# design 1

### Cells coloured by class, design 1

(4 px per um)
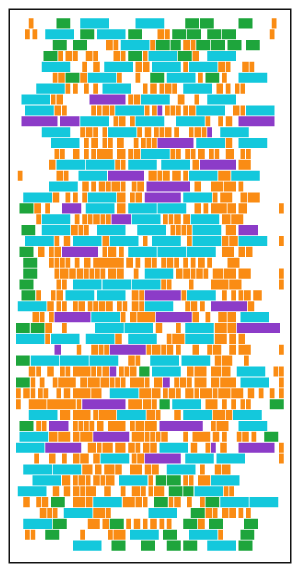

--- config.mk ---
export PLATFORM = sky130hd
export DESIGN_NAME = imem_loader_flat
export DESIGN_NICKNAME = d
export VERILOG_FILES = /design/src/rtl/imem_loader_if.sv /design/src/rtl/imem_loader.sv /design/src/flat_wrapper.sv
export SDC_FILE = /design/constraint.sdc
export NUM_CORES = 1
export LEC_CHECK = 0
export ABC_AREA = 0
export ABC_CLOCK_PERIOD_IN_PS = 4100
export CAP_MARGIN = 20
export CORE_ASPECT_RATIO = 2
export CORE_UTILIZATION = 58
export CTS_CLUSTER_SIZE = 20
export DETAILED_ROUTE_END_ITERATION = 10
export PLACE_DENSITY = 0.85
export SETUP_SLACK_MARGIN = 0.15
export SLEW_MARGIN = 20
export SYNTH_ARGS = -nofsm -noshare
export SYNTH_HDL_FRONTEND = slang
export SYNTH_SLANG_ARGS = --single-unit
--- constraint.sdc ---
create_clock -name clk -period 4.1 [get_ports clk]
set_clock_uncertainty 0.15 [all_clocks]
set_input_delay 0.41 -clock clk [delete_from_list [all_inputs] [get_ports clk]]
set_output_delay 0.41 -clock clk [all_outputs]
set_load 0.005 [all_outputs]
--- src/rtl/imem_loader_if.sv ---
// Byte-stream handshake and instruction-memory write port of the boot loader.
// The host side drives bytes in; the loader side drives ready, the write port and status.
interface imem_loader_if;
  logic        in_valid;
  logic [7:0]  in_byte;
  logic        in_ready;
  logic        we;
  logic [31:0] waddr;
  logic [31:0] wdata;
  logic        cpu_hold;
  logic        done;
  logic        err;

  modport master (
    output in_valid, in_byte,
    input  in_ready, we, waddr, wdata, cpu_hold, done, err
  );

  modport slave (
    input  in_valid, in_byte,
    output in_ready, we, waddr, wdata, cpu_hold, done, err
  );
endinterface

--- src/rtl/imem_loader.sv ---
// Boot-time instruction memory loader: length-prefixed little-endian byte stream,
// one registered write per assembled word, 8-bit payload checksum, CPU held until done.
module imem_loader #(
  parameter logic [31:0] BASE_PC     = 32'h0000_0000,
  parameter int          DEPTH_WORDS = 512
) (
  input  logic       clk,
  input  logic       rst,
  imem_loader_if.slave bus
);
  localparam int IDX_W = $clog2(DEPTH_WORDS) + 1;

  typedef enum logic [2:0] {S_LEN, S_DATA, S_CSUM, S_DONE, S_ERR} state_t;

  state_t           state, state_nx;
  logic [1:0]       byte_cnt;
  logic [31:0]      shift_q;
  logic [31:0]      len_q;
  logic [IDX_W-1:0] word_idx;
  logic [7:0]       sum_q;
  logic             we_q;
  logic [31:0]      waddr_q, wdata_q;

  logic             fire;
  logic             last_byte;
  logic             word_last;
  logic [31:0]      shift_nx;

  // Length and payload words share one little-endian shift assembler.
  assign fire      = bus.in_valid && bus.in_ready;
  assign last_byte = fire && (byte_cnt == 2'd3);
  assign shift_nx  = {bus.in_byte, shift_q[31:8]};
  assign word_last = ((32'(word_idx) + 32'd1) == len_q);

  always_ff @(posedge clk) begin
    if (rst) state <= S_LEN;
    else     state <= state_nx;
  end

  always_comb begin
    state_nx = state;
    case (state)
      S_LEN: if (last_byte) begin
        if (shift_nx > 32'(DEPTH_WORDS)) state_nx = S_ERR;
        else if (shift_nx == 32'd0)      state_nx = S_CSUM;
        else                             state_nx = S_DATA;
      end
      S_DATA: if (last_byte && word_last) state_nx = S_CSUM;
      S_CSUM: if (fire) state_nx = (bus.in_byte == sum_q) ? S_DONE : S_ERR;
      S_DONE:  state_nx = S_DONE;
      S_ERR:   state_nx = S_ERR;
      default: state_nx = S_LEN;
    endcase
  end

  always_comb begin
    bus.in_ready = !rst && (state == S_LEN || state == S_DATA || state == S_CSUM);
    bus.cpu_hold = (state != S_DONE);
    bus.done     = (state == S_DONE);
    bus.err      = (state == S_ERR);
    bus.we       = we_q;
    bus.waddr    = waddr_q;
    bus.wdata    = wdata_q;
  end

  always_ff @(posedge clk) begin
    if (rst) begin
      byte_cnt <= '0;
      shift_q  <= '0;
      len_q    <= '0;
      word_idx <= '0;
      sum_q    <= '0;
      we_q     <= 1'b0;
      waddr_q  <= BASE_PC;
      wdata_q  <= '0;
    end else begin
      we_q <= 1'b0;
      if (fire && (state == S_LEN || state == S_DATA)) begin
        shift_q  <= shift_nx;
        byte_cnt <= byte_cnt + 2'd1;
      end
      if (last_byte && state == S_LEN) len_q <= shift_nx;
      if (fire && state == S_DATA) begin
        sum_q <= sum_q + bus.in_byte;
        if (byte_cnt == 2'd3) begin
          we_q     <= 1'b1;
          waddr_q  <= BASE_PC + (32'(word_idx) << 2);
          wdata_q  <= shift_nx;
          word_idx <= word_idx + IDX_W'(1);
        end
      end
    end
  end
endmodule

--- src/flat_wrapper.sv ---
// flat-port wrapper written by rule: the top's interface ports become plain ports
module imem_loader_flat 
#(
  parameter logic [31:0] BASE_PC     = 32'h0000_0000,
  parameter int          DEPTH_WORDS = 512
)
  (clk, rst, bus_in_valid, bus_in_byte, bus_in_ready, bus_we, bus_waddr, bus_wdata, bus_cpu_hold, bus_done, bus_err);
  imem_loader_if bus_i ();
  input  logic clk;
  input  logic rst;
  input wire logic [$bits(bus_i.in_valid)-1:0] bus_in_valid;
  input wire logic [$bits(bus_i.in_byte)-1:0] bus_in_byte;
  output wire logic [$bits(bus_i.in_ready)-1:0] bus_in_ready;
  output wire logic [$bits(bus_i.we)-1:0] bus_we;
  output wire logic [$bits(bus_i.waddr)-1:0] bus_waddr;
  output wire logic [$bits(bus_i.wdata)-1:0] bus_wdata;
  output wire logic [$bits(bus_i.cpu_hold)-1:0] bus_cpu_hold;
  output wire logic [$bits(bus_i.done)-1:0] bus_done;
  output wire logic [$bits(bus_i.err)-1:0] bus_err;
  assign bus_i.in_valid = bus_in_valid;
  assign bus_i.in_byte = bus_in_byte;
  assign bus_in_ready = bus_i.in_ready;
  assign bus_we = bus_i.we;
  assign bus_waddr = bus_i.waddr;
  assign bus_wdata = bus_i.wdata;
  assign bus_cpu_hold = bus_i.cpu_hold;
  assign bus_done = bus_i.done;
  assign bus_err = bus_i.err;
  imem_loader #(.BASE_PC(BASE_PC), .DEPTH_WORDS(DEPTH_WORDS)) u_core (.clk(clk), .rst(rst), .bus(bus_i));
endmodule
# design 2

<file path="config.mk">
export PLATFORM = sky130hd
export DESIGN_NAME = start_pulse_gen
export DESIGN_NICKNAME = d
export VERILOG_FILES = /design/src/rtl/start_pulse_gen.sv
export SDC_FILE = /design/constraint.sdc
export NUM_CORES = 1
export LEC_CHECK = 0
export CAP_MARGIN = 15
export CORE_MARGIN = 3
export CORE_UTILIZATION = 45
export CTS_BUF_LIST = sky130_fd_sc_hd__clkbuf_4 sky130_fd_sc_hd__clkbuf_8
export CTS_CLUSTER_DIAMETER = 40
export DETAILED_ROUTE_END_ITERATION = 6
export SYNTH_ARGS = -nofsm -noshare
export SYNTH_HDL_FRONTEND = slang
export SYNTH_SLANG_ARGS = --single-unit
</file>
<file path="constraint.sdc">
create_clock -name CLK -period 3 [get_ports CLK]
set_clock_uncertainty 0.05 [all_clocks]
set_input_delay 0.45 -clock CLK [delete_from_list [all_inputs] [get_ports CLK]]
set_output_delay 0.45 -clock CLK [all_outputs]
set_load 0.02 [all_outputs]
</file>
<file path="src/rtl/start_pulse_gen.sv">
// -----------------------------------------------------------------------------
// start_pulse_gen
//
// Purpose:
//   Turns a raw, asynchronous push-button level into one clean, fixed-width
//   START pulse per press for the sequencing FSM downstream. The button is
//   synchronised, debounced, and re-triggering is blocked until a hold-off
//   period has passed and a debounced release has been observed.
//
// Parameters:
//   SYNC_STAGES     flops in the input synchroniser chain (>=2)
//   DEBOUNCE_CYCLES consecutive stable samples required for press/release (>=1)
//   PULSE_CYCLES    START high time in CLK cycles (>=1)
//   HOLDOFF_CYCLES  dead time after the pulse, input ignored (0 = no hold-off)
//   CNT_W           shared counter width, must hold the largest of the counts
//
// Ports:
//   CLK        in   system clock, all logic on posedge
//   RST_N      in   asynchronous, active-low reset
//   BTN_IN     in   raw button level, asynchronous to CLK, active high
//   ENABLE     in   arms press detection; low = new presses ignored
//   START      out  debounced start pulse (decoded from the state register)
//   BUSY       out  high in every state except IDLE
//   PRESS_CNT  out  8-bit count of emitted pulses, wraps 255 -> 0
// -----------------------------------------------------------------------------
module start_pulse_gen #(
  parameter int SYNC_STAGES     = 2,
  parameter int DEBOUNCE_CYCLES = 16,
  parameter int PULSE_CYCLES    = 1,
  parameter int HOLDOFF_CYCLES  = 8,
  parameter int CNT_W           = 16
) (
  input  logic       CLK,
  input  logic       RST_N,
  input  logic       BTN_IN,
  input  logic       ENABLE,
  output logic       START,
  output logic       BUSY,
  output logic [7:0] PRESS_CNT
);

  typedef enum logic [2:0] {
    IDLE         = 3'd0,
    DEBOUNCE     = 3'd1,
    PULSE        = 3'd2,
    HOLDOFF      = 3'd3,
    WAIT_RELEASE = 3'd4
  } state_t;

  // Terminal counts for the shared counter. HOLD_LAST is never compared
  // against when HOLDOFF_CYCLES is 0, so its wrapped value is harmless.
  localparam logic [CNT_W-1:0] DEB_LAST   = CNT_W'(DEBOUNCE_CYCLES - 1);
  localparam logic [CNT_W-1:0] PULSE_LAST = CNT_W'(PULSE_CYCLES - 1);
  localparam logic [CNT_W-1:0] HOLD_LAST  = CNT_W'(HOLDOFF_CYCLES - 1);
  localparam logic [CNT_W-1:0] CNT_ONE    = CNT_W'(1);

  logic [SYNC_STAGES-1:0] sync_reg;
  logic                   btn_s;

  state_t                 state_reg, state_next;
  logic [CNT_W-1:0]       cnt_reg, cnt_next;
  logic [7:0]             press_cnt_reg, press_cnt_next;

  // Synchroniser: BTN_IN enters at bit 0, btn_s is the last flop.
  always_ff @(posedge CLK or negedge RST_N) begin
    if (!RST_N) begin
      sync_reg <= '0;
    end else begin
      sync_reg <= {sync_reg[SYNC_STAGES-2:0], BTN_IN};
    end
  end

  assign btn_s = sync_reg[SYNC_STAGES-1];

  // State, shared counter and press counter.
  always_ff @(posedge CLK or negedge RST_N) begin
    if (!RST_N) begin
      state_reg     <= IDLE;
      cnt_reg       <= '0;
      press_cnt_reg <= '0;
    end else begin
      state_reg     <= state_next;
      cnt_reg       <= cnt_next;
      press_cnt_reg <= press_cnt_next;
    end
  end

  always_comb begin
    state_next     = state_reg;
    cnt_next       = cnt_reg;
    press_cnt_next = press_cnt_reg;

    case (state_reg)
      IDLE: begin
        if (ENABLE && btn_s) begin
          state_next = DEBOUNCE;
          cnt_next   = '0;
        end
      end

      DEBOUNCE: begin
        if (!btn_s || !ENABLE) begin
          // Any bounce or disarm restarts the whole press from IDLE.
          state_next = IDLE;
          cnt_next   = '0;
        end else if (cnt_reg == DEB_LAST) begin
          // Count the press on the same edge START rises.
          state_next     = PULSE;
          cnt_next       = '0;
          press_cnt_next = press_cnt_reg + 8'd1;
        end else begin
          cnt_next = cnt_reg + CNT_ONE;
        end
      end

      PULSE: begin
        // ENABLE and the button are deliberately ignored: only reset can
        // shorten a pulse that has started.
        if (cnt_reg == PULSE_LAST) begin
          state_next = (HOLDOFF_CYCLES == 0) ? WAIT_RELEASE : HOLDOFF;
          cnt_next   = '0;
        end else begin
          cnt_next = cnt_reg + CNT_ONE;
        end
      end

      HOLDOFF: begin
        if (cnt_reg == HOLD_LAST) begin
          state_next = WAIT_RELEASE;
          cnt_next   = '0;
        end else begin
          cnt_next = cnt_reg + CNT_ONE;
        end
      end

      WAIT_RELEASE: begin
        // A held (or bouncing-high) button keeps restarting the release count.
        if (btn_s) begin
          cnt_next = '0;
        end else if (cnt_reg == DEB_LAST) begin
          state_next = IDLE;
          cnt_next   = '0;
        end else begin
          cnt_next = cnt_reg + CNT_ONE;
        end
      end

      default: begin
        state_next = IDLE;
        cnt_next   = '0;
      end
    endcase
  end

  // Pure decodes of the state register, so they clear the moment reset hits.
  assign START     = (state_reg == PULSE);
  assign BUSY      = (state_reg != IDLE);
  assign PRESS_CNT = press_cnt_reg;

endmodule

</file>
# design 3

--- src/rtl/mtimer_clint_if.sv ---
// Wishbone B4 classic register-port bundle. DAT_O is master write data and
// DAT_I is slave read data, both named from the master's side.
interface WB4 (input logic clk);
  logic [31:0] ADR;
  logic [31:0] DAT_O;
  logic [31:0] DAT_I;
  logic        WE;
  logic        STB;
  logic        CYC;
  logic        ACK;

  modport slave  (input clk, ADR, DAT_O, WE, STB, CYC, output DAT_I, ACK);
  modport master (input clk, DAT_I, ACK, output ADR, DAT_O, WE, STB, CYC);
endinterface

--- src/rtl/mtimer_clint.sv ---
// CLINT-style machine timer: prescaled 64-bit mtime, per-hart mtimecmp/timer_irq,
// optional per-hart msip/soft_irq (enabled by defining CLINT_MSIP_EN).
module clint_hart (
  input  logic        clk,
  input  logic        rst_n,
  input  logic [63:0] mtime,
  input  logic [31:0] wdata,
  input  logic        cmp_wr_lo,
  input  logic        cmp_wr_hi,
  input  logic        msip_wr,
  output logic [63:0] cmp,
  output logic        msip,
  output logic        timer_irq
);
  logic [63:0] cmp_nxt;

  assign cmp_nxt = {cmp_wr_hi ? wdata : cmp[63:32], cmp_wr_lo ? wdata : cmp[31:0]};

  // Compare against the value being written so a raised compare drops the
  // interrupt in the very next cycle.
  always_ff @(posedge clk or negedge rst_n) begin
    if (!rst_n) begin
      cmp       <= '1;
      timer_irq <= 1'b0;
    end else begin
      cmp       <= cmp_nxt;
      timer_irq <= (mtime >= cmp_nxt);
    end
  end

`ifdef CLINT_MSIP_EN
  always_ff @(posedge clk or negedge rst_n) begin
    if (!rst_n)       msip <= 1'b0;
    else if (msip_wr) msip <= wdata[0];
  end
`else
  logic unused_msip_wr;
  assign unused_msip_wr = msip_wr;
  assign msip = 1'b0;
`endif
endmodule

module mtimer_clint #(
  parameter int NUM_HARTS  = 1,
  parameter int PRESCALE_W = 16
) (
  input  logic                 clk,
  input  logic                 rst_n,
  WB4.slave                    wb,
  output logic [NUM_HARTS-1:0] timer_irq,
  output logic [NUM_HARTS-1:0] soft_irq
);
  logic [15:0]                  adr;
  logic [31:0]                  wdata, rdata;
  logic                         access, ack, wr, rd;
  logic                         hit_ctrl, hit_shadow, hit_lo, hit_hi;
  logic [NUM_HARTS-1:0]         msip_sel, cmp_sel, msip;
  logic [NUM_HARTS-1:0][63:0]   cmp;
  logic [63:0]                  mtime;
  logic [31:0]                  shadow;
  logic                         en, tick;
  logic [PRESCALE_W-1:0]        div, cnt;
  logic                         unused_bits;

  assign unused_bits = ^{wb.clk, wb.ADR[31:16], wb.ADR[1:0]};

  assign adr    = wb.ADR[15:0];
  assign wdata  = wb.DAT_O;
  assign access = wb.STB & wb.CYC;
  assign wr     = ack & access & wb.WE;
  assign rd     = ack & access & ~wb.WE;

  assign hit_ctrl   = (adr[15:2] == 14'h2FFC);
  assign hit_shadow = (adr[15:2] == 14'h2FFD);
  assign hit_lo     = (adr[15:2] == 14'h2FFE);
  assign hit_hi     = (adr[15:2] == 14'h2FFF);

  // ACK toggles off between accesses, so a held STB gets one ACK per 2 cycles.
  always_ff @(posedge clk or negedge rst_n) begin
    if (!rst_n) ack <= 1'b0;
    else        ack <= access & ~ack;
  end
  assign wb.ACK = ack;

  assign tick = en && (cnt == div);

  always_ff @(posedge clk or negedge rst_n) begin
    if (!rst_n) begin
      en  <= 1'b1;
      div <= '0;
      cnt <= '0;
    end else if (wr && hit_ctrl) begin
      en  <= wdata[0];
      div <= wdata[PRESCALE_W+7:8];
      cnt <= '0;
    end else if (en) begin
      cnt <= tick ? '0 : cnt + 1'b1;
    end
  end

  // A bus write to either half beats a same-cycle tick; the other half holds.
  always_ff @(posedge clk or negedge rst_n) begin
    if (!rst_n)                 mtime <= '0;
    else if (wr && hit_lo)      mtime[31:0]  <= wdata;
    else if (wr && hit_hi)      mtime[63:32] <= wdata;
    else if (tick)              mtime <= mtime + 64'd1;
  end

  always_ff @(posedge clk or negedge rst_n) begin
    if (!rst_n)            shadow <= '0;
    else if (rd && hit_lo) shadow <= mtime[63:32];
  end

  for (genvar h = 0; h < NUM_HARTS; h++) begin : g_hart
    assign msip_sel[h] = (adr[15:14] == 2'b00) && (adr[13:2] == 12'(h));
    assign cmp_sel[h]  = (adr[15:14] == 2'b01) && (adr[13:3] == 11'(h));

    clint_hart u_hart (
      .clk       (clk),
      .rst_n     (rst_n),
      .mtime     (mtime),
      .wdata     (wdata),
      .cmp_wr_lo (wr & cmp_sel[h] & ~adr[2]),
      .cmp_wr_hi (wr & cmp_sel[h] &  adr[2]),
      .msip_wr   (wr & msip_sel[h]),
      .cmp       (cmp[h]),
      .msip      (msip[h]),
      .timer_irq (timer_irq[h])
    );
  end

  assign soft_irq = msip;

  always_comb begin
    rdata = '0;
    if (hit_ctrl)   rdata = 32'({div, 7'b0, en});
    if (hit_shadow) rdata = shadow;
    if (hit_lo)     rdata = mtime[31:0];
    if (hit_hi)     rdata = mtime[63:32];
    for (int h = 0; h < NUM_HARTS; h++) begin
      if (msip_sel[h]) rdata = {31'b0, msip[h]};
      if (cmp_sel[h])  rdata = adr[2] ? cmp[h][63:32] : cmp[h][31:0];
    end
  end

  assign wb.DAT_I = ack ? rdata : '0;
endmodule

--- src/flat_wrapper.sv ---
// flat-port wrapper written by rule: the top's interface ports become plain ports
module mtimer_clint_flat 
#(
  parameter int NUM_HARTS  = 1,
  parameter int PRESCALE_W = 16
)
  (clk, rst_n, timer_irq, soft_irq, wb_ADR, wb_DAT_O, wb_WE, wb_STB, wb_CYC, wb_DAT_I, wb_ACK);
  WB4 wb_i (.clk(clk));
  input  logic clk;
  input  logic rst_n;
  output logic [NUM_HARTS-1:0] timer_irq;
  output logic [NUM_HARTS-1:0] soft_irq;
  input wire logic [$bits(wb_i.ADR)-1:0] wb_ADR;
  input wire logic [$bits(wb_i.DAT_O)-1:0] wb_DAT_O;
  input wire logic [$bits(wb_i.WE)-1:0] wb_WE;
  input wire logic [$bits(wb_i.STB)-1:0] wb_STB;
  input wire logic [$bits(wb_i.CYC)-1:0] wb_CYC;
  output wire logic [$bits(wb_i.DAT_I)-1:0] wb_DAT_I;
  output wire logic [$bits(wb_i.ACK)-1:0] wb_ACK;
  assign wb_i.ADR = wb_ADR;
  assign wb_i.DAT_O = wb_DAT_O;
  assign wb_i.WE = wb_WE;
  assign wb_i.STB = wb_STB;
  assign wb_i.CYC = wb_CYC;
  assign wb_DAT_I = wb_i.DAT_I;
  assign wb_ACK = wb_i.ACK;
  mtimer_clint #(.NUM_HARTS(NUM_HARTS), .PRESCALE_W(PRESCALE_W)) u_core (.clk(clk), .rst_n(rst_n), .wb(wb_i), .timer_irq(timer_irq), .soft_irq(soft_irq));
endmodule
--- config.mk ---
export PLATFORM = sky130hd
export DESIGN_NAME = mtimer_clint_flat
export DESIGN_NICKNAME = d
export VERILOG_FILES = /design/src/rtl/mtimer_clint_if.sv /design/src/rtl/mtimer_clint.sv /design/src/flat_wrapper.sv
export SDC_FILE = /design/constraint.sdc
export NUM_CORES = 1
export LEC_CHECK = 0
export ABC_AREA = 1
export CAP_MARGIN = 20
export CELL_PAD_IN_SITES_DETAIL_PLACEMENT = 1
export CELL_PAD_IN_SITES_GLOBAL_PLACEMENT = 1
export CORE_ASPECT_RATIO = 0.75
export CORE_MARGIN = 8
export CORE_UTILIZATION = 30
export CTS_CLUSTER_SIZE = 8
export DETAILED_ROUTE_END_ITERATION = 16
export PLACE_DENSITY_LB_ADDON = 0.1
export SYNTH_ARGS = -nofsm -noshare
export SYNTH_HDL_FRONTEND = slang
export SYNTH_SLANG_ARGS = --single-unit
--- constraint.sdc ---
create_clock -name clk -period 5.3 [get_ports clk]
set_input_delay 0.53 -clock clk [delete_from_list [all_inputs] [get_ports clk]]
set_output_delay 0.53 -clock clk [all_outputs]
set_load 0.005 [all_outputs]
### Met3 routing, design 2

(6 px per um)
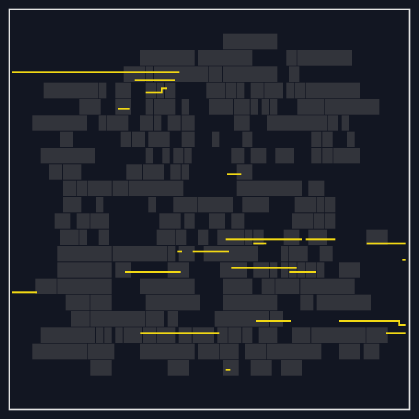
nets with wire on the layer: 16
longest straight run: 27.6 um
share of all routed wire: 4.0%
main direction: horizontal
final WL: 3.34 mm
Vias: 1,280

==> impl_metrics.tcl, design 2 <==
# flow metrics
set metrics [dict create \
    inverters 7 \
    cts_sinks 29 \
    powerSeq_mw 0.445 \
    grtUsageMet2_pct 27.5 \
    route.met3.wl_um 133 \
    vias_per_cell 5.59 \
    logic_area_um2 858 \
    pwr-share-comb_pct 24.3 \
    top_cells_by_count "dfrtp_1 (29), nand2_1 (17), nor2_1 (10)" \
    cp_slowest_stage_delay_ns 0.58 \
    synthDistinctLibCells 41 \
    wl_per_cell_um 14.6 \
    status "finished clean" \
    htreeDepth 2 \
    largest_reg_flops 16 \
    dp_hpwl_mm 2.41 \
]
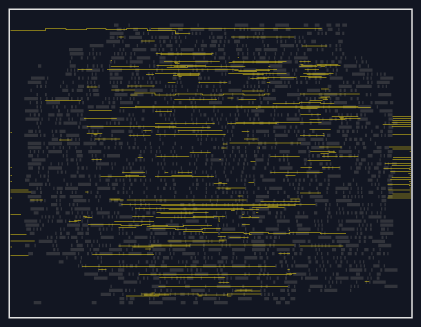
*Met3 routing, design 3*
(1.5 px per um)
main direction: horizontal
longest straight run: 167 um
nets with wire on the layer: 180
met3 usage: 5.46%
final WL: 68.6 mm
Vias: 15.2k

==> impl_metrics.tcl, design 3 <==
# flow metrics
set metrics [dict create \
    htreeDepth 4 \
    clk_pin_slew_ns 0.08 \
    buffers 115 \
    finalSetupViolCount 0 \
    postCtsHoldBufs 0 \
    synth_nets 2302 \
    syn_to_final_growth_pct 15.4 \
    clock.latency.late_pin_ns 0.49 \
    top_cells_by_count "nand2_1 (748), inv_1 (238), o21ai_0 (194)" \
    route.met2.wl_mm 27.8 \
    drive_gt1_share_pct 6.72 \
    cp-endpoint "wb_DAT_I[3]" \
    synthDistinctLibCells 44 \
    bufAreaShareNonClock_pct 6.84 \
    num-nets-final 2354 \
    logic_area_um2 8000 \
    start_kind "input pin" \
    num_tap_cells 639 \
    fmax_mhz 233 \
    status "finished clean" \
    startpoint "wb_ADR[8]" \
    wl_per_cell_um 23.9 \
    leakage_nw 7.94 \
    p_sw_share_pct 25.6 \
    rows 69 \
    critPathSlowestCell "clkinv_1" \
    largest_class "multi-input combinational cells" \
    cap_violations 0 \
    crit_required_ns 4.77 \
    cts_tree "done" \
    grt_max_degree 113 \
    cts_sinks 195 \
    ys_cells 2167 \
    ys_warn_count 0 \
    drc 0 \
    worst-path-buf-inv 3 \
    cts_resized 0 \
    clkbuf_count 20 \
    r2r-end "u_core.g_hart[0].u_hart.timer_irq$_DFF_PN0_" \
    clk_share_pct 3.75 \
    power_leader "registers" \
    arrival_ns 3.76 \
    grtUsageMet2_pct 36.3 \
    fp-utilization_pct 30.2 \
]
### Met3 routing, design 1

(4 px per um)
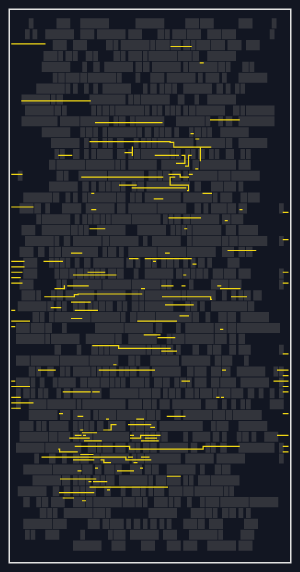
main direction: horizontal
wire length on this layer: 635 um
met3 usage: 7.49%
final WL: 14.0 mm
Vias: 4,943

About 'Cells coloured by class' of design 1:
| class | colour | cells | share of their area |
|---|---|---|---|
| registers | cyan | 122 | 39% |
| clock drivers and dummy loads | purple | 32 | 10% |
| remaining logic cells | orange | 526 | 42% |
| remaining buffers and delay cells | green | 61 | 9.5% |
fin util: 72.0%
flop share of the area: 37.9%

==> impl_metrics.tcl, design 1 <==
# flow metrics
set metrics [dict create \
    wl_per_cell_um 16.6 \
    tightest_slew_ns 1.03 \
    max-slew-margin-rel_pct 31.1 \
    firstDrtPassIters 7 \
    hold_viol 0 \
    drt-initial-drc-count 340 \
    syn_to_final_growth_pct 20.1 \
    rows 49 \
    status "finished clean" \
    num_tap_cells 102 \
    use_met1_pct 29.4 \
    powerSeq_mw 1.20 \
    synthMostInstantiatedCell "nand2_1" \
    cp-end-kind "flip-flop" \
    worst-path-buf-inv 1 \
    internal_power_mw 2.31 \
    cts_buffer_depth 2 \
    holdPathStages 2 \
    ys_warn_count 0 \
    grt_pass1_wl_mm 22.6 \
    ys_sh_xor_pct 3.76 \
]

# design 4

### Signal metal coverage by tile, design 4

(4 px per um) 19 x 12 tiles, from dark purple (low) to yellow (high), scaled to the fullest tile. Values are wire area over tile area, all layers added.
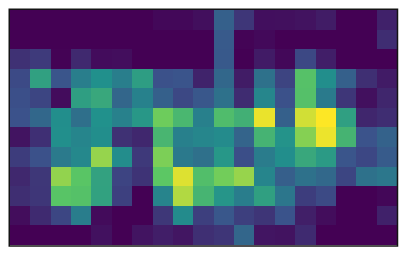

## src/rtl/parking_lot_ctrl.sv

```systemverilog
// Parking lot controller: synchronises entry/exit loop sensors, keeps the bay
// count, drives two timed gate actuators and optional 7-segment displays.
// Optional feature macro: PARK_SEG_DISPLAY_EN (BCD/segment display drive).
module parking_lot_ctrl #(
    parameter int unsigned CAPACITY  = 8,
    parameter int unsigned GATE_HOLD = 4,
    localparam int unsigned CW       = $clog2(CAPACITY + 1)
) (
    input  logic          clk,
    input  logic          rst_n,
    input  logic          entry_sense,
    input  logic          exit_sense,
    output logic [CW-1:0] car_count,
    output logic [CW-1:0] empty_spaces,
    output logic          full,
    output logic          empty,
    output logic          entry_gate_open,
    output logic          exit_gate_open,
    output logic          entry_denied,
    output logic [13:0]   car_count_display,
    output logic [13:0]   empty_space_display
);

    localparam logic [CW-1:0] CapCount = CW'(CAPACITY);
    localparam logic [7:0]    HoldInit = 8'(GATE_HOLD - 1);

    typedef enum logic [0:0] {StClosed, StOpen} gate_state_e;

    logic [1:0]  entry_sync_q, exit_sync_q;
    logic        entry_prev_q, exit_prev_q;
    logic        entry_arm_q, exit_arm_q;
    logic        settle_q;
    logic        entry_ev, exit_ev;
    logic        entry_acc, exit_acc;
    logic [CW-1:0] count_q, count_d;
    logic        denied_q, denied_d;
    gate_state_e entry_state_q, entry_state_d, exit_state_q, exit_state_d;
    logic [7:0]  entry_timer_q, entry_timer_d, exit_timer_q, exit_timer_d;

    // Synchronisers, edge-detect history and post-reset arming.
    // A sensor is armed only once a low level is seen after the pipeline has
    // filled, so a sensor held high across reset release yields no event.
    always_ff @(posedge clk or negedge rst_n) begin
        if (!rst_n) begin
            entry_sync_q <= 2'b00;
            exit_sync_q  <= 2'b00;
            entry_prev_q <= 1'b0;
            exit_prev_q  <= 1'b0;
            entry_arm_q  <= 1'b0;
            exit_arm_q   <= 1'b0;
            settle_q     <= 1'b0;
        end else begin
            entry_sync_q <= {entry_sync_q[0], entry_sense};
            exit_sync_q  <= {exit_sync_q[0], exit_sense};
            entry_prev_q <= entry_sync_q[1];
            exit_prev_q  <= exit_sync_q[1];
            entry_arm_q  <= entry_arm_q | (settle_q & ~entry_sync_q[0]);
            exit_arm_q   <= exit_arm_q | (settle_q & ~exit_sync_q[0]);
            settle_q     <= 1'b1;
        end
    end

    assign entry_ev = entry_sync_q[1] & ~entry_prev_q & entry_arm_q;
    assign exit_ev  = exit_sync_q[1] & ~exit_prev_q & exit_arm_q;

    // Event arbitration and next count; simultaneous events always net to zero.
    always_comb begin
        count_d   = count_q;
        entry_acc = 1'b0;
        exit_acc  = 1'b0;
        denied_d  = 1'b0;
        if (entry_ev && exit_ev) begin
            entry_acc = 1'b1;
            exit_acc  = 1'b1;
        end else if (entry_ev) begin
            if (!full) begin
                entry_acc = 1'b1;
                count_d   = count_q + CW'(1);
            end else begin
                denied_d = 1'b1;
            end
        end else if (exit_ev) begin
            if (!empty) begin
                exit_acc = 1'b1;
                count_d  = count_q - CW'(1);
            end
        end
    end

    // Count and denial pulse registers.
    always_ff @(posedge clk or negedge rst_n) begin
        if (!rst_n) begin
            count_q  <= '0;
            denied_q <= 1'b0;
        end else begin
            count_q  <= count_d;
            denied_q <= denied_d;
        end
    end

    // Gate FSM state and hold timer registers.
    always_ff @(posedge clk or negedge rst_n) begin
        if (!rst_n) begin
            entry_state_q <= StClosed;
            exit_state_q  <= StClosed;
            entry_timer_q <= '0;
            exit_timer_q  <= '0;
        end else begin
            entry_state_q <= entry_state_d;
            exit_state_q  <= exit_state_d;
            entry_timer_q <= entry_timer_d;
            exit_timer_q  <= exit_timer_d;
        end
    end

    // Entry gate: an accepted event opens or re-arms the full hold time.
    always_comb begin
        entry_state_d = entry_state_q;
        entry_timer_d = entry_timer_q;
        unique case (entry_state_q)
            StClosed: begin
                if (entry_acc) begin
                    entry_state_d = StOpen;
                    entry_timer_d = HoldInit;
                end
            end
            StOpen: begin
                if (entry_acc)                entry_timer_d = HoldInit;
                else if (entry_timer_q == '0) entry_state_d = StClosed;
                else                          entry_timer_d = entry_timer_q - 8'd1;
            end
            default: entry_state_d = StClosed;
        endcase
    end

    // Exit gate: same behaviour as the entry gate.
    always_comb begin
        exit_state_d = exit_state_q;
        exit_timer_d = exit_timer_q;
        unique case (exit_state_q)
            StClosed: begin
                if (exit_acc) begin
                    exit_state_d = StOpen;
                    exit_timer_d = HoldInit;
                end
            end
            StOpen: begin
                if (exit_acc)                exit_timer_d = HoldInit;
                else if (exit_timer_q == '0) exit_state_d = StClosed;
                else                         exit_timer_d = exit_timer_q - 8'd1;
            end
            default: exit_state_d = StClosed;
        endcase
    end

    assign car_count       = count_q;
    assign empty_spaces    = CapCount - count_q;
    assign full            = (count_q == CapCount);
    assign empty           = (count_q == '0);
    assign entry_gate_open = (entry_state_q == StOpen);
    assign exit_gate_open  = (exit_state_q == StOpen);
    assign entry_denied    = denied_q;

`ifdef PARK_SEG_DISPLAY_EN
    // Active-low segments, bit order gfedcba.
    function automatic logic [6:0] seg7(input logic [3:0] d);
        case (d)
            4'd0:    return 7'b1000000;
            4'd1:    return 7'b1111001;
            4'd2:    return 7'b0100100;
            4'd3:    return 7'b0110000;
            4'd4:    return 7'b0011001;
            4'd5:    return 7'b0010010;
            4'd6:    return 7'b0000010;
            4'd7:    return 7'b1111000;
            4'd8:    return 7'b0000000;
            4'd9:    return 7'b0010000;
            default: return 7'b1111111;
        endcase
    endfunction

    function automatic logic [13:0] to_disp(input logic [CW-1:0] v);
        logic [6:0] v7;
        logic [3:0] tens, ones;
        v7   = 7'(v);
        tens = 4'(v7 / 7'd10);
        ones = 4'(v7 % 7'd10);
        return {(v7 < 7'd10) ? 7'b1111111 : seg7(tens), seg7(ones)};
    endfunction

    // Two-digit displays of occupied and free bays.
    always_comb begin
        car_count_display   = to_disp(count_q);
        empty_space_display = to_disp(empty_spaces);
    end
`else
    assign car_count_display   = '1;
    assign empty_space_display = '1;
`endif

endmodule

```

## config.mk

```make
export PLATFORM = sky130hd
export DESIGN_NAME = parking_lot_ctrl
export DESIGN_NICKNAME = d
export VERILOG_FILES = /design/src/rtl/parking_lot_ctrl.sv
export SDC_FILE = /design/constraint.sdc
export NUM_CORES = 1
export LEC_CHECK = 0
export CAP_MARGIN = 25
export CORE_ASPECT_RATIO = 0.6
export CORE_MARGIN = 1
export CORE_UTILIZATION = 34
export CTS_CLUSTER_DIAMETER = 40
export CTS_CLUSTER_SIZE = 14
export DETAILED_ROUTE_END_ITERATION = 12
export PLACE_DENSITY = 0.7
export RECOVER_POWER = 100
export SLEW_MARGIN = 20
export SYNTH_ARGS = -nofsm -noshare
export SYNTH_HDL_FRONTEND = slang
export SYNTH_SLANG_ARGS = --single-unit
```

## constraint.sdc

```tcl
create_clock -name clk -period 1.8 [get_ports clk]
set_input_delay 0.27 -clock clk [delete_from_list [all_inputs] [get_ports clk]]
set_output_delay 0.27 -clock clk [all_outputs]
set_load 0.02 [all_outputs]
```

# design 5

<file path="config.mk">
export PLATFORM = sky130hd
export DESIGN_NAME = pwm_multi_ctrl_flat
export DESIGN_NICKNAME = d
export VERILOG_FILES = /design/src/rtl/pwm_multi_ctrl_pkg.sv /design/src/rtl/pwm_multi_ctrl_if.sv /design/src/rtl/pwm_multi_ctrl_cmp.sv /design/src/rtl/pwm_multi_ctrl.sv /design/src/flat_wrapper.sv
export SDC_FILE = /design/constraint.sdc
export NUM_CORES = 1
export LEC_CHECK = 0
export CAP_MARGIN = 0
export CORE_UTILIZATION = 30
export CTS_CLUSTER_SIZE = 24
export DETAILED_ROUTE_END_ITERATION = 8
export MAX_ROUTING_LAYER = met4
export PLACE_DENSITY = 0.61
export SKIP_CTS_REPAIR_TIMING = 1
export SLEW_MARGIN = 20
export SYNTH_ARGS = -nofsm -noshare
export SYNTH_HDL_FRONTEND = slang
export SYNTH_SLANG_ARGS = --single-unit
</file>
<file path="constraint.sdc">
create_clock -name CLK -period 12.1 [get_ports CLK]
set_input_delay 3.63 -clock CLK [delete_from_list [all_inputs] [get_ports CLK]]
set_output_delay 3.63 -clock CLK [all_outputs]
set_load 0.02 [all_outputs]
</file>
<file path="src/rtl/pwm_multi_ctrl_pkg.sv">
// Shared types and constants for the multi-channel PWM block.
package pwm_multi_pkg;

  localparam int CH_MAX = 16;

  // Counting mode as carried in the shadow/active mode bit.
  localparam logic EDGE   = 1'b0;
  localparam logic CENTER = 1'b1;

  // Period counter state. IDLE holds the counter at zero.
  typedef enum logic [1:0] {
    ST_IDLE = 2'd0,
    ST_UP   = 2'd1,
    ST_DOWN = 2'd2
  } cnt_state_e;

endpackage

</file>
<file path="src/rtl/pwm_multi_ctrl_if.sv">
// Register-side / pin-side bundle of the PWM controller.
// The master drives configuration; the slave (the PWM block) drives the outputs.
interface pwm_multi_ctrl_if #(
  parameter int CH = 4,
  parameter int CW = 28
) ();

  logic             RUN;
  logic             LOAD;
  logic [CW-1:0]    PERIOD_IN;
  logic [CH*CW-1:0] DUTY_IN;
  logic             CENTER_IN;
  logic [CH-1:0]    CH_EN;
  logic [CH-1:0]    PWM_OUT;
  logic             PERIOD_END;
  logic             PEND;

  modport master (
    output RUN, LOAD, PERIOD_IN, DUTY_IN, CENTER_IN, CH_EN,
    input  PWM_OUT, PERIOD_END, PEND
  );

  modport slave (
    input  RUN, LOAD, PERIOD_IN, DUTY_IN, CENTER_IN, CH_EN,
    output PWM_OUT, PERIOD_END, PEND
  );

endinterface

</file>
<file path="src/rtl/pwm_multi_ctrl_cmp.sv">
// One PWM channel: duty compare against the shared counter, live enable,
// polarity and the output register. Inactive level equals POL.
module pwm_channel_cmp #(
  parameter int   CW  = 28,
  parameter logic POL = 1'b0
) (
  input  logic          CLK,
  input  logic          RST,
  input  logic [CW-1:0] cnt,
  input  logic [CW-1:0] duty,
  input  logic          en,
  input  logic          running,
  output logic          pwm_out
);

  logic active;

  // Unsigned compare: duty 0 never fires, duty >= period always fires.
  assign active = en & running & (cnt < duty);

  // Registered output, one cycle behind the counter value it reflects.
  always_ff @(posedge CLK or posedge RST) begin
    if (RST) pwm_out <= POL;
    else     pwm_out <= active ^ POL;
  end

endmodule

</file>
<file path="src/rtl/pwm_multi_ctrl.sv">
// Multi-channel PWM: a shared period counter (edge or centre aligned) feeds
// CH duty comparators. Period, duties and mode are double-buffered and only
// move from shadow to active at a period boundary (or while idle), so a
// reconfiguration never produces a truncated or stretched pulse.
module pwm_multi_ctrl
  import pwm_multi_pkg::*;
#(
  parameter int            CH       = 4,
  parameter int            CW       = 28,
  parameter logic [CH-1:0] POL_MASK = '0
) (
  input  logic              CLK,
  input  logic              RST,
  pwm_multi_ctrl_if.slave   bus
);

  localparam logic [CW-1:0] ONE = {{(CW-1){1'b0}}, 1'b1};

  cnt_state_e              state;
  logic [CW-1:0]           cnt;
  logic [CW-1:0]           act_p;
  logic [CW-1:0]           sh_p;
  logic [CH-1:0][CW-1:0]   act_duty;
  logic [CH-1:0][CW-1:0]   sh_duty;
  logic                    act_center;
  logic                    sh_center;
  logic                    pend;
  logic                    period_end;
  logic [CH-1:0]           pwm_q;

  logic running;
  logic last_up;
  logic boundary;
  logic apply;

  // A zero period parks the counter exactly like RUN=0.
  assign running = bus.RUN && (act_p != '0);

  // Top of the up-ramp; >= keeps a stray count from running away.
  assign last_up = (cnt >= act_p - ONE);

  // Last cycle of a period: edge wraps at P-1, centre ends on the down-ramp at 0.
  assign boundary = running &&
                    ((act_center == CENTER) ? ((state == ST_DOWN) && (cnt == '0))
                                            : last_up);

  // Pending shadow is taken at a boundary, or immediately while idle.
  assign apply = pend && (boundary || !running);

  // Counter state machine plus shadow/active register bank.
  always_ff @(posedge CLK or posedge RST) begin
    if (RST) begin
      state      <= ST_IDLE;
      cnt        <= '0;
      act_p      <= '0;
      act_duty   <= '0;
      act_center <= EDGE;
      sh_p       <= '0;
      sh_duty    <= '0;
      sh_center  <= EDGE;
      pend       <= 1'b0;
      period_end <= 1'b0;
    end else begin
      // A LOAD coinciding with an apply lands in shadow after the old
      // shadow has been copied out, so it waits for the next boundary.
      if (bus.LOAD) begin
        sh_p      <= bus.PERIOD_IN;
        sh_duty   <= bus.DUTY_IN;
        sh_center <= bus.CENTER_IN;
      end
      pend <= bus.LOAD | (pend & ~apply);

      if (apply) begin
        act_p      <= sh_p;
        act_duty   <= sh_duty;
        act_center <= sh_center;
      end

      period_end <= boundary;

      if (!running) begin
        state <= ST_IDLE;
        cnt   <= '0;
      end else if (boundary) begin
        state <= ST_UP;
        cnt   <= '0;
      end else begin
        case (state)
          ST_DOWN: cnt <= cnt - ONE;
          default: begin
            // IDLE behaves as UP at zero so a restart counts immediately.
            if ((act_center == CENTER) && last_up) begin
              state <= ST_DOWN;
            end else begin
              state <= ST_UP;
              cnt   <= cnt + ONE;
            end
          end
        endcase
      end
    end
  end

  for (genvar i = 0; i < CH; i++) begin : g_ch
    pwm_channel_cmp #(
      .CW  (CW),
      .POL (POL_MASK[i])
    ) u_cmp (
      .CLK     (CLK),
      .RST     (RST),
      .cnt     (cnt),
      .duty    (act_duty[i]),
      .en      (bus.CH_EN[i]),
      .running (running),
      .pwm_out (pwm_q[i])
    );
  end

  assign bus.PWM_OUT    = pwm_q;
  assign bus.PERIOD_END = period_end;
  assign bus.PEND       = pend;

endmodule

</file>
<file path="src/flat_wrapper.sv">
// flat-port wrapper written by rule: the top's interface ports become plain ports
module pwm_multi_ctrl_flat import pwm_multi_pkg::*;
#(
  parameter int            CH       = 4,
  parameter int            CW       = 28,
  parameter logic [CH-1:0] POL_MASK = '0
)
  (CLK, RST, bus_RUN, bus_LOAD, bus_PERIOD_IN, bus_DUTY_IN, bus_CENTER_IN, bus_CH_EN, bus_PWM_OUT, bus_PERIOD_END, bus_PEND);
  pwm_multi_ctrl_if #(.CH(CH), .CW(CW)) bus_i ();
  input  logic CLK;
  input  logic RST;
  input wire logic [$bits(bus_i.RUN)-1:0] bus_RUN;
  input wire logic [$bits(bus_i.LOAD)-1:0] bus_LOAD;
  input wire logic [$bits(bus_i.PERIOD_IN)-1:0] bus_PERIOD_IN;
  input wire logic [$bits(bus_i.DUTY_IN)-1:0] bus_DUTY_IN;
  input wire logic [$bits(bus_i.CENTER_IN)-1:0] bus_CENTER_IN;
  input wire logic [$bits(bus_i.CH_EN)-1:0] bus_CH_EN;
  output wire logic [$bits(bus_i.PWM_OUT)-1:0] bus_PWM_OUT;
  output wire logic [$bits(bus_i.PERIOD_END)-1:0] bus_PERIOD_END;
  output wire logic [$bits(bus_i.PEND)-1:0] bus_PEND;
  assign bus_i.RUN = bus_RUN;
  assign bus_i.LOAD = bus_LOAD;
  assign bus_i.PERIOD_IN = bus_PERIOD_IN;
  assign bus_i.DUTY_IN = bus_DUTY_IN;
  assign bus_i.CENTER_IN = bus_CENTER_IN;
  assign bus_i.CH_EN = bus_CH_EN;
  assign bus_PWM_OUT = bus_i.PWM_OUT;
  assign bus_PERIOD_END = bus_i.PERIOD_END;
  assign bus_PEND = bus_i.PEND;
  pwm_multi_ctrl #(.CH(CH), .CW(CW), .POL_MASK(POL_MASK)) u_core (.CLK(CLK), .RST(RST), .bus(bus_i));
endmodule
</file>
# design 6

File: src/rtl/adpll_lock_det_if.sv
// rtl/adpll_lock_det_if.sv - signal bundle between the adpll lock detector and its environment
interface adpll_lock_det_if #(
   parameter int ERR_W = 10
);
   logic             i_rf;
   logic             i_gen;
   logic [ERR_W-1:0] o_err;
   logic             o_err_vld;
   logic             o_lock;
   logic             o_slip;
   logic             o_timeout;

   modport master (
      output i_rf, i_gen,
      input  o_err, o_err_vld, o_lock, o_slip, o_timeout
   );

   modport slave (
      input  i_rf, i_gen,
      output o_err, o_err_vld, o_lock, o_slip, o_timeout
   );
endinterface

File: src/rtl/adpll_lock_det.sv
// rtl/adpll_lock_det.sv - phase error measurement and lock detection between rf and adpll gen edges
module adpll_lock_det #(
   parameter int ERR_W      = 10,
   parameter int MAX_CNT    = 511,
   parameter int TOL        = 4,
   parameter int LOCK_CNT   = 16,
   parameter int UNLOCK_CNT = 4
) (
   input logic              i_clk,
   input logic              i_rst,
   adpll_lock_det_if.slave  bus
);
   localparam int CW = ERR_W - 1;
   localparam int GW = $clog2(LOCK_CNT + 1);
   localparam int BW = $clog2(UNLOCK_CNT + 1);

   typedef enum logic [1:0] {IDLE, WAIT_GEN, WAIT_RF} state_t;

   logic [2:0]       rf_sh, gen_sh;
   logic             rf_rise, gen_rise;
   state_t           state_q, state_d;
   logic [CW-1:0]    cnt_q, cnt_d;
   logic [ERR_W-1:0] elapsed;
   logic             meas_vld, meas_neg, slip_ev, tout_ev;
   logic [ERR_W-1:0] meas_mag, meas_err;
   logic             good_ev, bad_ev;
   logic [GW-1:0]    good_q, good_nxt;
   logic [BW-1:0]    bad_q, bad_nxt;
   logic [ERR_W-1:0] err_q;
   logic             err_vld_q, lock_q, slip_q, tout_q;

   // Two sync flops plus one history flop; the rise pulse is registered so both paths share latency
   always_ff @(posedge i_clk) begin
      if (i_rst) begin
         rf_sh    <= '0;
         gen_sh   <= '0;
         rf_rise  <= 1'b0;
         gen_rise <= 1'b0;
      end else begin
         rf_sh    <= {rf_sh[1:0], bus.i_rf};
         gen_sh   <= {gen_sh[1:0], bus.i_gen};
         rf_rise  <= rf_sh[1] & ~rf_sh[2];
         gen_rise <= gen_sh[1] & ~gen_sh[2];
      end
   end

   // cnt holds cycles since the opening edge minus one
   assign elapsed = {1'b0, cnt_q} + ERR_W'(1);

   always_comb begin
      state_d  = state_q;
      cnt_d    = cnt_q;
      meas_vld = 1'b0;
      meas_neg = 1'b0;
      meas_mag = '0;
      slip_ev  = 1'b0;
      tout_ev  = 1'b0;
      case (state_q)
         IDLE: begin
            if (rf_rise && gen_rise) begin
               meas_vld = 1'b1;
            end else if (rf_rise) begin
               state_d = WAIT_GEN;
               cnt_d   = '0;
            end else if (gen_rise) begin
               state_d = WAIT_RF;
               cnt_d   = '0;
            end
         end
         WAIT_GEN: begin
            cnt_d = cnt_q + CW'(1);
            if (gen_rise) begin
               meas_vld = 1'b1;
               meas_mag = elapsed;
               if (rf_rise) cnt_d = '0;
               else         state_d = IDLE;
            end else if (rf_rise) begin
               slip_ev = 1'b1;
               cnt_d   = '0;
            end else if (elapsed == ERR_W'(MAX_CNT)) begin
               tout_ev = 1'b1;
               cnt_d   = '0;
               state_d = IDLE;
            end
         end
         WAIT_RF: begin
            cnt_d = cnt_q + CW'(1);
            if (rf_rise) begin
               meas_vld = 1'b1;
               meas_neg = 1'b1;
               meas_mag = elapsed;
               if (gen_rise) cnt_d = '0;
               else          state_d = IDLE;
            end else if (gen_rise) begin
               slip_ev = 1'b1;
               cnt_d   = '0;
            end else if (elapsed == ERR_W'(MAX_CNT)) begin
               tout_ev = 1'b1;
               cnt_d   = '0;
               state_d = IDLE;
            end
         end
         default: begin
            state_d = IDLE;
            cnt_d   = '0;
         end
      endcase
   end

   // Magnitude is kept separately from the signed result so |err| never overflows
   assign meas_err = meas_neg ? (ERR_W'(0) - meas_mag) : meas_mag;
   assign good_ev  = meas_vld && (meas_mag <= ERR_W'(TOL));
   assign bad_ev   = (meas_vld && !good_ev) || slip_ev || tout_ev;
   assign good_nxt = (good_q == GW'(LOCK_CNT))   ? good_q : good_q + GW'(1);
   assign bad_nxt  = (bad_q  == BW'(UNLOCK_CNT)) ? bad_q  : bad_q  + BW'(1);

   always_ff @(posedge i_clk) begin
      if (i_rst) begin
         state_q   <= IDLE;
         cnt_q     <= '0;
         err_q     <= '0;
         err_vld_q <= 1'b0;
         slip_q    <= 1'b0;
         tout_q    <= 1'b0;
         lock_q    <= 1'b0;
         good_q    <= '0;
         bad_q     <= '0;
      end else begin
         state_q   <= state_d;
         cnt_q     <= cnt_d;
         err_vld_q <= meas_vld;
         slip_q    <= slip_ev;
         tout_q    <= tout_ev;
         if (meas_vld) err_q <= meas_err;
         if (good_ev) begin
            good_q <= good_nxt;
            bad_q  <= '0;
            if (good_nxt == GW'(LOCK_CNT)) lock_q <= 1'b1;
         end else if (bad_ev) begin
            bad_q  <= bad_nxt;
            good_q <= '0;
            if (bad_nxt == BW'(UNLOCK_CNT)) lock_q <= 1'b0;
         end
      end
   end

   assign bus.o_err     = err_q;
   assign bus.o_err_vld = err_vld_q;
   assign bus.o_slip    = slip_q;
   assign bus.o_timeout = tout_q;
   assign bus.o_lock    = lock_q;
endmodule

File: src/flat_wrapper.sv
// flat-port wrapper written by rule: the top's interface ports become plain ports
module adpll_lock_det_flat 
#(
   parameter int ERR_W      = 10,
   parameter int MAX_CNT    = 511,
   parameter int TOL        = 4,
   parameter int LOCK_CNT   = 16,
   parameter int UNLOCK_CNT = 4
)
  (i_clk, i_rst, bus_i_rf, bus_i_gen, bus_o_err, bus_o_err_vld, bus_o_lock, bus_o_slip, bus_o_timeout);
  adpll_lock_det_if #(.ERR_W(ERR_W)) bus_i ();
  input logic i_clk;
  input logic i_rst;
  input wire logic [$bits(bus_i.i_rf)-1:0] bus_i_rf;
  input wire logic [$bits(bus_i.i_gen)-1:0] bus_i_gen;
  output wire logic [$bits(bus_i.o_err)-1:0] bus_o_err;
  output wire logic [$bits(bus_i.o_err_vld)-1:0] bus_o_err_vld;
  output wire logic [$bits(bus_i.o_lock)-1:0] bus_o_lock;
  output wire logic [$bits(bus_i.o_slip)-1:0] bus_o_slip;
  output wire logic [$bits(bus_i.o_timeout)-1:0] bus_o_timeout;
  assign bus_i.i_rf = bus_i_rf;
  assign bus_i.i_gen = bus_i_gen;
  assign bus_o_err = bus_i.o_err;
  assign bus_o_err_vld = bus_i.o_err_vld;
  assign bus_o_lock = bus_i.o_lock;
  assign bus_o_slip = bus_i.o_slip;
  assign bus_o_timeout = bus_i.o_timeout;
  adpll_lock_det #(.ERR_W(ERR_W), .MAX_CNT(MAX_CNT), .TOL(TOL), .LOCK_CNT(LOCK_CNT), .UNLOCK_CNT(UNLOCK_CNT)) u_core (.i_clk(i_clk), .i_rst(i_rst), .bus(bus_i));
endmodule
File: config.mk
export PLATFORM = sky130hd
export DESIGN_NAME = adpll_lock_det_flat
export DESIGN_NICKNAME = d
export VERILOG_FILES = /design/src/rtl/adpll_lock_det_if.sv /design/src/rtl/adpll_lock_det.sv /design/src/flat_wrapper.sv
export SDC_FILE = /design/constraint.sdc
export NUM_CORES = 1
export LEC_CHECK = 0
export CORE_UTILIZATION = 35
export CTS_BUF_LIST = sky130_fd_sc_hd__clkbuf_8 sky130_fd_sc_hd__clkbuf_16
export DETAILED_ROUTE_END_ITERATION = 8
export MAX_ROUTING_LAYER = met4
export SETUP_SLACK_MARGIN = 0.05
export SLEW_MARGIN = 0
export SYNTH_ARGS = -nofsm -noshare
export SYNTH_HDL_FRONTEND = slang
export SYNTH_SLANG_ARGS = --single-unit
export TNS_END_PERCENT = 10
File: constraint.sdc
create_clock -name i_clk -period 2.9 [get_ports i_clk]
set_input_delay 0.58 -clock i_clk [delete_from_list [all_inputs] [get_ports i_clk]]
set_output_delay 0.58 -clock i_clk [all_outputs]
set_load 0.02 [all_outputs]
# design 7

==> src/rtl/simd_pkg.sv <==
// -----------------------------------------------------------------------------
// simd_pkg
//   Shared definitions for the SIMD add/subtract datapath.
//   - OP_ADD / OP_SUB : encodings of the 1-bit op input.
//   - lane_sel        : extracts element i of width ew from a packed vector.
//                       The vector argument is LANE_VEC_MAX bits wide and the
//                       returned element is LANE_MAX bits wide. Callers
//                       zero-extend their vector and cast the result down to
//                       their element width.
// -----------------------------------------------------------------------------
package simd_pkg;

   localparam logic OP_ADD = 1'b0;
   localparam logic OP_SUB = 1'b1;

   // Widest packed operand vector and widest element that lane_sel handles.
   localparam int LANE_VEC_MAX = 1024;
   localparam int LANE_MAX     = 64;

   function automatic logic [LANE_MAX-1:0] lane_sel(
      input logic [LANE_VEC_MAX-1:0] vec,
      input int                      i,
      input int                      ew
   );
      logic [LANE_VEC_MAX-1:0] shifted;
      logic [LANE_MAX-1:0]     mask;
      shifted = vec >> (i * ew);
      mask    = (ew >= LANE_MAX) ? '1 : ((LANE_MAX'(1) << ew) - LANE_MAX'(1));
      return shifted[LANE_MAX-1:0] & mask;
   endfunction

endpackage

==> src/rtl/simd_lane_addsub.sv <==
// -----------------------------------------------------------------------------
// simd_lane_addsub
//   One combinational SIMD lane. It computes a+b or a-b at EW+1 bits and
//   returns the EW-bit result and an overflow flag.
//   Optional macro SIMD_ADDSUB_SAT_EN: an overflowing lane returns the clamped
//   value instead of the wrapped value.
// Ports
//   a   in  EW  operand A
//   b   in  EW  operand B
//   op  in  1   OP_ADD (A+B) or OP_SUB (A-B)
//   res out EW  lane result (wrapped, or clamped when saturation is built in)
//   ovf out 1   signed overflow (SIGNED=1) or carry/borrow (SIGNED=0)
// -----------------------------------------------------------------------------
module simd_lane_addsub
   import simd_pkg::*;
#(
   parameter int EW     = 8,
   parameter bit SIGNED = 1'b1
) (
   input  logic [EW-1:0] a,
   input  logic [EW-1:0] b,
   input  logic          op,
   output logic [EW-1:0] res,
   output logic          ovf
);

   // The operands are extended by one bit: sign-extended for signed lanes and
   // zero-extended for unsigned lanes. This makes full[] the exact
   // mathematical result.
   logic          ext_a;
   logic          ext_b;
   logic [EW:0]   full;
   logic          lane_ovf;

   assign ext_a = SIGNED & a[EW-1];
   assign ext_b = SIGNED & b[EW-1];

   always_comb begin
      case (op)
         OP_ADD:  full = {ext_a, a} + {ext_b, b};
         OP_SUB:  full = {ext_a, a} - {ext_b, b};
         default: full = '0;
      endcase
   end

   // Signed case: the exact result does not fit in EW bits when the top two
   // bits differ. Unsigned case: the top bit is the carry or the borrow.
   assign lane_ovf = SIGNED ? (full[EW] ^ full[EW-1]) : full[EW];
   assign ovf      = lane_ovf;

`ifdef SIMD_ADDSUB_SAT_EN
   logic [EW-1:0] clamp;

   // Signed case: full[EW] is the true sign, so it picks the clamp direction.
   // Unsigned case: an add can only overflow upward and a sub only downward.
   always_comb begin
      if (SIGNED)
         clamp = full[EW] ? {1'b1, {(EW-1){1'b0}}} : {1'b0, {(EW-1){1'b1}}};
      else
         clamp = (op == OP_SUB) ? '0 : '1;
   end

   assign res = lane_ovf ? clamp : full[EW-1:0];
`else
   assign res = full[EW-1:0];
`endif

endmodule

==> src/rtl/simd_addsub_pipe.sv <==
// -----------------------------------------------------------------------------
// simd_addsub_pipe
//   Lane-wise add/subtract on SIMD_WIDTH elements of EW bits each, through a
//   pipeline of LAT stages (LAT = 1..4). Both sides use valid/ready handshakes
//   with full backpressure.
//   The arithmetic is done in front of stage 0. Later stages only delay the
//   data. The last stage drives the outputs.
//   Optional macro SIMD_ADDSUB_SAT_EN: overflowing lanes saturate instead of
//   wrapping.
//   2*SIMD_WIDTH*EW must not exceed simd_pkg::LANE_VEC_MAX.
// Ports
//   clk   in  1              rising-edge clock
//   rst   in  1              asynchronous active-high reset; deassert it
//                            synchronously to clk
//   en    in  1              block enable; 0 stops accepts and lets the pipe drain
//   din   in  2*SIMD_WIDTH*EW {B,A}; A lane i = din[i*EW +: EW], B in upper half
//   op    in  1              0: A+B, 1: A-B; captured with din
//   dvld  in  1              input beat valid
//   rdy   out 1              input ready (combinational from ordy)
//   dout  out SIMD_WIDTH*EW  lane results
//   ovf   out SIMD_WIDTH     per-lane overflow / carry-borrow
//   ovld  out 1              output beat valid
//   ordy  in  1              downstream ready
// -----------------------------------------------------------------------------
module simd_addsub_pipe
   import simd_pkg::*;
#(
   parameter int SIMD_WIDTH = 4,
   parameter int EW         = 8,
   parameter int LAT        = 2,
   parameter bit SIGNED     = 1'b1
) (
   input  logic                      clk,
   input  logic                      rst,
   input  logic                      en,
   input  logic [2*SIMD_WIDTH*EW-1:0] din,
   input  logic                      op,
   input  logic                      dvld,
   output logic                      rdy,
   output logic [SIMD_WIDTH*EW-1:0]  dout,
   output logic [SIMD_WIDTH-1:0]     ovf,
   output logic                      ovld,
   input  logic                      ordy
);

   localparam int DW = SIMD_WIDTH * EW;

   logic [LANE_VEC_MAX-1:0] din_ext;
   logic [DW-1:0]           res_comb;
   logic [SIMD_WIDTH-1:0]   ovf_comb;

   logic [DW-1:0]           data_reg [LAT];
   logic [SIMD_WIDTH-1:0]   ovf_reg  [LAT];
   logic [LAT-1:0]          vld_reg;
   logic [LAT-1:0]          open;
   logic                    accept;

   assign din_ext = LANE_VEC_MAX'(din);

   // ---------------------------------------------------------------- lanes
   genvar gi;
   generate
      for (gi = 0; gi < SIMD_WIDTH; gi++) begin : g_lane
         logic [EW-1:0] a_lane;
         logic [EW-1:0] b_lane;

         assign a_lane = EW'(lane_sel(din_ext, gi, EW));
         assign b_lane = EW'(lane_sel(din_ext, gi + SIMD_WIDTH, EW));

         simd_lane_addsub #(
            .EW     (EW),
            .SIGNED (SIGNED)
         ) u_lane (
            .a   (a_lane),
            .b   (b_lane),
            .op  (op),
            .res (res_comb[gi*EW +: EW]),
            .ovf (ovf_comb[gi])
         );
      end

      // Stage k can take a beat unless it and every stage after it are full
      // while the output is stalled. This closed form gives the same answer
      // as the ripple "next stage empty or advancing" rule, so an empty stage
      // (a bubble) is always filled.
      for (gi = 0; gi < LAT; gi++) begin : g_open
         assign open[gi] = ordy || !(&vld_reg[LAT-1:gi]);
      end
   endgenerate

   // ------------------------------------------------------------ handshake
   assign rdy    = en && open[0] && !rst;
   assign accept = dvld && rdy;

   // ------------------------------------------------------------- pipeline
   // A stage loads its data only when a valid beat moves into it. A stage
   // that drains therefore keeps its old payload while its valid bit is 0.
   always_ff @(posedge clk or posedge rst) begin
      if (rst) begin
         vld_reg <= '0;
         for (int k = 0; k < LAT; k++) begin
            data_reg[k] <= '0;
            ovf_reg[k]  <= '0;
         end
      end else begin
         if (open[0]) begin
            vld_reg[0] <= accept;
            if (accept) begin
               data_reg[0] <= res_comb;
               ovf_reg[0]  <= ovf_comb;
            end
         end
         for (int k = 1; k < LAT; k++) begin
            if (open[k]) begin
               vld_reg[k] <= vld_reg[k-1];
               if (vld_reg[k-1]) begin
                  data_reg[k] <= data_reg[k-1];
                  ovf_reg[k]  <= ovf_reg[k-1];
               end
            end
         end
      end
   end

   assign dout = data_reg[LAT-1];
   assign ovf  = ovf_reg[LAT-1];
   assign ovld = vld_reg[LAT-1];

endmodule

==> config.mk <==
export PLATFORM = sky130hd
export DESIGN_NAME = simd_addsub_pipe
export DESIGN_NICKNAME = d
export VERILOG_FILES = /design/src/rtl/simd_pkg.sv /design/src/rtl/simd_lane_addsub.sv /design/src/rtl/simd_addsub_pipe.sv
export SDC_FILE = /design/constraint.sdc
export NUM_CORES = 1
export LEC_CHECK = 0
export CAP_MARGIN = 5
export CORE_AREA = 2 2 116 118
export DETAILED_ROUTE_END_ITERATION = 8
export DIE_AREA = 0 0 118 120
export HOLD_SLACK_MARGIN = 0.06
export SYNTH_ARGS = -nofsm -noshare
export SYNTH_HDL_FRONTEND = slang
export SYNTH_SLANG_ARGS = --single-unit
==> constraint.sdc <==
create_clock -name clk -period 4.3 [get_ports clk]
set_input_delay 0.86 -clock clk [delete_from_list [all_inputs] [get_ports clk]]
set_output_delay 0.86 -clock clk [all_outputs]
set_load 0.01 [all_outputs]
### Drive-strength map, design 7

(2 px per um)
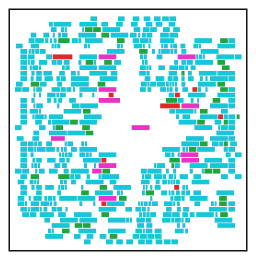
| size | colour | cells | most used |
|---|---|---|---|
| x3 and x4 | red | 9 | buf_4 |
| x6 and larger | magenta | 12 | clkbuf_16 |
| x1 and smaller | cyan | 525 | clkdlybuf4s50_1 |
| x2 | green | 49 | mux2_2 |
Area growth, synth to finish: 25.7%
Repair and plain buffers: 113

### Met3 routing, design 7

(3 px per um)
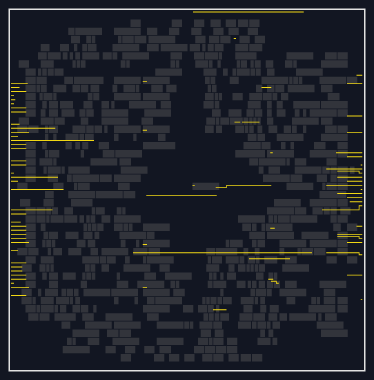
wire length on this layer: 536 um
longest straight run: 59.3 um
main direction: horizontal
nets with wire on the layer: 71
met3 usage: 2.80%
Vias: 3,701
final WL: 9.98 mm

==> impl_metrics.tcl, design 7 <==
# flow metrics
set metrics [dict create \
    status "finished clean" \
    pg_clk_mw 0.729 \
    cp_top_family "simple AND/OR/NAND/NOR gates" \
    reg2regPathDepth 5 \
    hold_end "data_reg[59]$_DFFE_PP0P_" \
    critPathSlowestCell "clkdlybuf4s50_1" \
    ys_sh_xor_pct 9.75 \
    synth_top_cell_by_area "dfrtp_1" \
    critPathKind "input pin to flip-flop" \
    fin_ws_ns 0.984 \
    path_max_fanout 4 \
    clkbuf_count 10 \
    cts_tree "done" \
    top_cells_by_count "dfrtp_1 (74), nand2_1 (47), xnor2_1 (44)" \
    antenna_found_initial 0 \
    drt-initial-drc-count 146 \
    peakVddDrop_uv 166 \
    placed_cell_area_um2 6110 \
    cts-buffers-inserted 9 \
    ff_count 74 \
    grt-busiest-layer "met2" \
    die_w_um 118 \
    cts_sinks 74 \
    wl_per_cell_um 12.9 \
    synthDistinctLibCells 44 \
    drv_slew 0 \
    path_common_cell "ha_1" \
]
### Drive-strength map, design 4

(4 px per um)
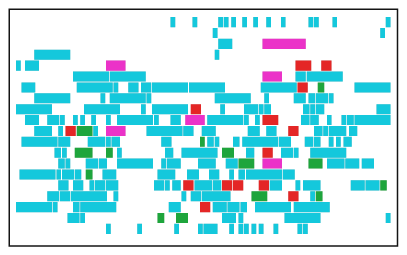
| size | colour | cells | most used |
|---|---|---|---|
| x2 | green | 14 | clkbuf_2 |
| x3 and x4 | red | 14 | buf_4 |
| x1 and smaller | cyan | 187 | dfrtp_1 |
| x6 and larger | magenta | 6 | clkbuf_8 |
Area growth, synth to finish: 18.2%
Final Cell Area: 2160 um^2

### Clock routing, design 4

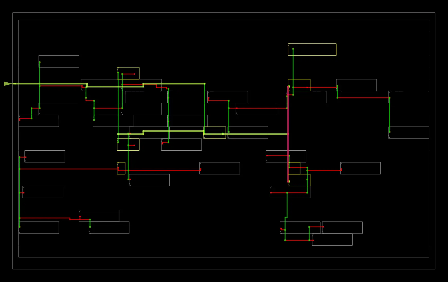
TritonCTS Buffers: 5
# clk buffers: 5

Notes on 'Signal metal coverage by tile' of design 4 above:
fullest tile: 0.34
nearly empty tiles: 22%
tiles over half the peak: 18%
mean over tiles: 0.092
GRT Total Usage: 13.3%
post-DR wirelength/cell: 11.8 um
final WL: 3.39 mm
Vias: 1,264

==> impl_metrics.tcl, design 4 <==
# flow metrics
set metrics [dict create \
    status "finished clean" \
    gp_congestion 0.845 \
    coreArea_um2 5100 \
    pre_cts_slack_ns 0.0252 \
    synth_top_cell_by_area "dfrtp_1" \
    cts_tree "done" \
    cp-endpoint "entry_timer_q[7]$_DFFE_PN0P_" \
    drc 0 \
    fp-utilization_pct 35.8 \
    routed.top_layer "met4" \
    worst-path-buf-inv 0 \
    logic_gates 135 \
    timing.rr.start "entry_timer_q[2]$_DFFE_PN0P_" \
    ys.flop_type "dfrtp_1" \
    crit_required_ns 2.01 \
    drt-initial-drc-count 52 \
    clk_pin_slew_ns 0.07 \
    logic_area_um2 866 \
    grt-busiest-layer "met2" \
    edf_count 0 \
    io_pins 45 \
    internal_power_mw 2.18 \
    grt_pass1_wl_mm 5.78 \
    finalSetupViolCount 0 \
    top_cells_by_count "dfrtp_1 (32), buf_4 (29), nor2_1 (15)" \
    ys_sh_adder_pct 6.57 \
    final_layout_top_logic_cell "dfrtp_1" \
    use_met1_pct 18.1 \
    rows 20 \
]
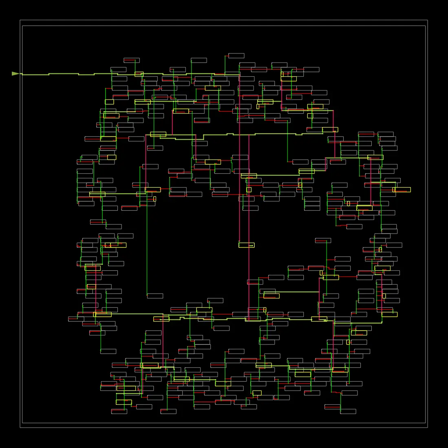
*Clock routing, design 5*
TritonCTS Buffers: 37
clock group power: 1.03 mW
Flops: 318
clk latency of the worst-skew pair: 0.54 ns

==> impl_metrics.tcl, design 5 <==
# flow metrics
set metrics [dict create \
    clk_pin_slew_ns 0.06 \
    wl_per_cell_um 17.3 \
    peakVddDrop_uv 71.9 \
    drt-total-wl_mm 40.8 \
    flop_area_um2 7960 \
    pwr-share-comb_pct 15.0 \
    hold_viol 0 \
    num-nets-final 1896 \
    synth_nets 1737 \
    ys.flop_type "dfrtp_1" \
    status "finished clean" \
    antenna_left 0 \
    ys_top_logic_family "multiplexers" \
    drt-initial-drc-count 563 \
    comb_area_share_pct 40.7 \
    synthTopCellsByArea "dfrtp_1 (47%), ha_1 (12%), mux2_1 (9.3%)" \
    cp-endpoint "u_core.act_duty[78]$_DFFE_PP0P_" \
    placed_cell_area_um2 19300 \
]
### Drive-strength map, design 6

(3 px per um)
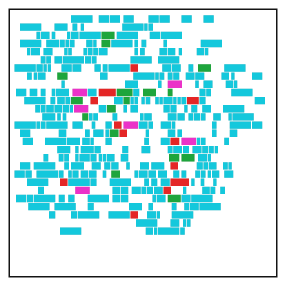
| size | colour | cells |
|---|---|---|
| x1 and smaller | cyan | 305 |
| x3 and x4 | red | 12 |
| x6 and larger | magenta | 6 |
| x2 | green | 16 |
Repair and plain buffers: 25
Final Cell Area: 2990 um^2
final worst-path setup slack: 0.342 ns
Area growth, synth to finish: 13.7%

==> impl_metrics.tcl, design 6 <==
# flow metrics
set metrics [dict create \
    num_tap_cells 99 \
    antenna_found_initial 0 \
    tns_ns 0 \
    p_sw_share_pct 26.0 \
    ys_top_logic_family "AND-OR/OR-AND gates" \
    vias_per_cell 5.37 \
    combinationalPower_mw 0.110 \
    ys_sh_mux_pct 1.19 \
    comb_area_share_pct 55.5 \
    clockPowerShare_pct 36.8 \
    finalSetupViolCount 0 \
    drt-total-wl_mm 6.20 \
    numPortBuffers 17 \
    postCtsHoldBufs 0 \
    gp_congestion 0.879 \
    htreeDepth 2 \
    power_switching_mw 0.284 \
    logic_area_um2 1660 \
    placed_cell_area_um2 2880 \
    use_met1_pct 24.3 \
    seq_share_pct 27.4 \
    fin_cells 438 \
    yosysTopAreaCellShare_pct 31.2 \
    peakVddDrop_uv 201 \
    route.met2.wl_mm 2.77 \
    firstDrtPassIters 4 \
    coreArea_um2 7250 \
    cts_root_buf "clkbuf_8" \
    cts_buffer_depth 2 \
    inverters 16 \
    hold_viol 0 \
    status "finished clean" \
]

==> screenshots <==
Cells coloured by class.
Plate I
(6 px per um)
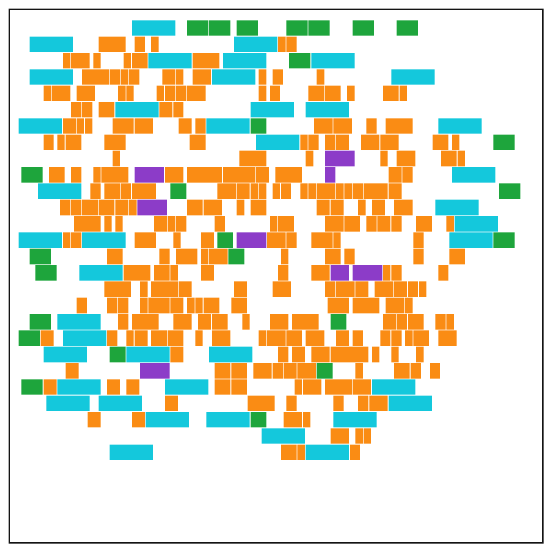
Plate II
(6 px per um)
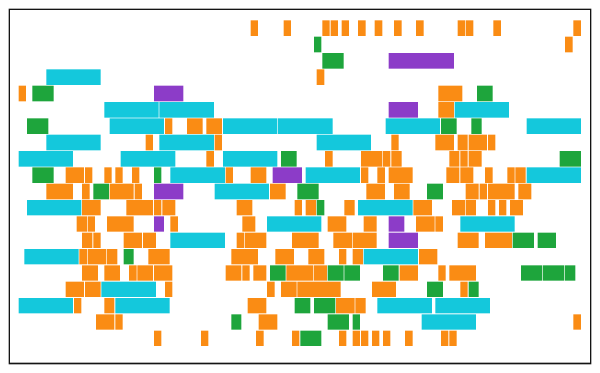
Plate III
(2 px per um)
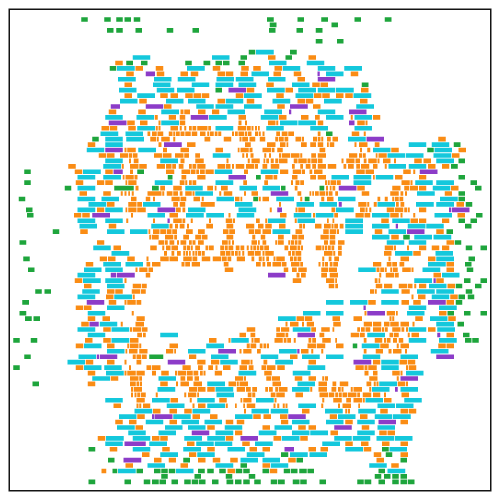
Plate IV
(4 px per um)
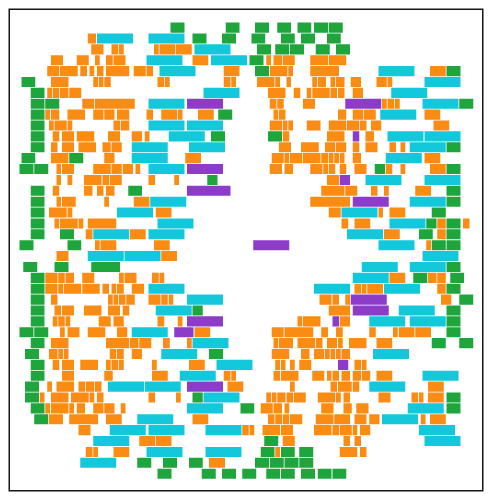
- fewest sequential cells: Plate II
- smallest die: Plate II
Plate III comes from design 5.
Plate IV comes from design 7.
Plate I comes from design 6.
Plate II comes from design 4.

Key to Plate II:
| class | colour | cells | share of their area |
|---|---|---|---|
| clock drivers and dummy loads | purple | 8 | 5.4% |
| registers | cyan | 32 | 39% |
| remaining buffers and delay cells | green | 33 | 12% |
| remaining logic cells | orange | 148 | 44% |


# design 8

### Cells coloured by class, design 8

(4 px per um)
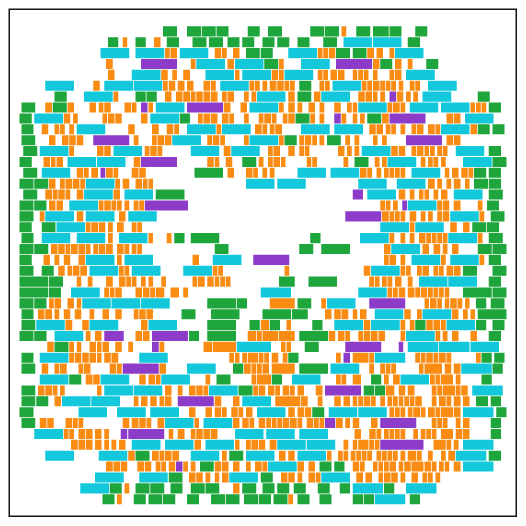

`config.mk`:
```
export PLATFORM = sky130hd
export DESIGN_NAME = ex_mem_stage_buf
export DESIGN_NICKNAME = d
export VERILOG_FILES = /design/src/rtl/ex_mem_stage_buf.sv
export SDC_FILE = /design/constraint.sdc
export NUM_CORES = 1
export LEC_CHECK = 0
export ABC_AREA = 1
export CAP_MARGIN = 20
export CORE_MARGIN = 2
export CORE_UTILIZATION = 51
export DETAILED_ROUTE_END_ITERATION = 16
export MAX_ROUTING_LAYER = met4
export PLACE_DENSITY = 0.9
export SLEW_MARGIN = 20
export SYNTH_ARGS = -nofsm -noshare
export SYNTH_HDL_FRONTEND = slang
export SYNTH_SLANG_ARGS = --single-unit
```
`constraint.sdc`:
```
create_clock -name clk_i -period 1.9 [get_ports clk_i]
set_clock_uncertainty 0.2 [all_clocks]
set_input_delay 0.19 -clock clk_i [delete_from_list [all_inputs] [get_ports clk_i]]
set_output_delay 0.19 -clock clk_i [all_outputs]
set_load 0.05 [all_outputs]
```
`src/rtl/ex_mem_stage_buf.sv`:
```
// EX->MEM stage register, 1-cycle latency, valid/ready with flush and optional 2-entry skid.
// Backpressure: SKID=0 ready_o follows ready_i combinationally; SKID=1 ready_o decodes registered state.
module ex_mem_stage_buf #(
  parameter int DATA_W = 32,
  parameter int ADDR_W = 5,
  parameter int WB_W   = 2,
  parameter int MEM_W  = 2,
  parameter int SKID   = 1,
  parameter int CNT_W  = 16
) (
  input  logic              clk_i,
  input  logic              rst_i,
  input  logic              flush_i,
  input  logic              valid_i,
  output logic              ready_o,
  input  logic [WB_W-1:0]   wb_i,
  input  logic [MEM_W-1:0]  mem_i,
  input  logic [DATA_W-1:0] result_i,
  input  logic [DATA_W-1:0] rtdata_i,
  input  logic [ADDR_W-1:0] writeaddr_i,
  output logic              valid_o,
  input  logic              ready_i,
  output logic [WB_W-1:0]   wb_o,
  output logic [MEM_W-1:0]  mem_o,
  output logic [DATA_W-1:0] result_o,
  output logic [DATA_W-1:0] rtdata_o,
  output logic [ADDR_W-1:0] writeaddr_o,
  output logic [CNT_W-1:0]  stall_cnt_o
);

  typedef struct packed {
    logic [WB_W-1:0]   wb;
    logic [MEM_W-1:0]  mem;
    logic [DATA_W-1:0] result;
    logic [DATA_W-1:0] rtdata;
    logic [ADDR_W-1:0] waddr;
  } entry_t;

  typedef enum logic [1:0] {ST_EMPTY, ST_FULL, ST_SKID} state_t;

  state_t           r_state;
  entry_t           r_main;
  entry_t           r_skid;
  logic [CNT_W-1:0] r_stall_cnt;

  entry_t w_in;
  logic   w_valid;
  logic   w_ready;
  logic   w_accept;
  logic   w_release;

  assign w_in = '{wb: wb_i, mem: mem_i, result: result_i, rtdata: rtdata_i, waddr: writeaddr_i};

  assign w_valid = (r_state != ST_EMPTY);

  // Skid mode never looks at ready_i here, which keeps the upstream ready path register-driven.
  always_comb begin
    w_ready = 1'b0;
    if (SKID != 0) begin
      w_ready = !rst_i && (r_state != ST_SKID);
    end else begin
      w_ready = !rst_i && (!w_valid || ready_i);
    end
  end

  assign w_accept  = valid_i && w_ready;
  assign w_release = w_valid && ready_i;

  always_ff @(posedge clk_i) begin
    if (rst_i) begin
      r_state <= ST_EMPTY;
      r_main  <= '0;
      r_skid  <= '0;
    end else if (flush_i) begin
      r_state <= ST_EMPTY;
    end else begin
      case (r_state)
        ST_EMPTY: begin
          if (w_accept) begin
            r_main  <= w_in;
            r_state <= ST_FULL;
          end
        end
        ST_FULL: begin
          // Without skid, accept in FULL implies release, so the skid branch is unreachable.
          if (w_accept && w_release) begin
            r_main <= w_in;
          end else if (w_accept) begin
            r_skid  <= w_in;
            r_state <= ST_SKID;
          end else if (w_release) begin
            r_state <= ST_EMPTY;
          end
        end
        ST_SKID: begin
          if (w_release) begin
            r_main  <= r_skid;
            r_state <= ST_FULL;
          end
        end
        default: r_state <= ST_EMPTY;
      endcase
    end
  end

  always_ff @(posedge clk_i) begin
    if (rst_i) begin
      r_stall_cnt <= '0;
    end else if (w_valid && !ready_i && !flush_i && (r_stall_cnt != {CNT_W{1'b1}})) begin
      r_stall_cnt <= r_stall_cnt + CNT_W'(1);
    end
  end

  assign ready_o     = w_ready;
  assign valid_o     = w_valid;
  assign wb_o        = w_valid ? r_main.wb  : '0;
  assign mem_o       = w_valid ? r_main.mem : '0;
  assign result_o    = r_main.result;
  assign rtdata_o    = r_main.rtdata;
  assign writeaddr_o = r_main.waddr;
  assign stall_cnt_o = r_stall_cnt;

endmodule
```
# design 9

==> src/rtl/br_lite_traffic_port_pkg.sv <==
// Shared types for the BR-lite traffic port: NoC flit, queued service record, FSM encodings.
package BrLitePkg;
  localparam int ID_W      = 5;
  localparam int SRC_W     = 4;
  localparam int PAYLOAD_W = 32;

  typedef logic [ID_W-1:0] br_id_t;

  typedef struct packed {
    logic [SRC_W-1:0]     seq_source;
    logic                 clear;
    br_id_t               id;
    logic [PAYLOAD_W-1:0] payload;
  } br_data_t;

  typedef struct packed {
    logic [63:0]          timestamp;
    logic [PAYLOAD_W-1:0] payload;
  } br_svc_t;

  localparam logic       TX_IDLE  = 1'b0;
  localparam logic       TX_REQ   = 1'b1;
  localparam logic [1:0] RX_IDLE  = 2'd0;
  localparam logic [1:0] RX_DELAY = 2'd1;
  localparam logic [1:0] RX_ACK   = 2'd2;
endpackage

==> src/rtl/br_svc_fifo.sv <==
// Service FIFO; pointers carry an extra wrap bit so full and empty need no counter.
module br_svc_fifo
  import BrLitePkg::*;
#(
  parameter int DEPTH = 8
) (
  input  logic    clk,
  input  logic    rst_n,
  input  logic    push,
  input  logic    pop,
  input  br_svc_t wdata,
  output br_svc_t rdata,
  output logic    full,
  output logic    empty
);
  localparam int AW = $clog2(DEPTH);

  logic [AW:0] wptr, rptr;
  br_svc_t     mem [DEPTH];

  always_ff @(posedge clk or negedge rst_n) begin
    if (!rst_n) begin
      wptr <= '0;
      rptr <= '0;
    end else begin
      if (push && !full) wptr <= wptr + 1'b1;
      if (pop && !empty) rptr <= rptr + 1'b1;
    end
  end

  always_ff @(posedge clk) begin
    if (push && !full) mem[wptr[AW-1:0]] <= wdata;
  end

  assign rdata = mem[rptr[AW-1:0]];
  assign empty = (wptr == rptr);
  assign full  = (wptr[AW] != rptr[AW]) && (wptr[AW-1:0] == rptr[AW-1:0]);
endmodule

==> src/rtl/br_lite_traffic_port.sv <==
// PE-side NoC port: timestamped service injection (TX) and delayed-ack delivery (RX).
module br_lite_traffic_port
  import BrLitePkg::*;
#(
  parameter logic [SRC_W-1:0] SOURCE    = '0,
  parameter int               SVC_DEPTH = 8,
  parameter int               ACK_DELAY = 2,
  parameter int               CNT_W     = 16
) (
  input  logic                 clk_i,
  input  logic                 rst_ni,
  input  logic                 svc_valid_i,
  output logic                 svc_ready_o,
  input  logic [63:0]          svc_timestamp_i,
  input  logic [PAYLOAD_W-1:0] svc_payload_i,
  input  logic                 enable_i,
  input  logic                 busy_i,
  output br_data_t             flit_o,
  output logic                 req_o,
  input  logic                 ack_i,
  input  br_data_t             flit_i,
  input  logic                 req_i,
  output logic                 ack_o,
  output logic                 rx_valid_o,
  output br_data_t             rx_flit_o,
  output logic [63:0]          tick_o,
  output logic [CNT_W-1:0]     sent_cnt_o,
  output logic [CNT_W-1:0]     recv_cnt_o,
  output logic                 idle_o
);
  if (SVC_DEPTH < 2 || (SVC_DEPTH & (SVC_DEPTH - 1)) != 0) begin : g_bad_depth
    $error("SVC_DEPTH must be a power of two >= 2");
  end
  if (ACK_DELAY < 0 || ACK_DELAY > 7) begin : g_bad_delay
    $error("ACK_DELAY must be in 0..7");
  end

  logic       tx_state;
  logic [1:0] rx_state;
  logic [2:0] rx_cnt;
  br_id_t     id_q;
  br_svc_t    head;
  logic       fifo_full, fifo_empty, push, launch;

  br_svc_fifo #(.DEPTH(SVC_DEPTH)) u_fifo (
    .clk   (clk_i),
    .rst_n (rst_ni),
    .push  (push),
    .pop   (launch),
    .wdata ('{timestamp: svc_timestamp_i, payload: svc_payload_i}),
    .rdata (head),
    .full  (fifo_full),
    .empty (fifo_empty)
  );

  // Ready comes from registered pointers, so a pop cannot free a slot for a same-edge push.
  assign svc_ready_o = !fifo_full;
  assign push        = svc_valid_i && svc_ready_o;
  assign launch      = (tx_state == TX_IDLE) && !fifo_empty && enable_i && !busy_i &&
                       (head.timestamp <= tick_o);
  assign req_o       = (tx_state == TX_REQ);
  assign ack_o       = (rx_state == RX_ACK);
  assign idle_o      = fifo_empty && (tx_state == TX_IDLE) && (rx_state == RX_IDLE);

  always_ff @(posedge clk_i or negedge rst_ni) begin
    if (!rst_ni) tick_o <= '0;
    else         tick_o <= tick_o + 64'd1;
  end

  always_ff @(posedge clk_i or negedge rst_ni) begin
    if (!rst_ni) begin
      tx_state   <= TX_IDLE;
      flit_o     <= '0;
      id_q       <= '0;
      sent_cnt_o <= '0;
    end else begin
      case (tx_state)
        TX_IDLE: if (launch) begin
          tx_state <= TX_REQ;
          flit_o   <= '{seq_source: SOURCE, clear: 1'b0, id: id_q, payload: head.payload};
          id_q     <= id_q + 1'b1;
        end
        default: if (ack_i) begin
          tx_state <= TX_IDLE;
          if (sent_cnt_o != '1) sent_cnt_o <= sent_cnt_o + 1'b1;
        end
      endcase
    end
  end

  // Leaving RX_ACK only on req_i low means a held request can never be captured twice.
  always_ff @(posedge clk_i or negedge rst_ni) begin
    if (!rst_ni) begin
      rx_state   <= RX_IDLE;
      rx_cnt     <= '0;
      rx_valid_o <= 1'b0;
      rx_flit_o  <= '0;
      recv_cnt_o <= '0;
    end else begin
      rx_valid_o <= 1'b0;
      case (rx_state)
        RX_IDLE: if (req_i) begin
          rx_flit_o  <= flit_i;
          rx_valid_o <= 1'b1;
          rx_cnt     <= 3'(ACK_DELAY);
          rx_state   <= (ACK_DELAY == 0) ? RX_ACK : RX_DELAY;
          if (recv_cnt_o != '1) recv_cnt_o <= recv_cnt_o + 1'b1;
        end
        RX_DELAY: begin
          rx_cnt <= rx_cnt - 3'd1;
          if (rx_cnt == 3'd1) rx_state <= RX_ACK;
        end
        RX_ACK: if (!req_i) rx_state <= RX_IDLE;
        default: rx_state <= RX_IDLE;
      endcase
    end
  end
endmodule

==> config.mk <==
export PLATFORM = sky130hd
export DESIGN_NAME = br_lite_traffic_port
export DESIGN_NICKNAME = d
export VERILOG_FILES = /design/src/rtl/br_lite_traffic_port_pkg.sv /design/src/rtl/br_svc_fifo.sv /design/src/rtl/br_lite_traffic_port.sv
export SDC_FILE = /design/constraint.sdc
export NUM_CORES = 1
export LEC_CHECK = 0
export ABC_AREA = 0
export CAP_MARGIN = 10
export CORE_ASPECT_RATIO = 0.5
export CORE_MARGIN = 5
export CORE_UTILIZATION = 25
export DETAILED_ROUTE_END_ITERATION = 7
export GPL_TIMING_DRIVEN = 0
export MAX_ROUTING_LAYER = met4
export SKIP_LAST_GASP = 1
export SLEW_MARGIN = 20
export SYNTH_ARGS = -nofsm -noshare
export SYNTH_HDL_FRONTEND = slang
export SYNTH_HIERARCHICAL = 1
export SYNTH_SLANG_ARGS = --single-unit
==> constraint.sdc <==
create_clock -name clk_i -period 18.2 [get_ports clk_i]
set_clock_uncertainty 0.2 [all_clocks]
set_input_delay 1.82 -clock clk_i [delete_from_list [all_inputs] [get_ports clk_i]]
set_output_delay 1.82 -clock clk_i [all_outputs]
set_load 0.005 [all_outputs]

==> screenshots <==
Clock routing.
panel A
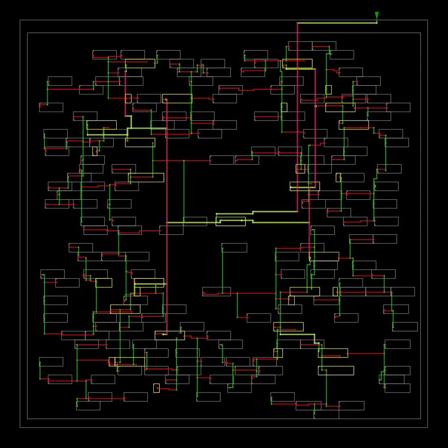
panel B
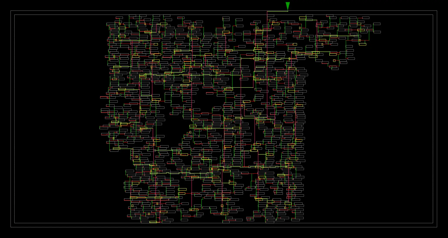
Of these, most sequential cells: panel B
Of these, most clock buffers: panel B
For design 8, see panel A.
For design 9, see panel B.

### Signal metal coverage by tile, design 9

28 x 14 tiles, from dark purple (low) to yellow (high), scaled to the fullest tile. Values are wire area over tile area, all layers added.
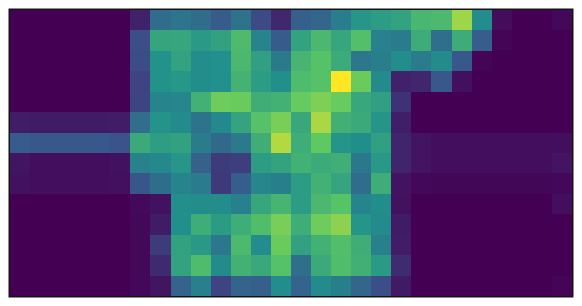
fullest tile: 0.34
nearly empty tiles: 35%
tiles over half the peak: 26%
mean over tiles: 0.090
emptiest ninth of the die: lower right
Vias: 20.0k
post-DR wirelength/cell: 20.5 um
GRT Total Usage: 11.7%

### Met3 routing, design 9

(1 px per um)
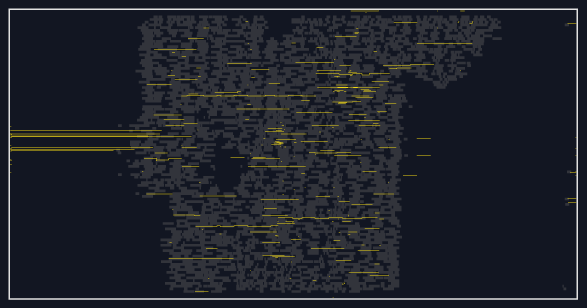
wire length on this layer: 3,700 um
longest straight run: 180 um
main direction: horizontal
share of all routed wire: 3.9%
final WL: 95.7 mm
met3 usage: 2.03%

==> impl_metrics.tcl, design 9 <==
# flow metrics
set metrics [dict create \
    cts_resized 0 \
    power_switching_mw 2.09 \
    gp_congestion 0.777 \
    cp_slowest_stage_delay_ns 0.83 \
    combinationalPower_mw 2.27 \
    synth_top_cell_by_area "edfxtp_1" \
    power_leader "registers" \
    buffers 495 \
    grt_pass1_vias 21100 \
    drv_slew 0 \
    synth.cellmix.simpleShare_pct 3.45 \
    grt-busiest-layer "met2" \
    crit_required_ns 18.53 \
    route.met2.wl_mm 51.9 \
    dpl.cell_count 4482 \
    cts_setup_buffers 0 \
    cts_buffer_depth 3 \
    final_layout_top_logic_cell "edfxtp_1" \
    path_max_fanout 10 \
    flop_area_um2 27900 \
    status "finished clean" \
    wl_met1_mm 38.1 \
    cp-endpoint "u_fifo/rptr[3]$_DFFE_PN0P_" \
    routed.top_layer "met4" \
    crit_chain "buf_2 > buf_2 > clkbuf_1 > mux4_2 > mux2_2 > ha_1 > nand4_1 > nor4_1 > nand4_1 > a31oi_1 > nor4_4 > nor2_1 > buf_2 > inv_1 > and4_1 > o311ai_0 > o311ai_1" \
    cap_violations 0 \
    synthTopCellsByArea "edfxtp_1 (60%), dfrtp_1 (13%), mux4_2 (11%)" \
    diodes 8 \
    ys_cells 1977 \
    worst-path-buf-inv 5 \
    coreArea_um2 154000 \
    tightest_slew_ns 0.941 \
    path_common_cell "buf_2" \
    vias_per_cell 4.28 \
    cp_top_family "simple AND/OR/NAND/NOR gates" \
    die_h_um 288 \
    synthDistinctLibCells 58 \
    async_flop_share_pct 20.2 \
    fp-utilization_pct 25.1 \
    antenna_found_initial 15 \
    grt_pass1_wl_mm 141 \
    fmax_mhz 146 \
    cts-buffers-inserted 93 \
    postCtsHoldBufs 0 \
]
### Signal metal coverage by tile, design 8

(3 px per um) 25 x 25 tiles, from dark purple (low) to yellow (high), scaled to the fullest tile. Values are wire area over tile area, all layers added.
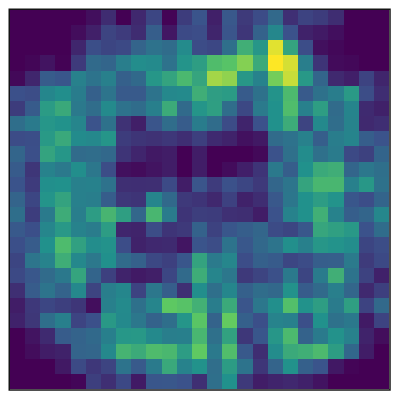
emptiest ninth of the die: centre
nearly empty tiles: 8.5%
mean over tiles: 0.20
tiles over half the peak: 18%
post-DR wirelength/cell: 14.2 um
Vias: 7,293
final WL: 19.3 mm
GRT Total Usage: 24.7%

### Drive-strength map, design 8

(2 px per um)
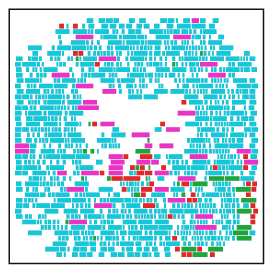
| size | colour | cells | most used |
|---|---|---|---|
| x6 and larger | magenta | 39 | clkbuf_16 |
| x3 and x4 | red | 45 | buf_4 |
| x2 | green | 30 | dfxtp_2 |
| x1 and smaller | cyan | 1,064 | nand2_1 |
final worst-path setup slack: 0.0296 ns
Final Cell Area: 9570 um^2
Area growth, synth to finish: 25.3%

Notes on 'Cells coloured by class' of design 8 above:
| class | colour | cells | share of their area |
|---|---|---|---|
| registers | cyan | 164 | 35% |
| clock drivers and dummy loads | purple | 32 | 6.0% |
| remaining logic cells | orange | 787 | 38% |
| remaining buffers and delay cells | green | 195 | 21% |
fin util: 65.6%
core area: 14,600 um^2
cell row count: 44
flop share of the area: 34.5%

==> impl_metrics.tcl, design 8 <==
# flow metrics
set metrics [dict create \
    dpl.cell_count 1329 \
    grt_max_degree 100 \
    internal_power_mw 5.82 \
    comb_area_share_pct 34.2 \
    largest_reg_flops 73 \
    final_layout_top_logic_cell "nand2_1" \
    pre_cts_slack_ns -0.233 \
    reg2regPathDepth 7 \
    path_max_fanout 32 \
    status "finished clean" \
    top_cells_by_count "nand2_1 (260), dfxtp_1 (164), a21oi_1 (128)" \
    async_flop_share_pct 0 \
    hold_slack_ns 0.119 \
    ys_cells 1094 \
    placed_cell_area_um2 9050 \
    buffers 195 \
    antenna_found_initial 0 \
    use_met1_pct 30.6 \
    firstDrtPassIters 5 \
    combinationalPower_mw 0.929 \
    cp.depth 5 \
    fillCellCount 1238 \
    crit_chain "inv_1 > nor2_2 > buf_12 > nor2_1 > buf_6" \
    die-area_um2 16000 \
    fp-utilization_pct 52.4 \
    synthDistinctLibCells 30 \
    aoi_share_pct 16.8 \
    syn_area_um2 7640 \
    pg_clk_mw 3.29 \
    pwr-share-comb_pct 11.9 \
    finalSetupViolCount 0 \
    io_pins 169 \
    ys_sh_mux_pct 0 \
]

# design 10

### Drive-strength map, design 10

(3 px per um)
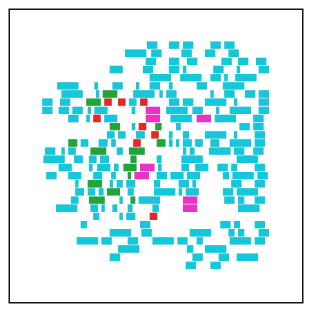

[src/rtl/stack_arbiter.sv]
// Two-requester arbiter in front of an external LIFO stack; every output is registered.
// Build option: define STACK_ARB_RR_EN for round-robin arbitration of simultaneous requests.
module stack_arbiter #(
   parameter int W     = 8,
   parameter int DEPTH = 8,
   localparam int CW   = $clog2(DEPTH + 1)
) (
   input  logic          clk,
   input  logic          rst,
   input  logic          req0,
   input  logic          req1,
   input  logic [1:0]    op0,
   input  logic [1:0]    op1,
   input  logic [W-1:0]  wdata0,
   input  logic [W-1:0]  wdata1,
   output logic          ack0,
   output logic          ack1,
   output logic [W-1:0]  rdata,
   output logic          err,
   output logic          stk_push,
   output logic          stk_pop,
   output logic          stk_tos,
   output logic [W-1:0]  stk_din,
   input  logic [W-1:0]  stk_dout,
   output logic [CW-1:0] count,
   output logic          full,
   output logic          empty
);
   typedef enum logic [1:0] {IDLE, ISSUE, CAPT, RESP} state_t;

   localparam logic [1:0]    OP_PUSH = 2'b00;
   localparam logic [1:0]    OP_POP  = 2'b01;
   localparam logic [1:0]    OP_PEEK = 2'b10;
   localparam logic [CW-1:0] CNT_MAX = CW'(DEPTH);

   state_t        state_q, state_d;
   logic          gnt_q, gnt_d;
   logic [1:0]    op_q, op_d;
   logic          ack0_q, ack0_d, ack1_q, ack1_d, err_q, err_d;
   logic          push_q, push_d, pop_q, pop_d, tos_q, tos_d;
   logic [W-1:0]  rdata_q, rdata_d, din_q, din_d;
   logic [CW-1:0] count_q, count_d;
   logic          full_q, empty_q;
   logic          pick;
   logic [1:0]    op_sel;
   logic [W-1:0]  wdata_sel;
   logic          reject;

`ifdef STACK_ARB_RR_EN
   // prio_q names the requester that wins the next tie.
   logic prio_q, prio_d;
   assign pick = (req0 && req1) ? prio_q : req1;
`else
   assign pick = ~req0;
`endif

   assign op_sel    = pick ? op1 : op0;
   assign wdata_sel = pick ? wdata1 : wdata0;

   always_comb begin
      reject = 1'b1;
      case (op_sel)
         OP_PUSH:         reject = (count_q == CNT_MAX);
         OP_POP, OP_PEEK: reject = (count_q == '0);
         default:         reject = 1'b1;
      endcase
   end

   // Outputs are computed for the state being entered, so they appear with that state.
   always_comb begin
      state_d = state_q;
      gnt_d   = gnt_q;
      op_d    = op_q;
      count_d = count_q;
      ack0_d  = 1'b0;
      ack1_d  = 1'b0;
      err_d   = 1'b0;
      rdata_d = '0;
      push_d  = 1'b0;
      pop_d   = 1'b0;
      tos_d   = 1'b0;
      din_d   = '0;
`ifdef STACK_ARB_RR_EN
      prio_d  = prio_q;
`endif
      case (state_q)
         IDLE: begin
            if (req0 || req1) begin
               gnt_d = pick;
               op_d  = op_sel;
`ifdef STACK_ARB_RR_EN
               prio_d = ~pick;
`endif
               if (reject) begin
                  state_d = RESP;
                  ack0_d  = ~pick;
                  ack1_d  = pick;
                  err_d   = 1'b1;
               end else if (op_sel == OP_PUSH) begin
                  state_d = ISSUE;
                  push_d  = 1'b1;
                  din_d   = wdata_sel;
                  count_d = count_q + CW'(1);
               end else begin
                  state_d = ISSUE;
                  tos_d   = 1'b1;
               end
            end
         end
         ISSUE: begin
            if (op_q == OP_PUSH) begin
               state_d = RESP;
               ack0_d  = ~gnt_q;
               ack1_d  = gnt_q;
            end else begin
               state_d = CAPT;
               if (op_q == OP_POP) begin
                  pop_d   = 1'b1;
                  count_d = count_q - CW'(1);
               end
            end
         end
         CAPT: begin
            // stk_dout now shows the top sampled by the earlier stk_tos
            state_d = RESP;
            ack0_d  = ~gnt_q;
            ack1_d  = gnt_q;
            rdata_d = stk_dout;
         end
         RESP:    state_d = IDLE;
         default: state_d = IDLE;
      endcase
   end

   always_ff @(posedge clk) begin
      if (!rst) begin
         state_q <= IDLE;
         gnt_q   <= 1'b0;
         op_q    <= 2'b00;
         ack0_q  <= 1'b0;
         ack1_q  <= 1'b0;
         err_q   <= 1'b0;
         rdata_q <= '0;
         push_q  <= 1'b0;
         pop_q   <= 1'b0;
         tos_q   <= 1'b0;
         din_q   <= '0;
         count_q <= '0;
         full_q  <= 1'b0;
         empty_q <= 1'b1;
`ifdef STACK_ARB_RR_EN
         prio_q  <= 1'b0;
`endif
      end else begin
         state_q <= state_d;
         gnt_q   <= gnt_d;
         op_q    <= op_d;
         ack0_q  <= ack0_d;
         ack1_q  <= ack1_d;
         err_q   <= err_d;
         rdata_q <= rdata_d;
         push_q  <= push_d;
         pop_q   <= pop_d;
         tos_q   <= tos_d;
         din_q   <= din_d;
         count_q <= count_d;
         full_q  <= (count_d == CNT_MAX);
         empty_q <= (count_d == '0);
`ifdef STACK_ARB_RR_EN
         prio_q  <= prio_d;
`endif
      end
   end

   assign ack0     = ack0_q;
   assign ack1     = ack1_q;
   assign err      = err_q;
   assign rdata    = rdata_q;
   assign stk_push = push_q;
   assign stk_pop  = pop_q;
   assign stk_tos  = tos_q;
   assign stk_din  = din_q;
   assign count    = count_q;
   assign full     = full_q;
   assign empty    = empty_q;

endmodule

[config.mk]
export PLATFORM = sky130hd
export DESIGN_NAME = stack_arbiter
export DESIGN_NICKNAME = d
export VERILOG_FILES = /design/src/rtl/stack_arbiter.sv
export SDC_FILE = /design/constraint.sdc
export NUM_CORES = 1
export LEC_CHECK = 0
export CELL_PAD_IN_SITES_DETAIL_PLACEMENT = 1
export CELL_PAD_IN_SITES_GLOBAL_PLACEMENT = 2
export CORE_MARGIN = 10
export CORE_UTILIZATION = 25
export DETAILED_ROUTE_END_ITERATION = 8
export GPL_ROUTABILITY_DRIVEN = 0
export PLACE_DENSITY = 0.9
export SYNTH_ARGS = -nofsm -noshare
export SYNTH_HDL_FRONTEND = slang
export SYNTH_SLANG_ARGS = --single-unit
[constraint.sdc]
create_clock -name clk -period 2.6 [get_ports clk]
set_input_delay 0.52 -clock clk [delete_from_list [all_inputs] [get_ports clk]]
set_output_delay 0.52 -clock clk [all_outputs]
set_load 0.02 [all_outputs]
# design 11

===== src/rtl/chunk_stream_pkg.sv =====
// Shared configuration, widths and types for the chunk stream packer.
package chunk_stream_pkg;

    localparam int WIDTH            = 16;
    localparam int CHUNK_SIZE       = 4;
    localparam int DEPTH            = 8;
    localparam int WORDS_PER_PACKET = 16;
    localparam int WORD_W           = WIDTH * CHUNK_SIZE;

    function automatic int ptr_w(input int depth);
        return (depth > 1) ? $clog2(depth) : 1;
    endfunction

    function automatic int cnt_w(input int depth);
        return $clog2(depth) + 1;
    endfunction

    function automatic int beat_w(input int wpp);
        return (wpp > 1) ? $clog2(wpp) : 1;
    endfunction

    localparam int PTR_W  = ptr_w(DEPTH);
    localparam int CNT_W  = cnt_w(DEPTH);
    localparam int BEAT_W = beat_w(WORDS_PER_PACKET);

    typedef logic [WORD_W-1:0] chunk_word_t;

endpackage


===== src/rtl/chunk_fifo.sv =====
// DEPTH-entry word FIFO: registered write, combinational read at rd_ptr.
module chunk_fifo
    import chunk_stream_pkg::*;
(
    input  logic             clk,
    input  logic             rst,
    input  logic             push,
    input  logic             pop,
    input  chunk_word_t      wr_data,
    output chunk_word_t      rd_data,
    output logic [CNT_W-1:0] count,
    output logic             full,
    output logic             empty
);

    localparam logic [CNT_W-1:0] FULL_CNT = CNT_W'(DEPTH);

    chunk_word_t      mem [DEPTH];
    logic [PTR_W-1:0] wr_ptr_reg;
    logic [PTR_W-1:0] rd_ptr_reg;
    logic [CNT_W-1:0] count_reg;

    // Storage is not reset; only the pointers and count define what is valid.
    always_ff @(posedge clk) begin
        if (push) begin
            mem[wr_ptr_reg] <= wr_data;
        end
    end

    always_ff @(posedge clk) begin
        if (rst) begin
            wr_ptr_reg <= '0;
            rd_ptr_reg <= '0;
            count_reg  <= '0;
        end else begin
            if (push) begin
                wr_ptr_reg <= wr_ptr_reg + 1'b1;
            end
            if (pop) begin
                rd_ptr_reg <= rd_ptr_reg + 1'b1;
            end
            case ({push, pop})
                2'b10:   count_reg <= count_reg + 1'b1;
                2'b01:   count_reg <= count_reg - 1'b1;
                default: count_reg <= count_reg;
            endcase
        end
    end

    assign rd_data = mem[rd_ptr_reg];
    assign count   = count_reg;
    assign full    = (count_reg == FULL_CNT);
    assign empty   = (count_reg == '0);

endmodule


===== src/rtl/chunk_stream_packer.sv =====
// Buffers serializer words and emits them as an AXI-Stream packet stream.
// Define CHUNK_STREAM_OVF_CNT_EN to add the saturating ovf_count output.
module chunk_stream_packer
    import chunk_stream_pkg::*;
(
    input  logic              clk,
    input  logic              rst,
    input  logic              in_valid,
    input  logic [WORD_W-1:0] in_data,
    output logic              in_almost_full,
    output logic              m_tvalid,
    input  logic              m_tready,
    output logic [WORD_W-1:0] m_tdata,
    output logic              m_tlast,
    output logic              overflow
`ifdef CHUNK_STREAM_OVF_CNT_EN
    ,
    output logic [15:0]       ovf_count
`endif
);

    localparam logic [CNT_W-1:0]  AFULL_CNT = CNT_W'(DEPTH - 1);
    localparam logic [BEAT_W-1:0] LAST_BEAT = BEAT_W'(WORDS_PER_PACKET - 1);

    logic              push;
    logic              pop;
    logic              drop;
    logic              fifo_full;
    logic              fifo_empty;
    logic [CNT_W-1:0]  fifo_count;
    chunk_word_t       rd_data;
    logic [BEAT_W-1:0] beat_cnt_reg;

    chunk_fifo u_fifo (
        .clk     (clk),
        .rst     (rst),
        .push    (push),
        .pop     (pop),
        .wr_data (in_data),
        .rd_data (rd_data),
        .count   (fifo_count),
        .full    (fifo_full),
        .empty   (fifo_empty)
    );

    assign m_tvalid       = ~fifo_empty;
    assign pop            = m_tvalid & m_tready;
    // A pop in the same cycle frees the slot, so a full FIFO still accepts.
    assign push           = in_valid & (~fifo_full | pop);
    assign drop           = in_valid & ~push;
    assign in_almost_full = (fifo_count >= AFULL_CNT);
    assign m_tlast        = m_tvalid & (beat_cnt_reg == LAST_BEAT);

    // Stale storage is masked so the data bus reads zero whenever no beat is offered.
    for (genvar gi = 0; gi < CHUNK_SIZE; gi++) begin : g_lane
        assign m_tdata[gi*WIDTH +: WIDTH] = m_tvalid ? rd_data[gi*WIDTH +: WIDTH] : '0;
    end

    always_ff @(posedge clk) begin
        if (rst) begin
            beat_cnt_reg <= '0;
        end else if (pop) begin
            beat_cnt_reg <= m_tlast ? '0 : beat_cnt_reg + 1'b1;
        end
    end

`ifdef CHUNK_STREAM_OVF_CNT_EN
    logic [15:0] ovf_count_reg;

    always_ff @(posedge clk) begin
        if (rst) begin
            ovf_count_reg <= '0;
        end else if (drop && (ovf_count_reg != 16'hFFFF)) begin
            ovf_count_reg <= ovf_count_reg + 16'd1;
        end
    end

    assign ovf_count = ovf_count_reg;
    assign overflow  = (ovf_count_reg != 16'd0);
`else
    logic overflow_reg;

    always_ff @(posedge clk) begin
        if (rst) begin
            overflow_reg <= 1'b0;
        end else if (drop) begin
            overflow_reg <= 1'b1;
        end
    end

    assign overflow = overflow_reg;
`endif

endmodule


===== config.mk =====
export PLATFORM = sky130hd
export DESIGN_NAME = chunk_stream_packer
export DESIGN_NICKNAME = d
export VERILOG_FILES = /design/src/rtl/chunk_stream_pkg.sv /design/src/rtl/chunk_fifo.sv /design/src/rtl/chunk_stream_packer.sv
export SDC_FILE = /design/constraint.sdc
export NUM_CORES = 1
export LEC_CHECK = 0
export CAP_MARGIN = 30
export CORE_MARGIN = 4
export CORE_UTILIZATION = 53
export CTS_BUF_LIST = sky130_fd_sc_hd__clkbuf_16
export CTS_CLUSTER_DIAMETER = 150
export DETAILED_ROUTE_END_ITERATION = 10
export HOLD_SLACK_MARGIN = 0.06
export PLACE_DENSITY = 0.72
export SLEW_MARGIN = 10
export SYNTH_ARGS = -nofsm -noshare
export SYNTH_HDL_FRONTEND = slang
export SYNTH_SLANG_ARGS = --single-unit

===== constraint.sdc =====
create_clock -name clk -period 8.3 [get_ports clk]
set_clock_uncertainty 0.1 [all_clocks]
set_input_delay 2.49 -clock clk [delete_from_list [all_inputs] [get_ports clk]]
set_output_delay 2.49 -clock clk [all_outputs]
set_load 0.03 [all_outputs]

# design 12

<file path="src/rtl/rat_pkg.sv">
// Shared definitions for the rational reducer: controller states, the default
// operand width and the constant terms written by the zero fast paths.
package rat_pkg;

  localparam int WIDTH_DEFAULT = 32;

  // Denominator produced when the numerator is zero, so that 0/x becomes 0/1.
  localparam int ZERO_NUM_DEN = 1;

  // Numerator produced when only the denominator is zero, so that x/0 becomes 1/0.
  localparam int ZERO_DEN_NUM = 1;

  typedef enum logic [2:0] {
    IDLE,
    CHECK,
    TWOS,
    GCD,
    DIV,
    DONE
  } state_t;

endpackage

</file>
<file path="src/rtl/rat_divu.sv">
// Restoring unsigned divider. A start pulse loads the operands, and then one
// quotient bit is produced per cycle for WIDTH cycles. 'done' is high during
// the final step. 'quotient' is the value that step produces, so the caller
// can capture the result on the same edge that completes the division.
module rat_divu #(
  parameter int WIDTH = 32
) (
  input  logic             clk,
  input  logic             rst,
  input  logic             start,
  input  logic [WIDTH-1:0] dividend,
  input  logic [WIDTH-1:0] divisor,
  output logic             done,
  output logic [WIDTH-1:0] quotient
);

  localparam int CW = $clog2(WIDTH + 1);

  logic [WIDTH-1:0] rem, quo, div_r, rem_next, quo_next;
  logic [WIDTH:0]   shifted;
  logic             fits;
  logic [CW-1:0]    cnt;

  // One restoring step: shift in the next dividend bit, subtract the divisor if it fits.
  // The partial remainder stays below the divisor, so the true difference fits in WIDTH bits.
  always_comb begin
    shifted  = {rem, quo[WIDTH-1]};
    fits     = shifted >= {1'b0, div_r};
    rem_next = fits ? (shifted[WIDTH-1:0] - div_r) : shifted[WIDTH-1:0];
    quo_next = {quo[WIDTH-2:0], fits};
  end

  assign done     = (cnt == CW'(1));
  assign quotient = quo_next;

  // Operand load on start, then WIDTH iterations counted down to zero.
  always_ff @(posedge clk or posedge rst) begin
    if (rst) begin
      rem   <= '0;
      quo   <= '0;
      div_r <= '0;
      cnt   <= '0;
    end else if (start) begin
      rem   <= '0;
      quo   <= dividend;
      div_r <= divisor;
      cnt   <= CW'(WIDTH);
    end else if (cnt != '0) begin
      rem <= rem_next;
      quo <= quo_next;
      cnt <= cnt - CW'(1);
    end
  end

endmodule

</file>
<file path="src/rtl/rat_reduce.sv">
// Rational reducer: it brings num/den to lowest terms. The binary GCD runs
// inline, in two phases: it first strips the common factors of two, then it
// runs the Stein reduction. Two rat_divu instances then divide both terms by
// the GCD. Define RAT_REDUCE_DIVZERO_EN to flag zero denominators on 'err' and
// to pass those operands through unchanged. Without it, 'err' is tied low.
module rat_reduce
  import rat_pkg::*;
#(
  parameter int WIDTH = WIDTH_DEFAULT
) (
  input  logic             clk,
  input  logic             rst,
  input  logic             in_valid,
  output logic             in_ready,
  input  logic [WIDTH-1:0] in_num,
  input  logic [WIDTH-1:0] in_den,
  output logic             out_valid,
  input  logic             out_ready,
  output logic [WIDTH-1:0] s_num,
  output logic [WIDTH-1:0] s_den,
  output logic             err
);

  localparam int KW = $clog2(WIDTH) + 1;

  state_t           state, state_next;
  logic [WIDTH-1:0] num_r, den_r, a, b, g, num_q, den_q;
  logic [KW-1:0]    k;
  logic             div_start, num_done, den_done, fast_path;

  assign in_ready  = (state == IDLE);
  assign out_valid = (state == DONE);
  assign g         = a << k;
  assign fast_path = (num_r == '0) || (den_r == '0);

  // Controller state register; reset drops any in-flight operand.
  always_ff @(posedge clk or posedge rst) begin
    if (rst) state <= IDLE;
    else     state <= state_next;
  end

  // Next-state sequencing and the divider launch pulse.
  always_comb begin
    state_next = state;
    div_start  = 1'b0;
    case (state)
      IDLE:  if (in_valid) state_next = CHECK;
      CHECK: state_next = fast_path ? DONE : TWOS;
      TWOS:  if (a[0] || b[0]) state_next = GCD;
      GCD:   if (b == '0) begin
               state_next = DIV;
               div_start  = 1'b1;
             end
      DIV:   if (num_done && den_done) state_next = DONE;
      DONE:  if (out_ready) state_next = IDLE;
      default: state_next = IDLE;
    endcase
  end

  // Operand capture, zero fast paths, common-twos removal, Stein steps and result capture.
  always_ff @(posedge clk or posedge rst) begin
    if (rst) begin
      num_r <= '0;
      den_r <= '0;
      a     <= '0;
      b     <= '0;
      k     <= '0;
      s_num <= '0;
      s_den <= '0;
    end else begin
      case (state)
        IDLE: if (in_valid) begin
          num_r <= in_num;
          den_r <= in_den;
          a     <= in_num;
          b     <= in_den;
          k     <= '0;
        end
        CHECK: begin
`ifdef RAT_REDUCE_DIVZERO_EN
          if (den_r == '0) begin
            s_num <= num_r;
            s_den <= den_r;
          end else if (num_r == '0) begin
            s_num <= '0;
            s_den <= WIDTH'(ZERO_NUM_DEN);
          end
`else
          if (num_r == '0) begin
            s_num <= '0;
            s_den <= (den_r == '0) ? '0 : WIDTH'(ZERO_NUM_DEN);
          end else if (den_r == '0) begin
            s_num <= WIDTH'(ZERO_DEN_NUM);
            s_den <= '0;
          end
`endif
        end
        TWOS: if (!a[0] && !b[0]) begin
          a <= a >> 1;
          b <= b >> 1;
          k <= k + KW'(1);
        end
        GCD: begin
          if (b == '0) begin
            a <= a;
          end else if (!a[0]) begin
            a <= a >> 1;
          end else if (!b[0]) begin
            b <= b >> 1;
          end else if (a > b) begin
            a <= b;
            b <= a - b;
          end else begin
            b <= b - a;
          end
        end
        DIV: if (num_done && den_done) begin
          s_num <= num_q;
          s_den <= den_q;
        end
        default: ;
      endcase
    end
  end

`ifdef RAT_REDUCE_DIVZERO_EN
  // The zero-denominator flag is decided once, in CHECK, and then held through DONE.
  always_ff @(posedge clk or posedge rst) begin
    if (rst)                 err <= 1'b0;
    else if (state == CHECK) err <= (den_r == '0);
  end
`else
  assign err = 1'b0;
`endif

  rat_divu #(.WIDTH(WIDTH)) u_div_num (
    .clk      (clk),
    .rst      (rst),
    .start    (div_start),
    .dividend (num_r),
    .divisor  (g),
    .done     (num_done),
    .quotient (num_q)
  );

  rat_divu #(.WIDTH(WIDTH)) u_div_den (
    .clk      (clk),
    .rst      (rst),
    .start    (div_start),
    .dividend (den_r),
    .divisor  (g),
    .done     (den_done),
    .quotient (den_q)
  );

endmodule

</file>
<file path="config.mk">
export PLATFORM = sky130hd
export DESIGN_NAME = rat_reduce
export DESIGN_NICKNAME = d
export VERILOG_FILES = /design/src/rtl/rat_pkg.sv /design/src/rtl/rat_divu.sv /design/src/rtl/rat_reduce.sv
export SDC_FILE = /design/constraint.sdc
export NUM_CORES = 1
export LEC_CHECK = 0
export ABC_CLOCK_PERIOD_IN_PS = 27800
export CAP_MARGIN = 10
export CORE_ASPECT_RATIO = 1.25
export CORE_MARGIN = 4
export CORE_UTILIZATION = 53
export DETAILED_ROUTE_END_ITERATION = 6
export PLACE_DENSITY = 0.71
export SLEW_MARGIN = 40
export SYNTH_ARGS = -nofsm -noshare
export SYNTH_HDL_FRONTEND = slang
export SYNTH_SLANG_ARGS = --single-unit
</file>
<file path="constraint.sdc">
create_clock -name clk -period 27.8 [get_ports clk]
set_input_delay 2.78 -clock clk [delete_from_list [all_inputs] [get_ports clk]]
set_output_delay 2.78 -clock clk [all_outputs]
set_load 0.1 [all_outputs]
</file>
### Clock routing, design 12

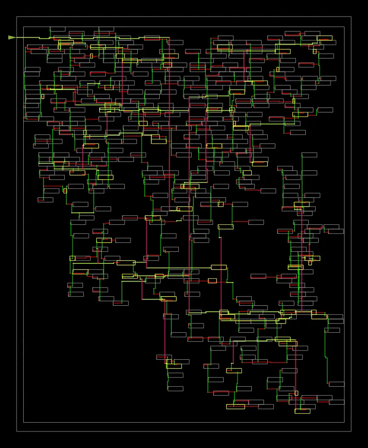
clk latency of the worst-skew pair: 0.59 ns
# clk buffers: 58

### Signal metal coverage by tile, design 12

(1.5 px per um) 20 x 25 tiles, from dark purple (low) to yellow (high), scaled to the fullest tile. Values are wire area over tile area, all layers added.
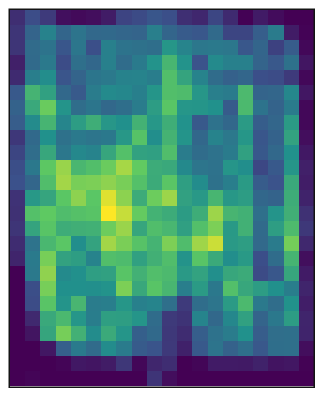
nearly empty tiles: 7.4%
tiles over half the peak: 37%
densest ninth of the die: centre
fullest tile: 0.66
mean over tiles: 0.27
final WL: 82.6 mm
post-DR wirelength/cell: 22.8 um
GRT Total Usage: 31.4%

==> impl_metrics.tcl, design 12 <==
# flow metrics
set metrics [dict create \
    status "finished clean" \
    critPathSlowestCell "dfrtp_1" \
    worst-path-buf-inv 1 \
    cp_slowest_stage_delay_ns 0.55 \
    tns_ns 0 \
    power_switching_mw 1.16 \
    ys_sh_mux_pct 6.58 \
    cts_tree "done" \
    fin_ws_ns 22.89 \
    final_layout_top_logic_cell "nand2_1" \
    grtUsageMet2_pct 54.7 \
    fin_cells 3622 \
    rows 88 \
    dpl.cell_count 3548 \
    internal_power_mw 1.39 \
    timing.rr.start "b[0]$_DFFE_PP0P_" \
    logic_gates 2243 \
    max-slew-margin-rel_pct 42.6 \
    power_density_nw_per_um2 91.8 \
    synthDistinctLibCells 87 \
]
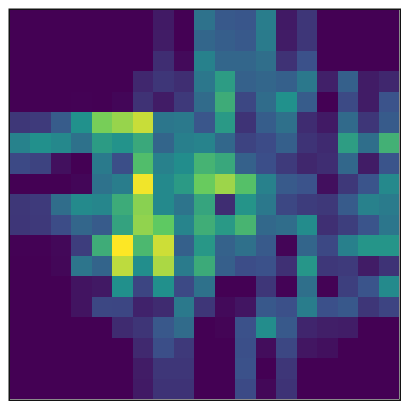
*Signal metal coverage by tile, design 10*
(4 px per um) 19 x 19 tiles, from dark purple (low) to yellow (high), scaled to the fullest tile. Values are wire area over tile area, all layers added.
emptiest ninth of the die: lower left
fullest tile: 0.33
nearly empty tiles: 32%
mean over tiles: 0.073
final WL: 4.39 mm
post-DR wirelength/cell: 14.9 um
Vias: 1,345
GRT Total Usage: 9.38%

About 'Drive-strength map' of design 10:
| size | colour | cells | most used |
|---|---|---|---|
| x1 and smaller | cyan | 190 | clkdlybuf4s50_1 |
| x6 and larger | magenta | 7 | clkbuf_8 |
| x2 | green | 15 | mux2i_2 |
| x3 and x4 | red | 8 | buf_4 |
Repair and plain buffers: 67
Final Cell Area: 2330 um^2

==> impl_metrics.tcl, design 10 <==
# flow metrics
set metrics [dict create \
    status "finished clean" \
    drv_slew 0 \
    num-nets-final 260 \
    yosys_area_um2 1500 \
    holdPathStages 2 \
    drt-initial-drc-count 21 \
    hp-class "flip-flop to flip-flop" \
    final_layout_top_logic_cell "clkdlybuf4s50_1" \
    yosysTopAreaCellShare_pct 44.1 \
    cts_buffer_depth 2 \
    fin_ws_ns 0.287 \
    routed.top_layer "met4" \
    p_seq_share_pct 34.3 \
    seq_share_pct 28.3 \
    synthMostInstantiatedCell "dfxtp_1" \
    inverters 9 \
    syn_inst 151 \
    pwr-share-comb_pct 43.9 \
    finalCritPeriodShare_pct 89.0 \
    die-area_um2 9480 \
    tightest_slew_ns 0.519 \
    fin_util_pct 39.9 \
    ff_count 33 \
    pre_cts_slack_ns -0.260 \
    rows 28 \
    power_mw 1.96 \
    tns_ns 0 \
    route.met2.wl_mm 2.23 \
    fin_skew_ns 0.00594 \
    yosys_register_bits 33 \
    die_w_um 97.4 \
    cp.depth 9 \
]
### Signal metal coverage by tile, design 11

(2 px per um) 20 x 20 tiles, from dark purple (low) to yellow (high), scaled to the fullest tile. Values are wire area over tile area, all layers added.
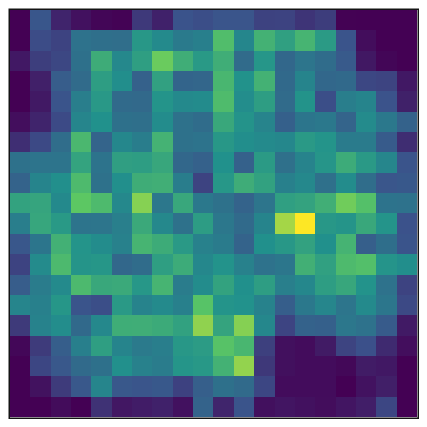
fullest tile: 0.40
mean over tiles: 0.15
nearly empty tiles: 6.0%
post-DR wirelength/cell: 24.0 um
final WL: 39.3 mm
GRT Total Usage: 19.3%
Vias: 9,418

### Clock routing, design 11

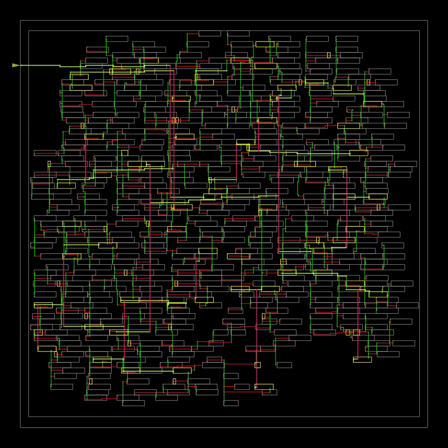
CTS sink cnt: 530
TritonCTS Buffers: 52
clk latency of the worst-skew pair: 0.58 ns
# clk buffers: 53

==> impl_metrics.tcl, design 11 <==
# flow metrics
set metrics [dict create \
    status "finished clean" \
    fmax_mhz 163 \
    internal_power_mw 5.42 \
    cts_buffer_depth 3 \
    r2r-end "u_fifo.mem[3][35]$_DFFE_PP_" \
    fillCellCount 2510 \
    postCtsHoldBufs 0 \
    cp_slowest_stage_delay_ns 0.91 \
    synth.cellmix.simpleShare_pct 2.22 \
    syn_area_um2 20300 \
    rsz0062_at_grt "false" \
    drc 0 \
    inverters 5 \
    routed.top_layer "met5" \
    max-slew-margin-rel_pct 37.4 \
    fin_area_um2 24100 \
]


==> notes/layouts.md <==
Pictures saved along the way, in no particular order.

Drive-strength map.
image #1
(4 px per um)
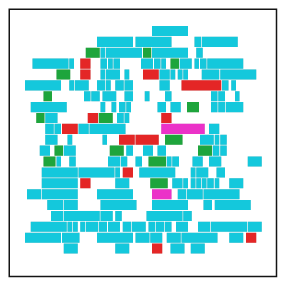
image #2
(3 px per um)
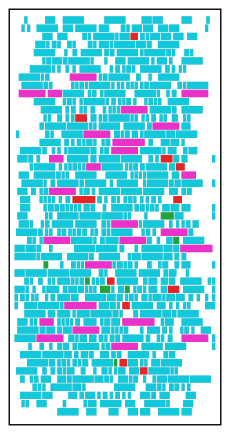
image #3
(1.5 px per um)
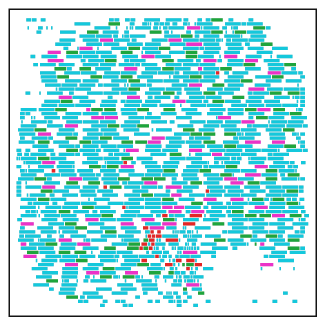
- image #1 = design 2
- image #3 = design 11
- image #2 = design 1

Key to image #2:
| size | colour | cells | most used |
|---|---|---|---|
| x3 and x4 | red | 11 | buf_4 |
| x1 and smaller | cyan | 697 | nand2_1 |
| x6 and larger | magenta | 26 | clkbuf_16 |
| x2 | green | 7 | clkinv_2 |


==> screenshots <==
Cells coloured by class.
picture 1
(8 px per um)
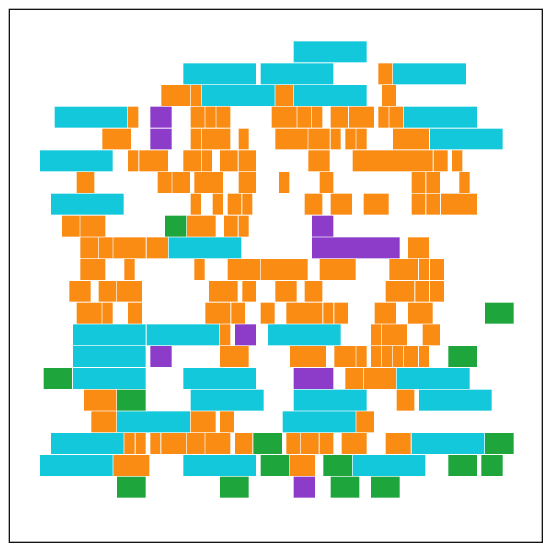
picture 2
(4 px per um)
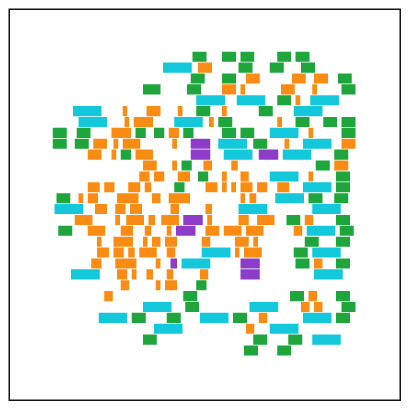
picture 3
(2 px per um)
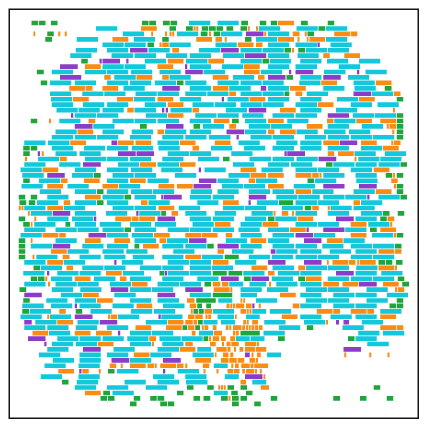
picture 4
(1 px per um)
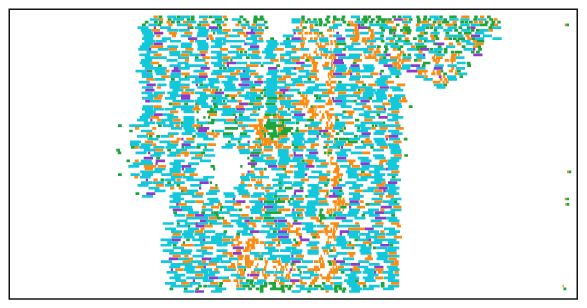
picture 5
(2 px per um)
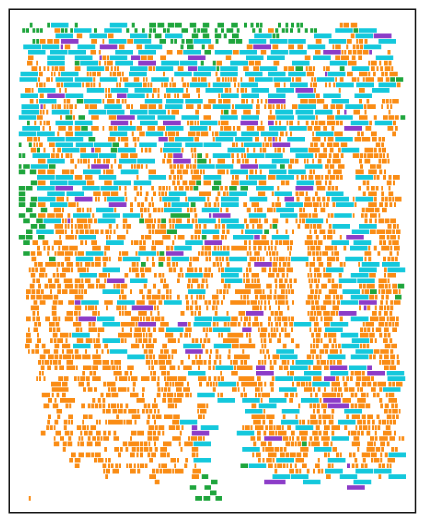
picture 6
(2 px per um)
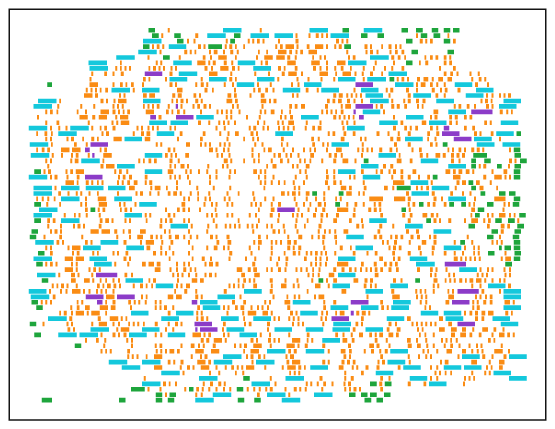
design 2 -> picture 1
design 9 -> picture 4
design 11 -> picture 3
design 3 -> picture 6
design 10 -> picture 2
design 12 -> picture 5
Of these, most sequential cells: picture 4

Key to picture 5:
| class | colour | cells | share of their area |
|---|---|---|---|
| clock drivers and dummy loads | purple | 72 | 5.1% |
| registers | cyan | 373 | 35% |
| remaining logic cells | orange | 2,382 | 56% |
| remaining buffers and delay cells | green | 163 | 4.8% |

Power is estimated from default activity; no workload was simulated.
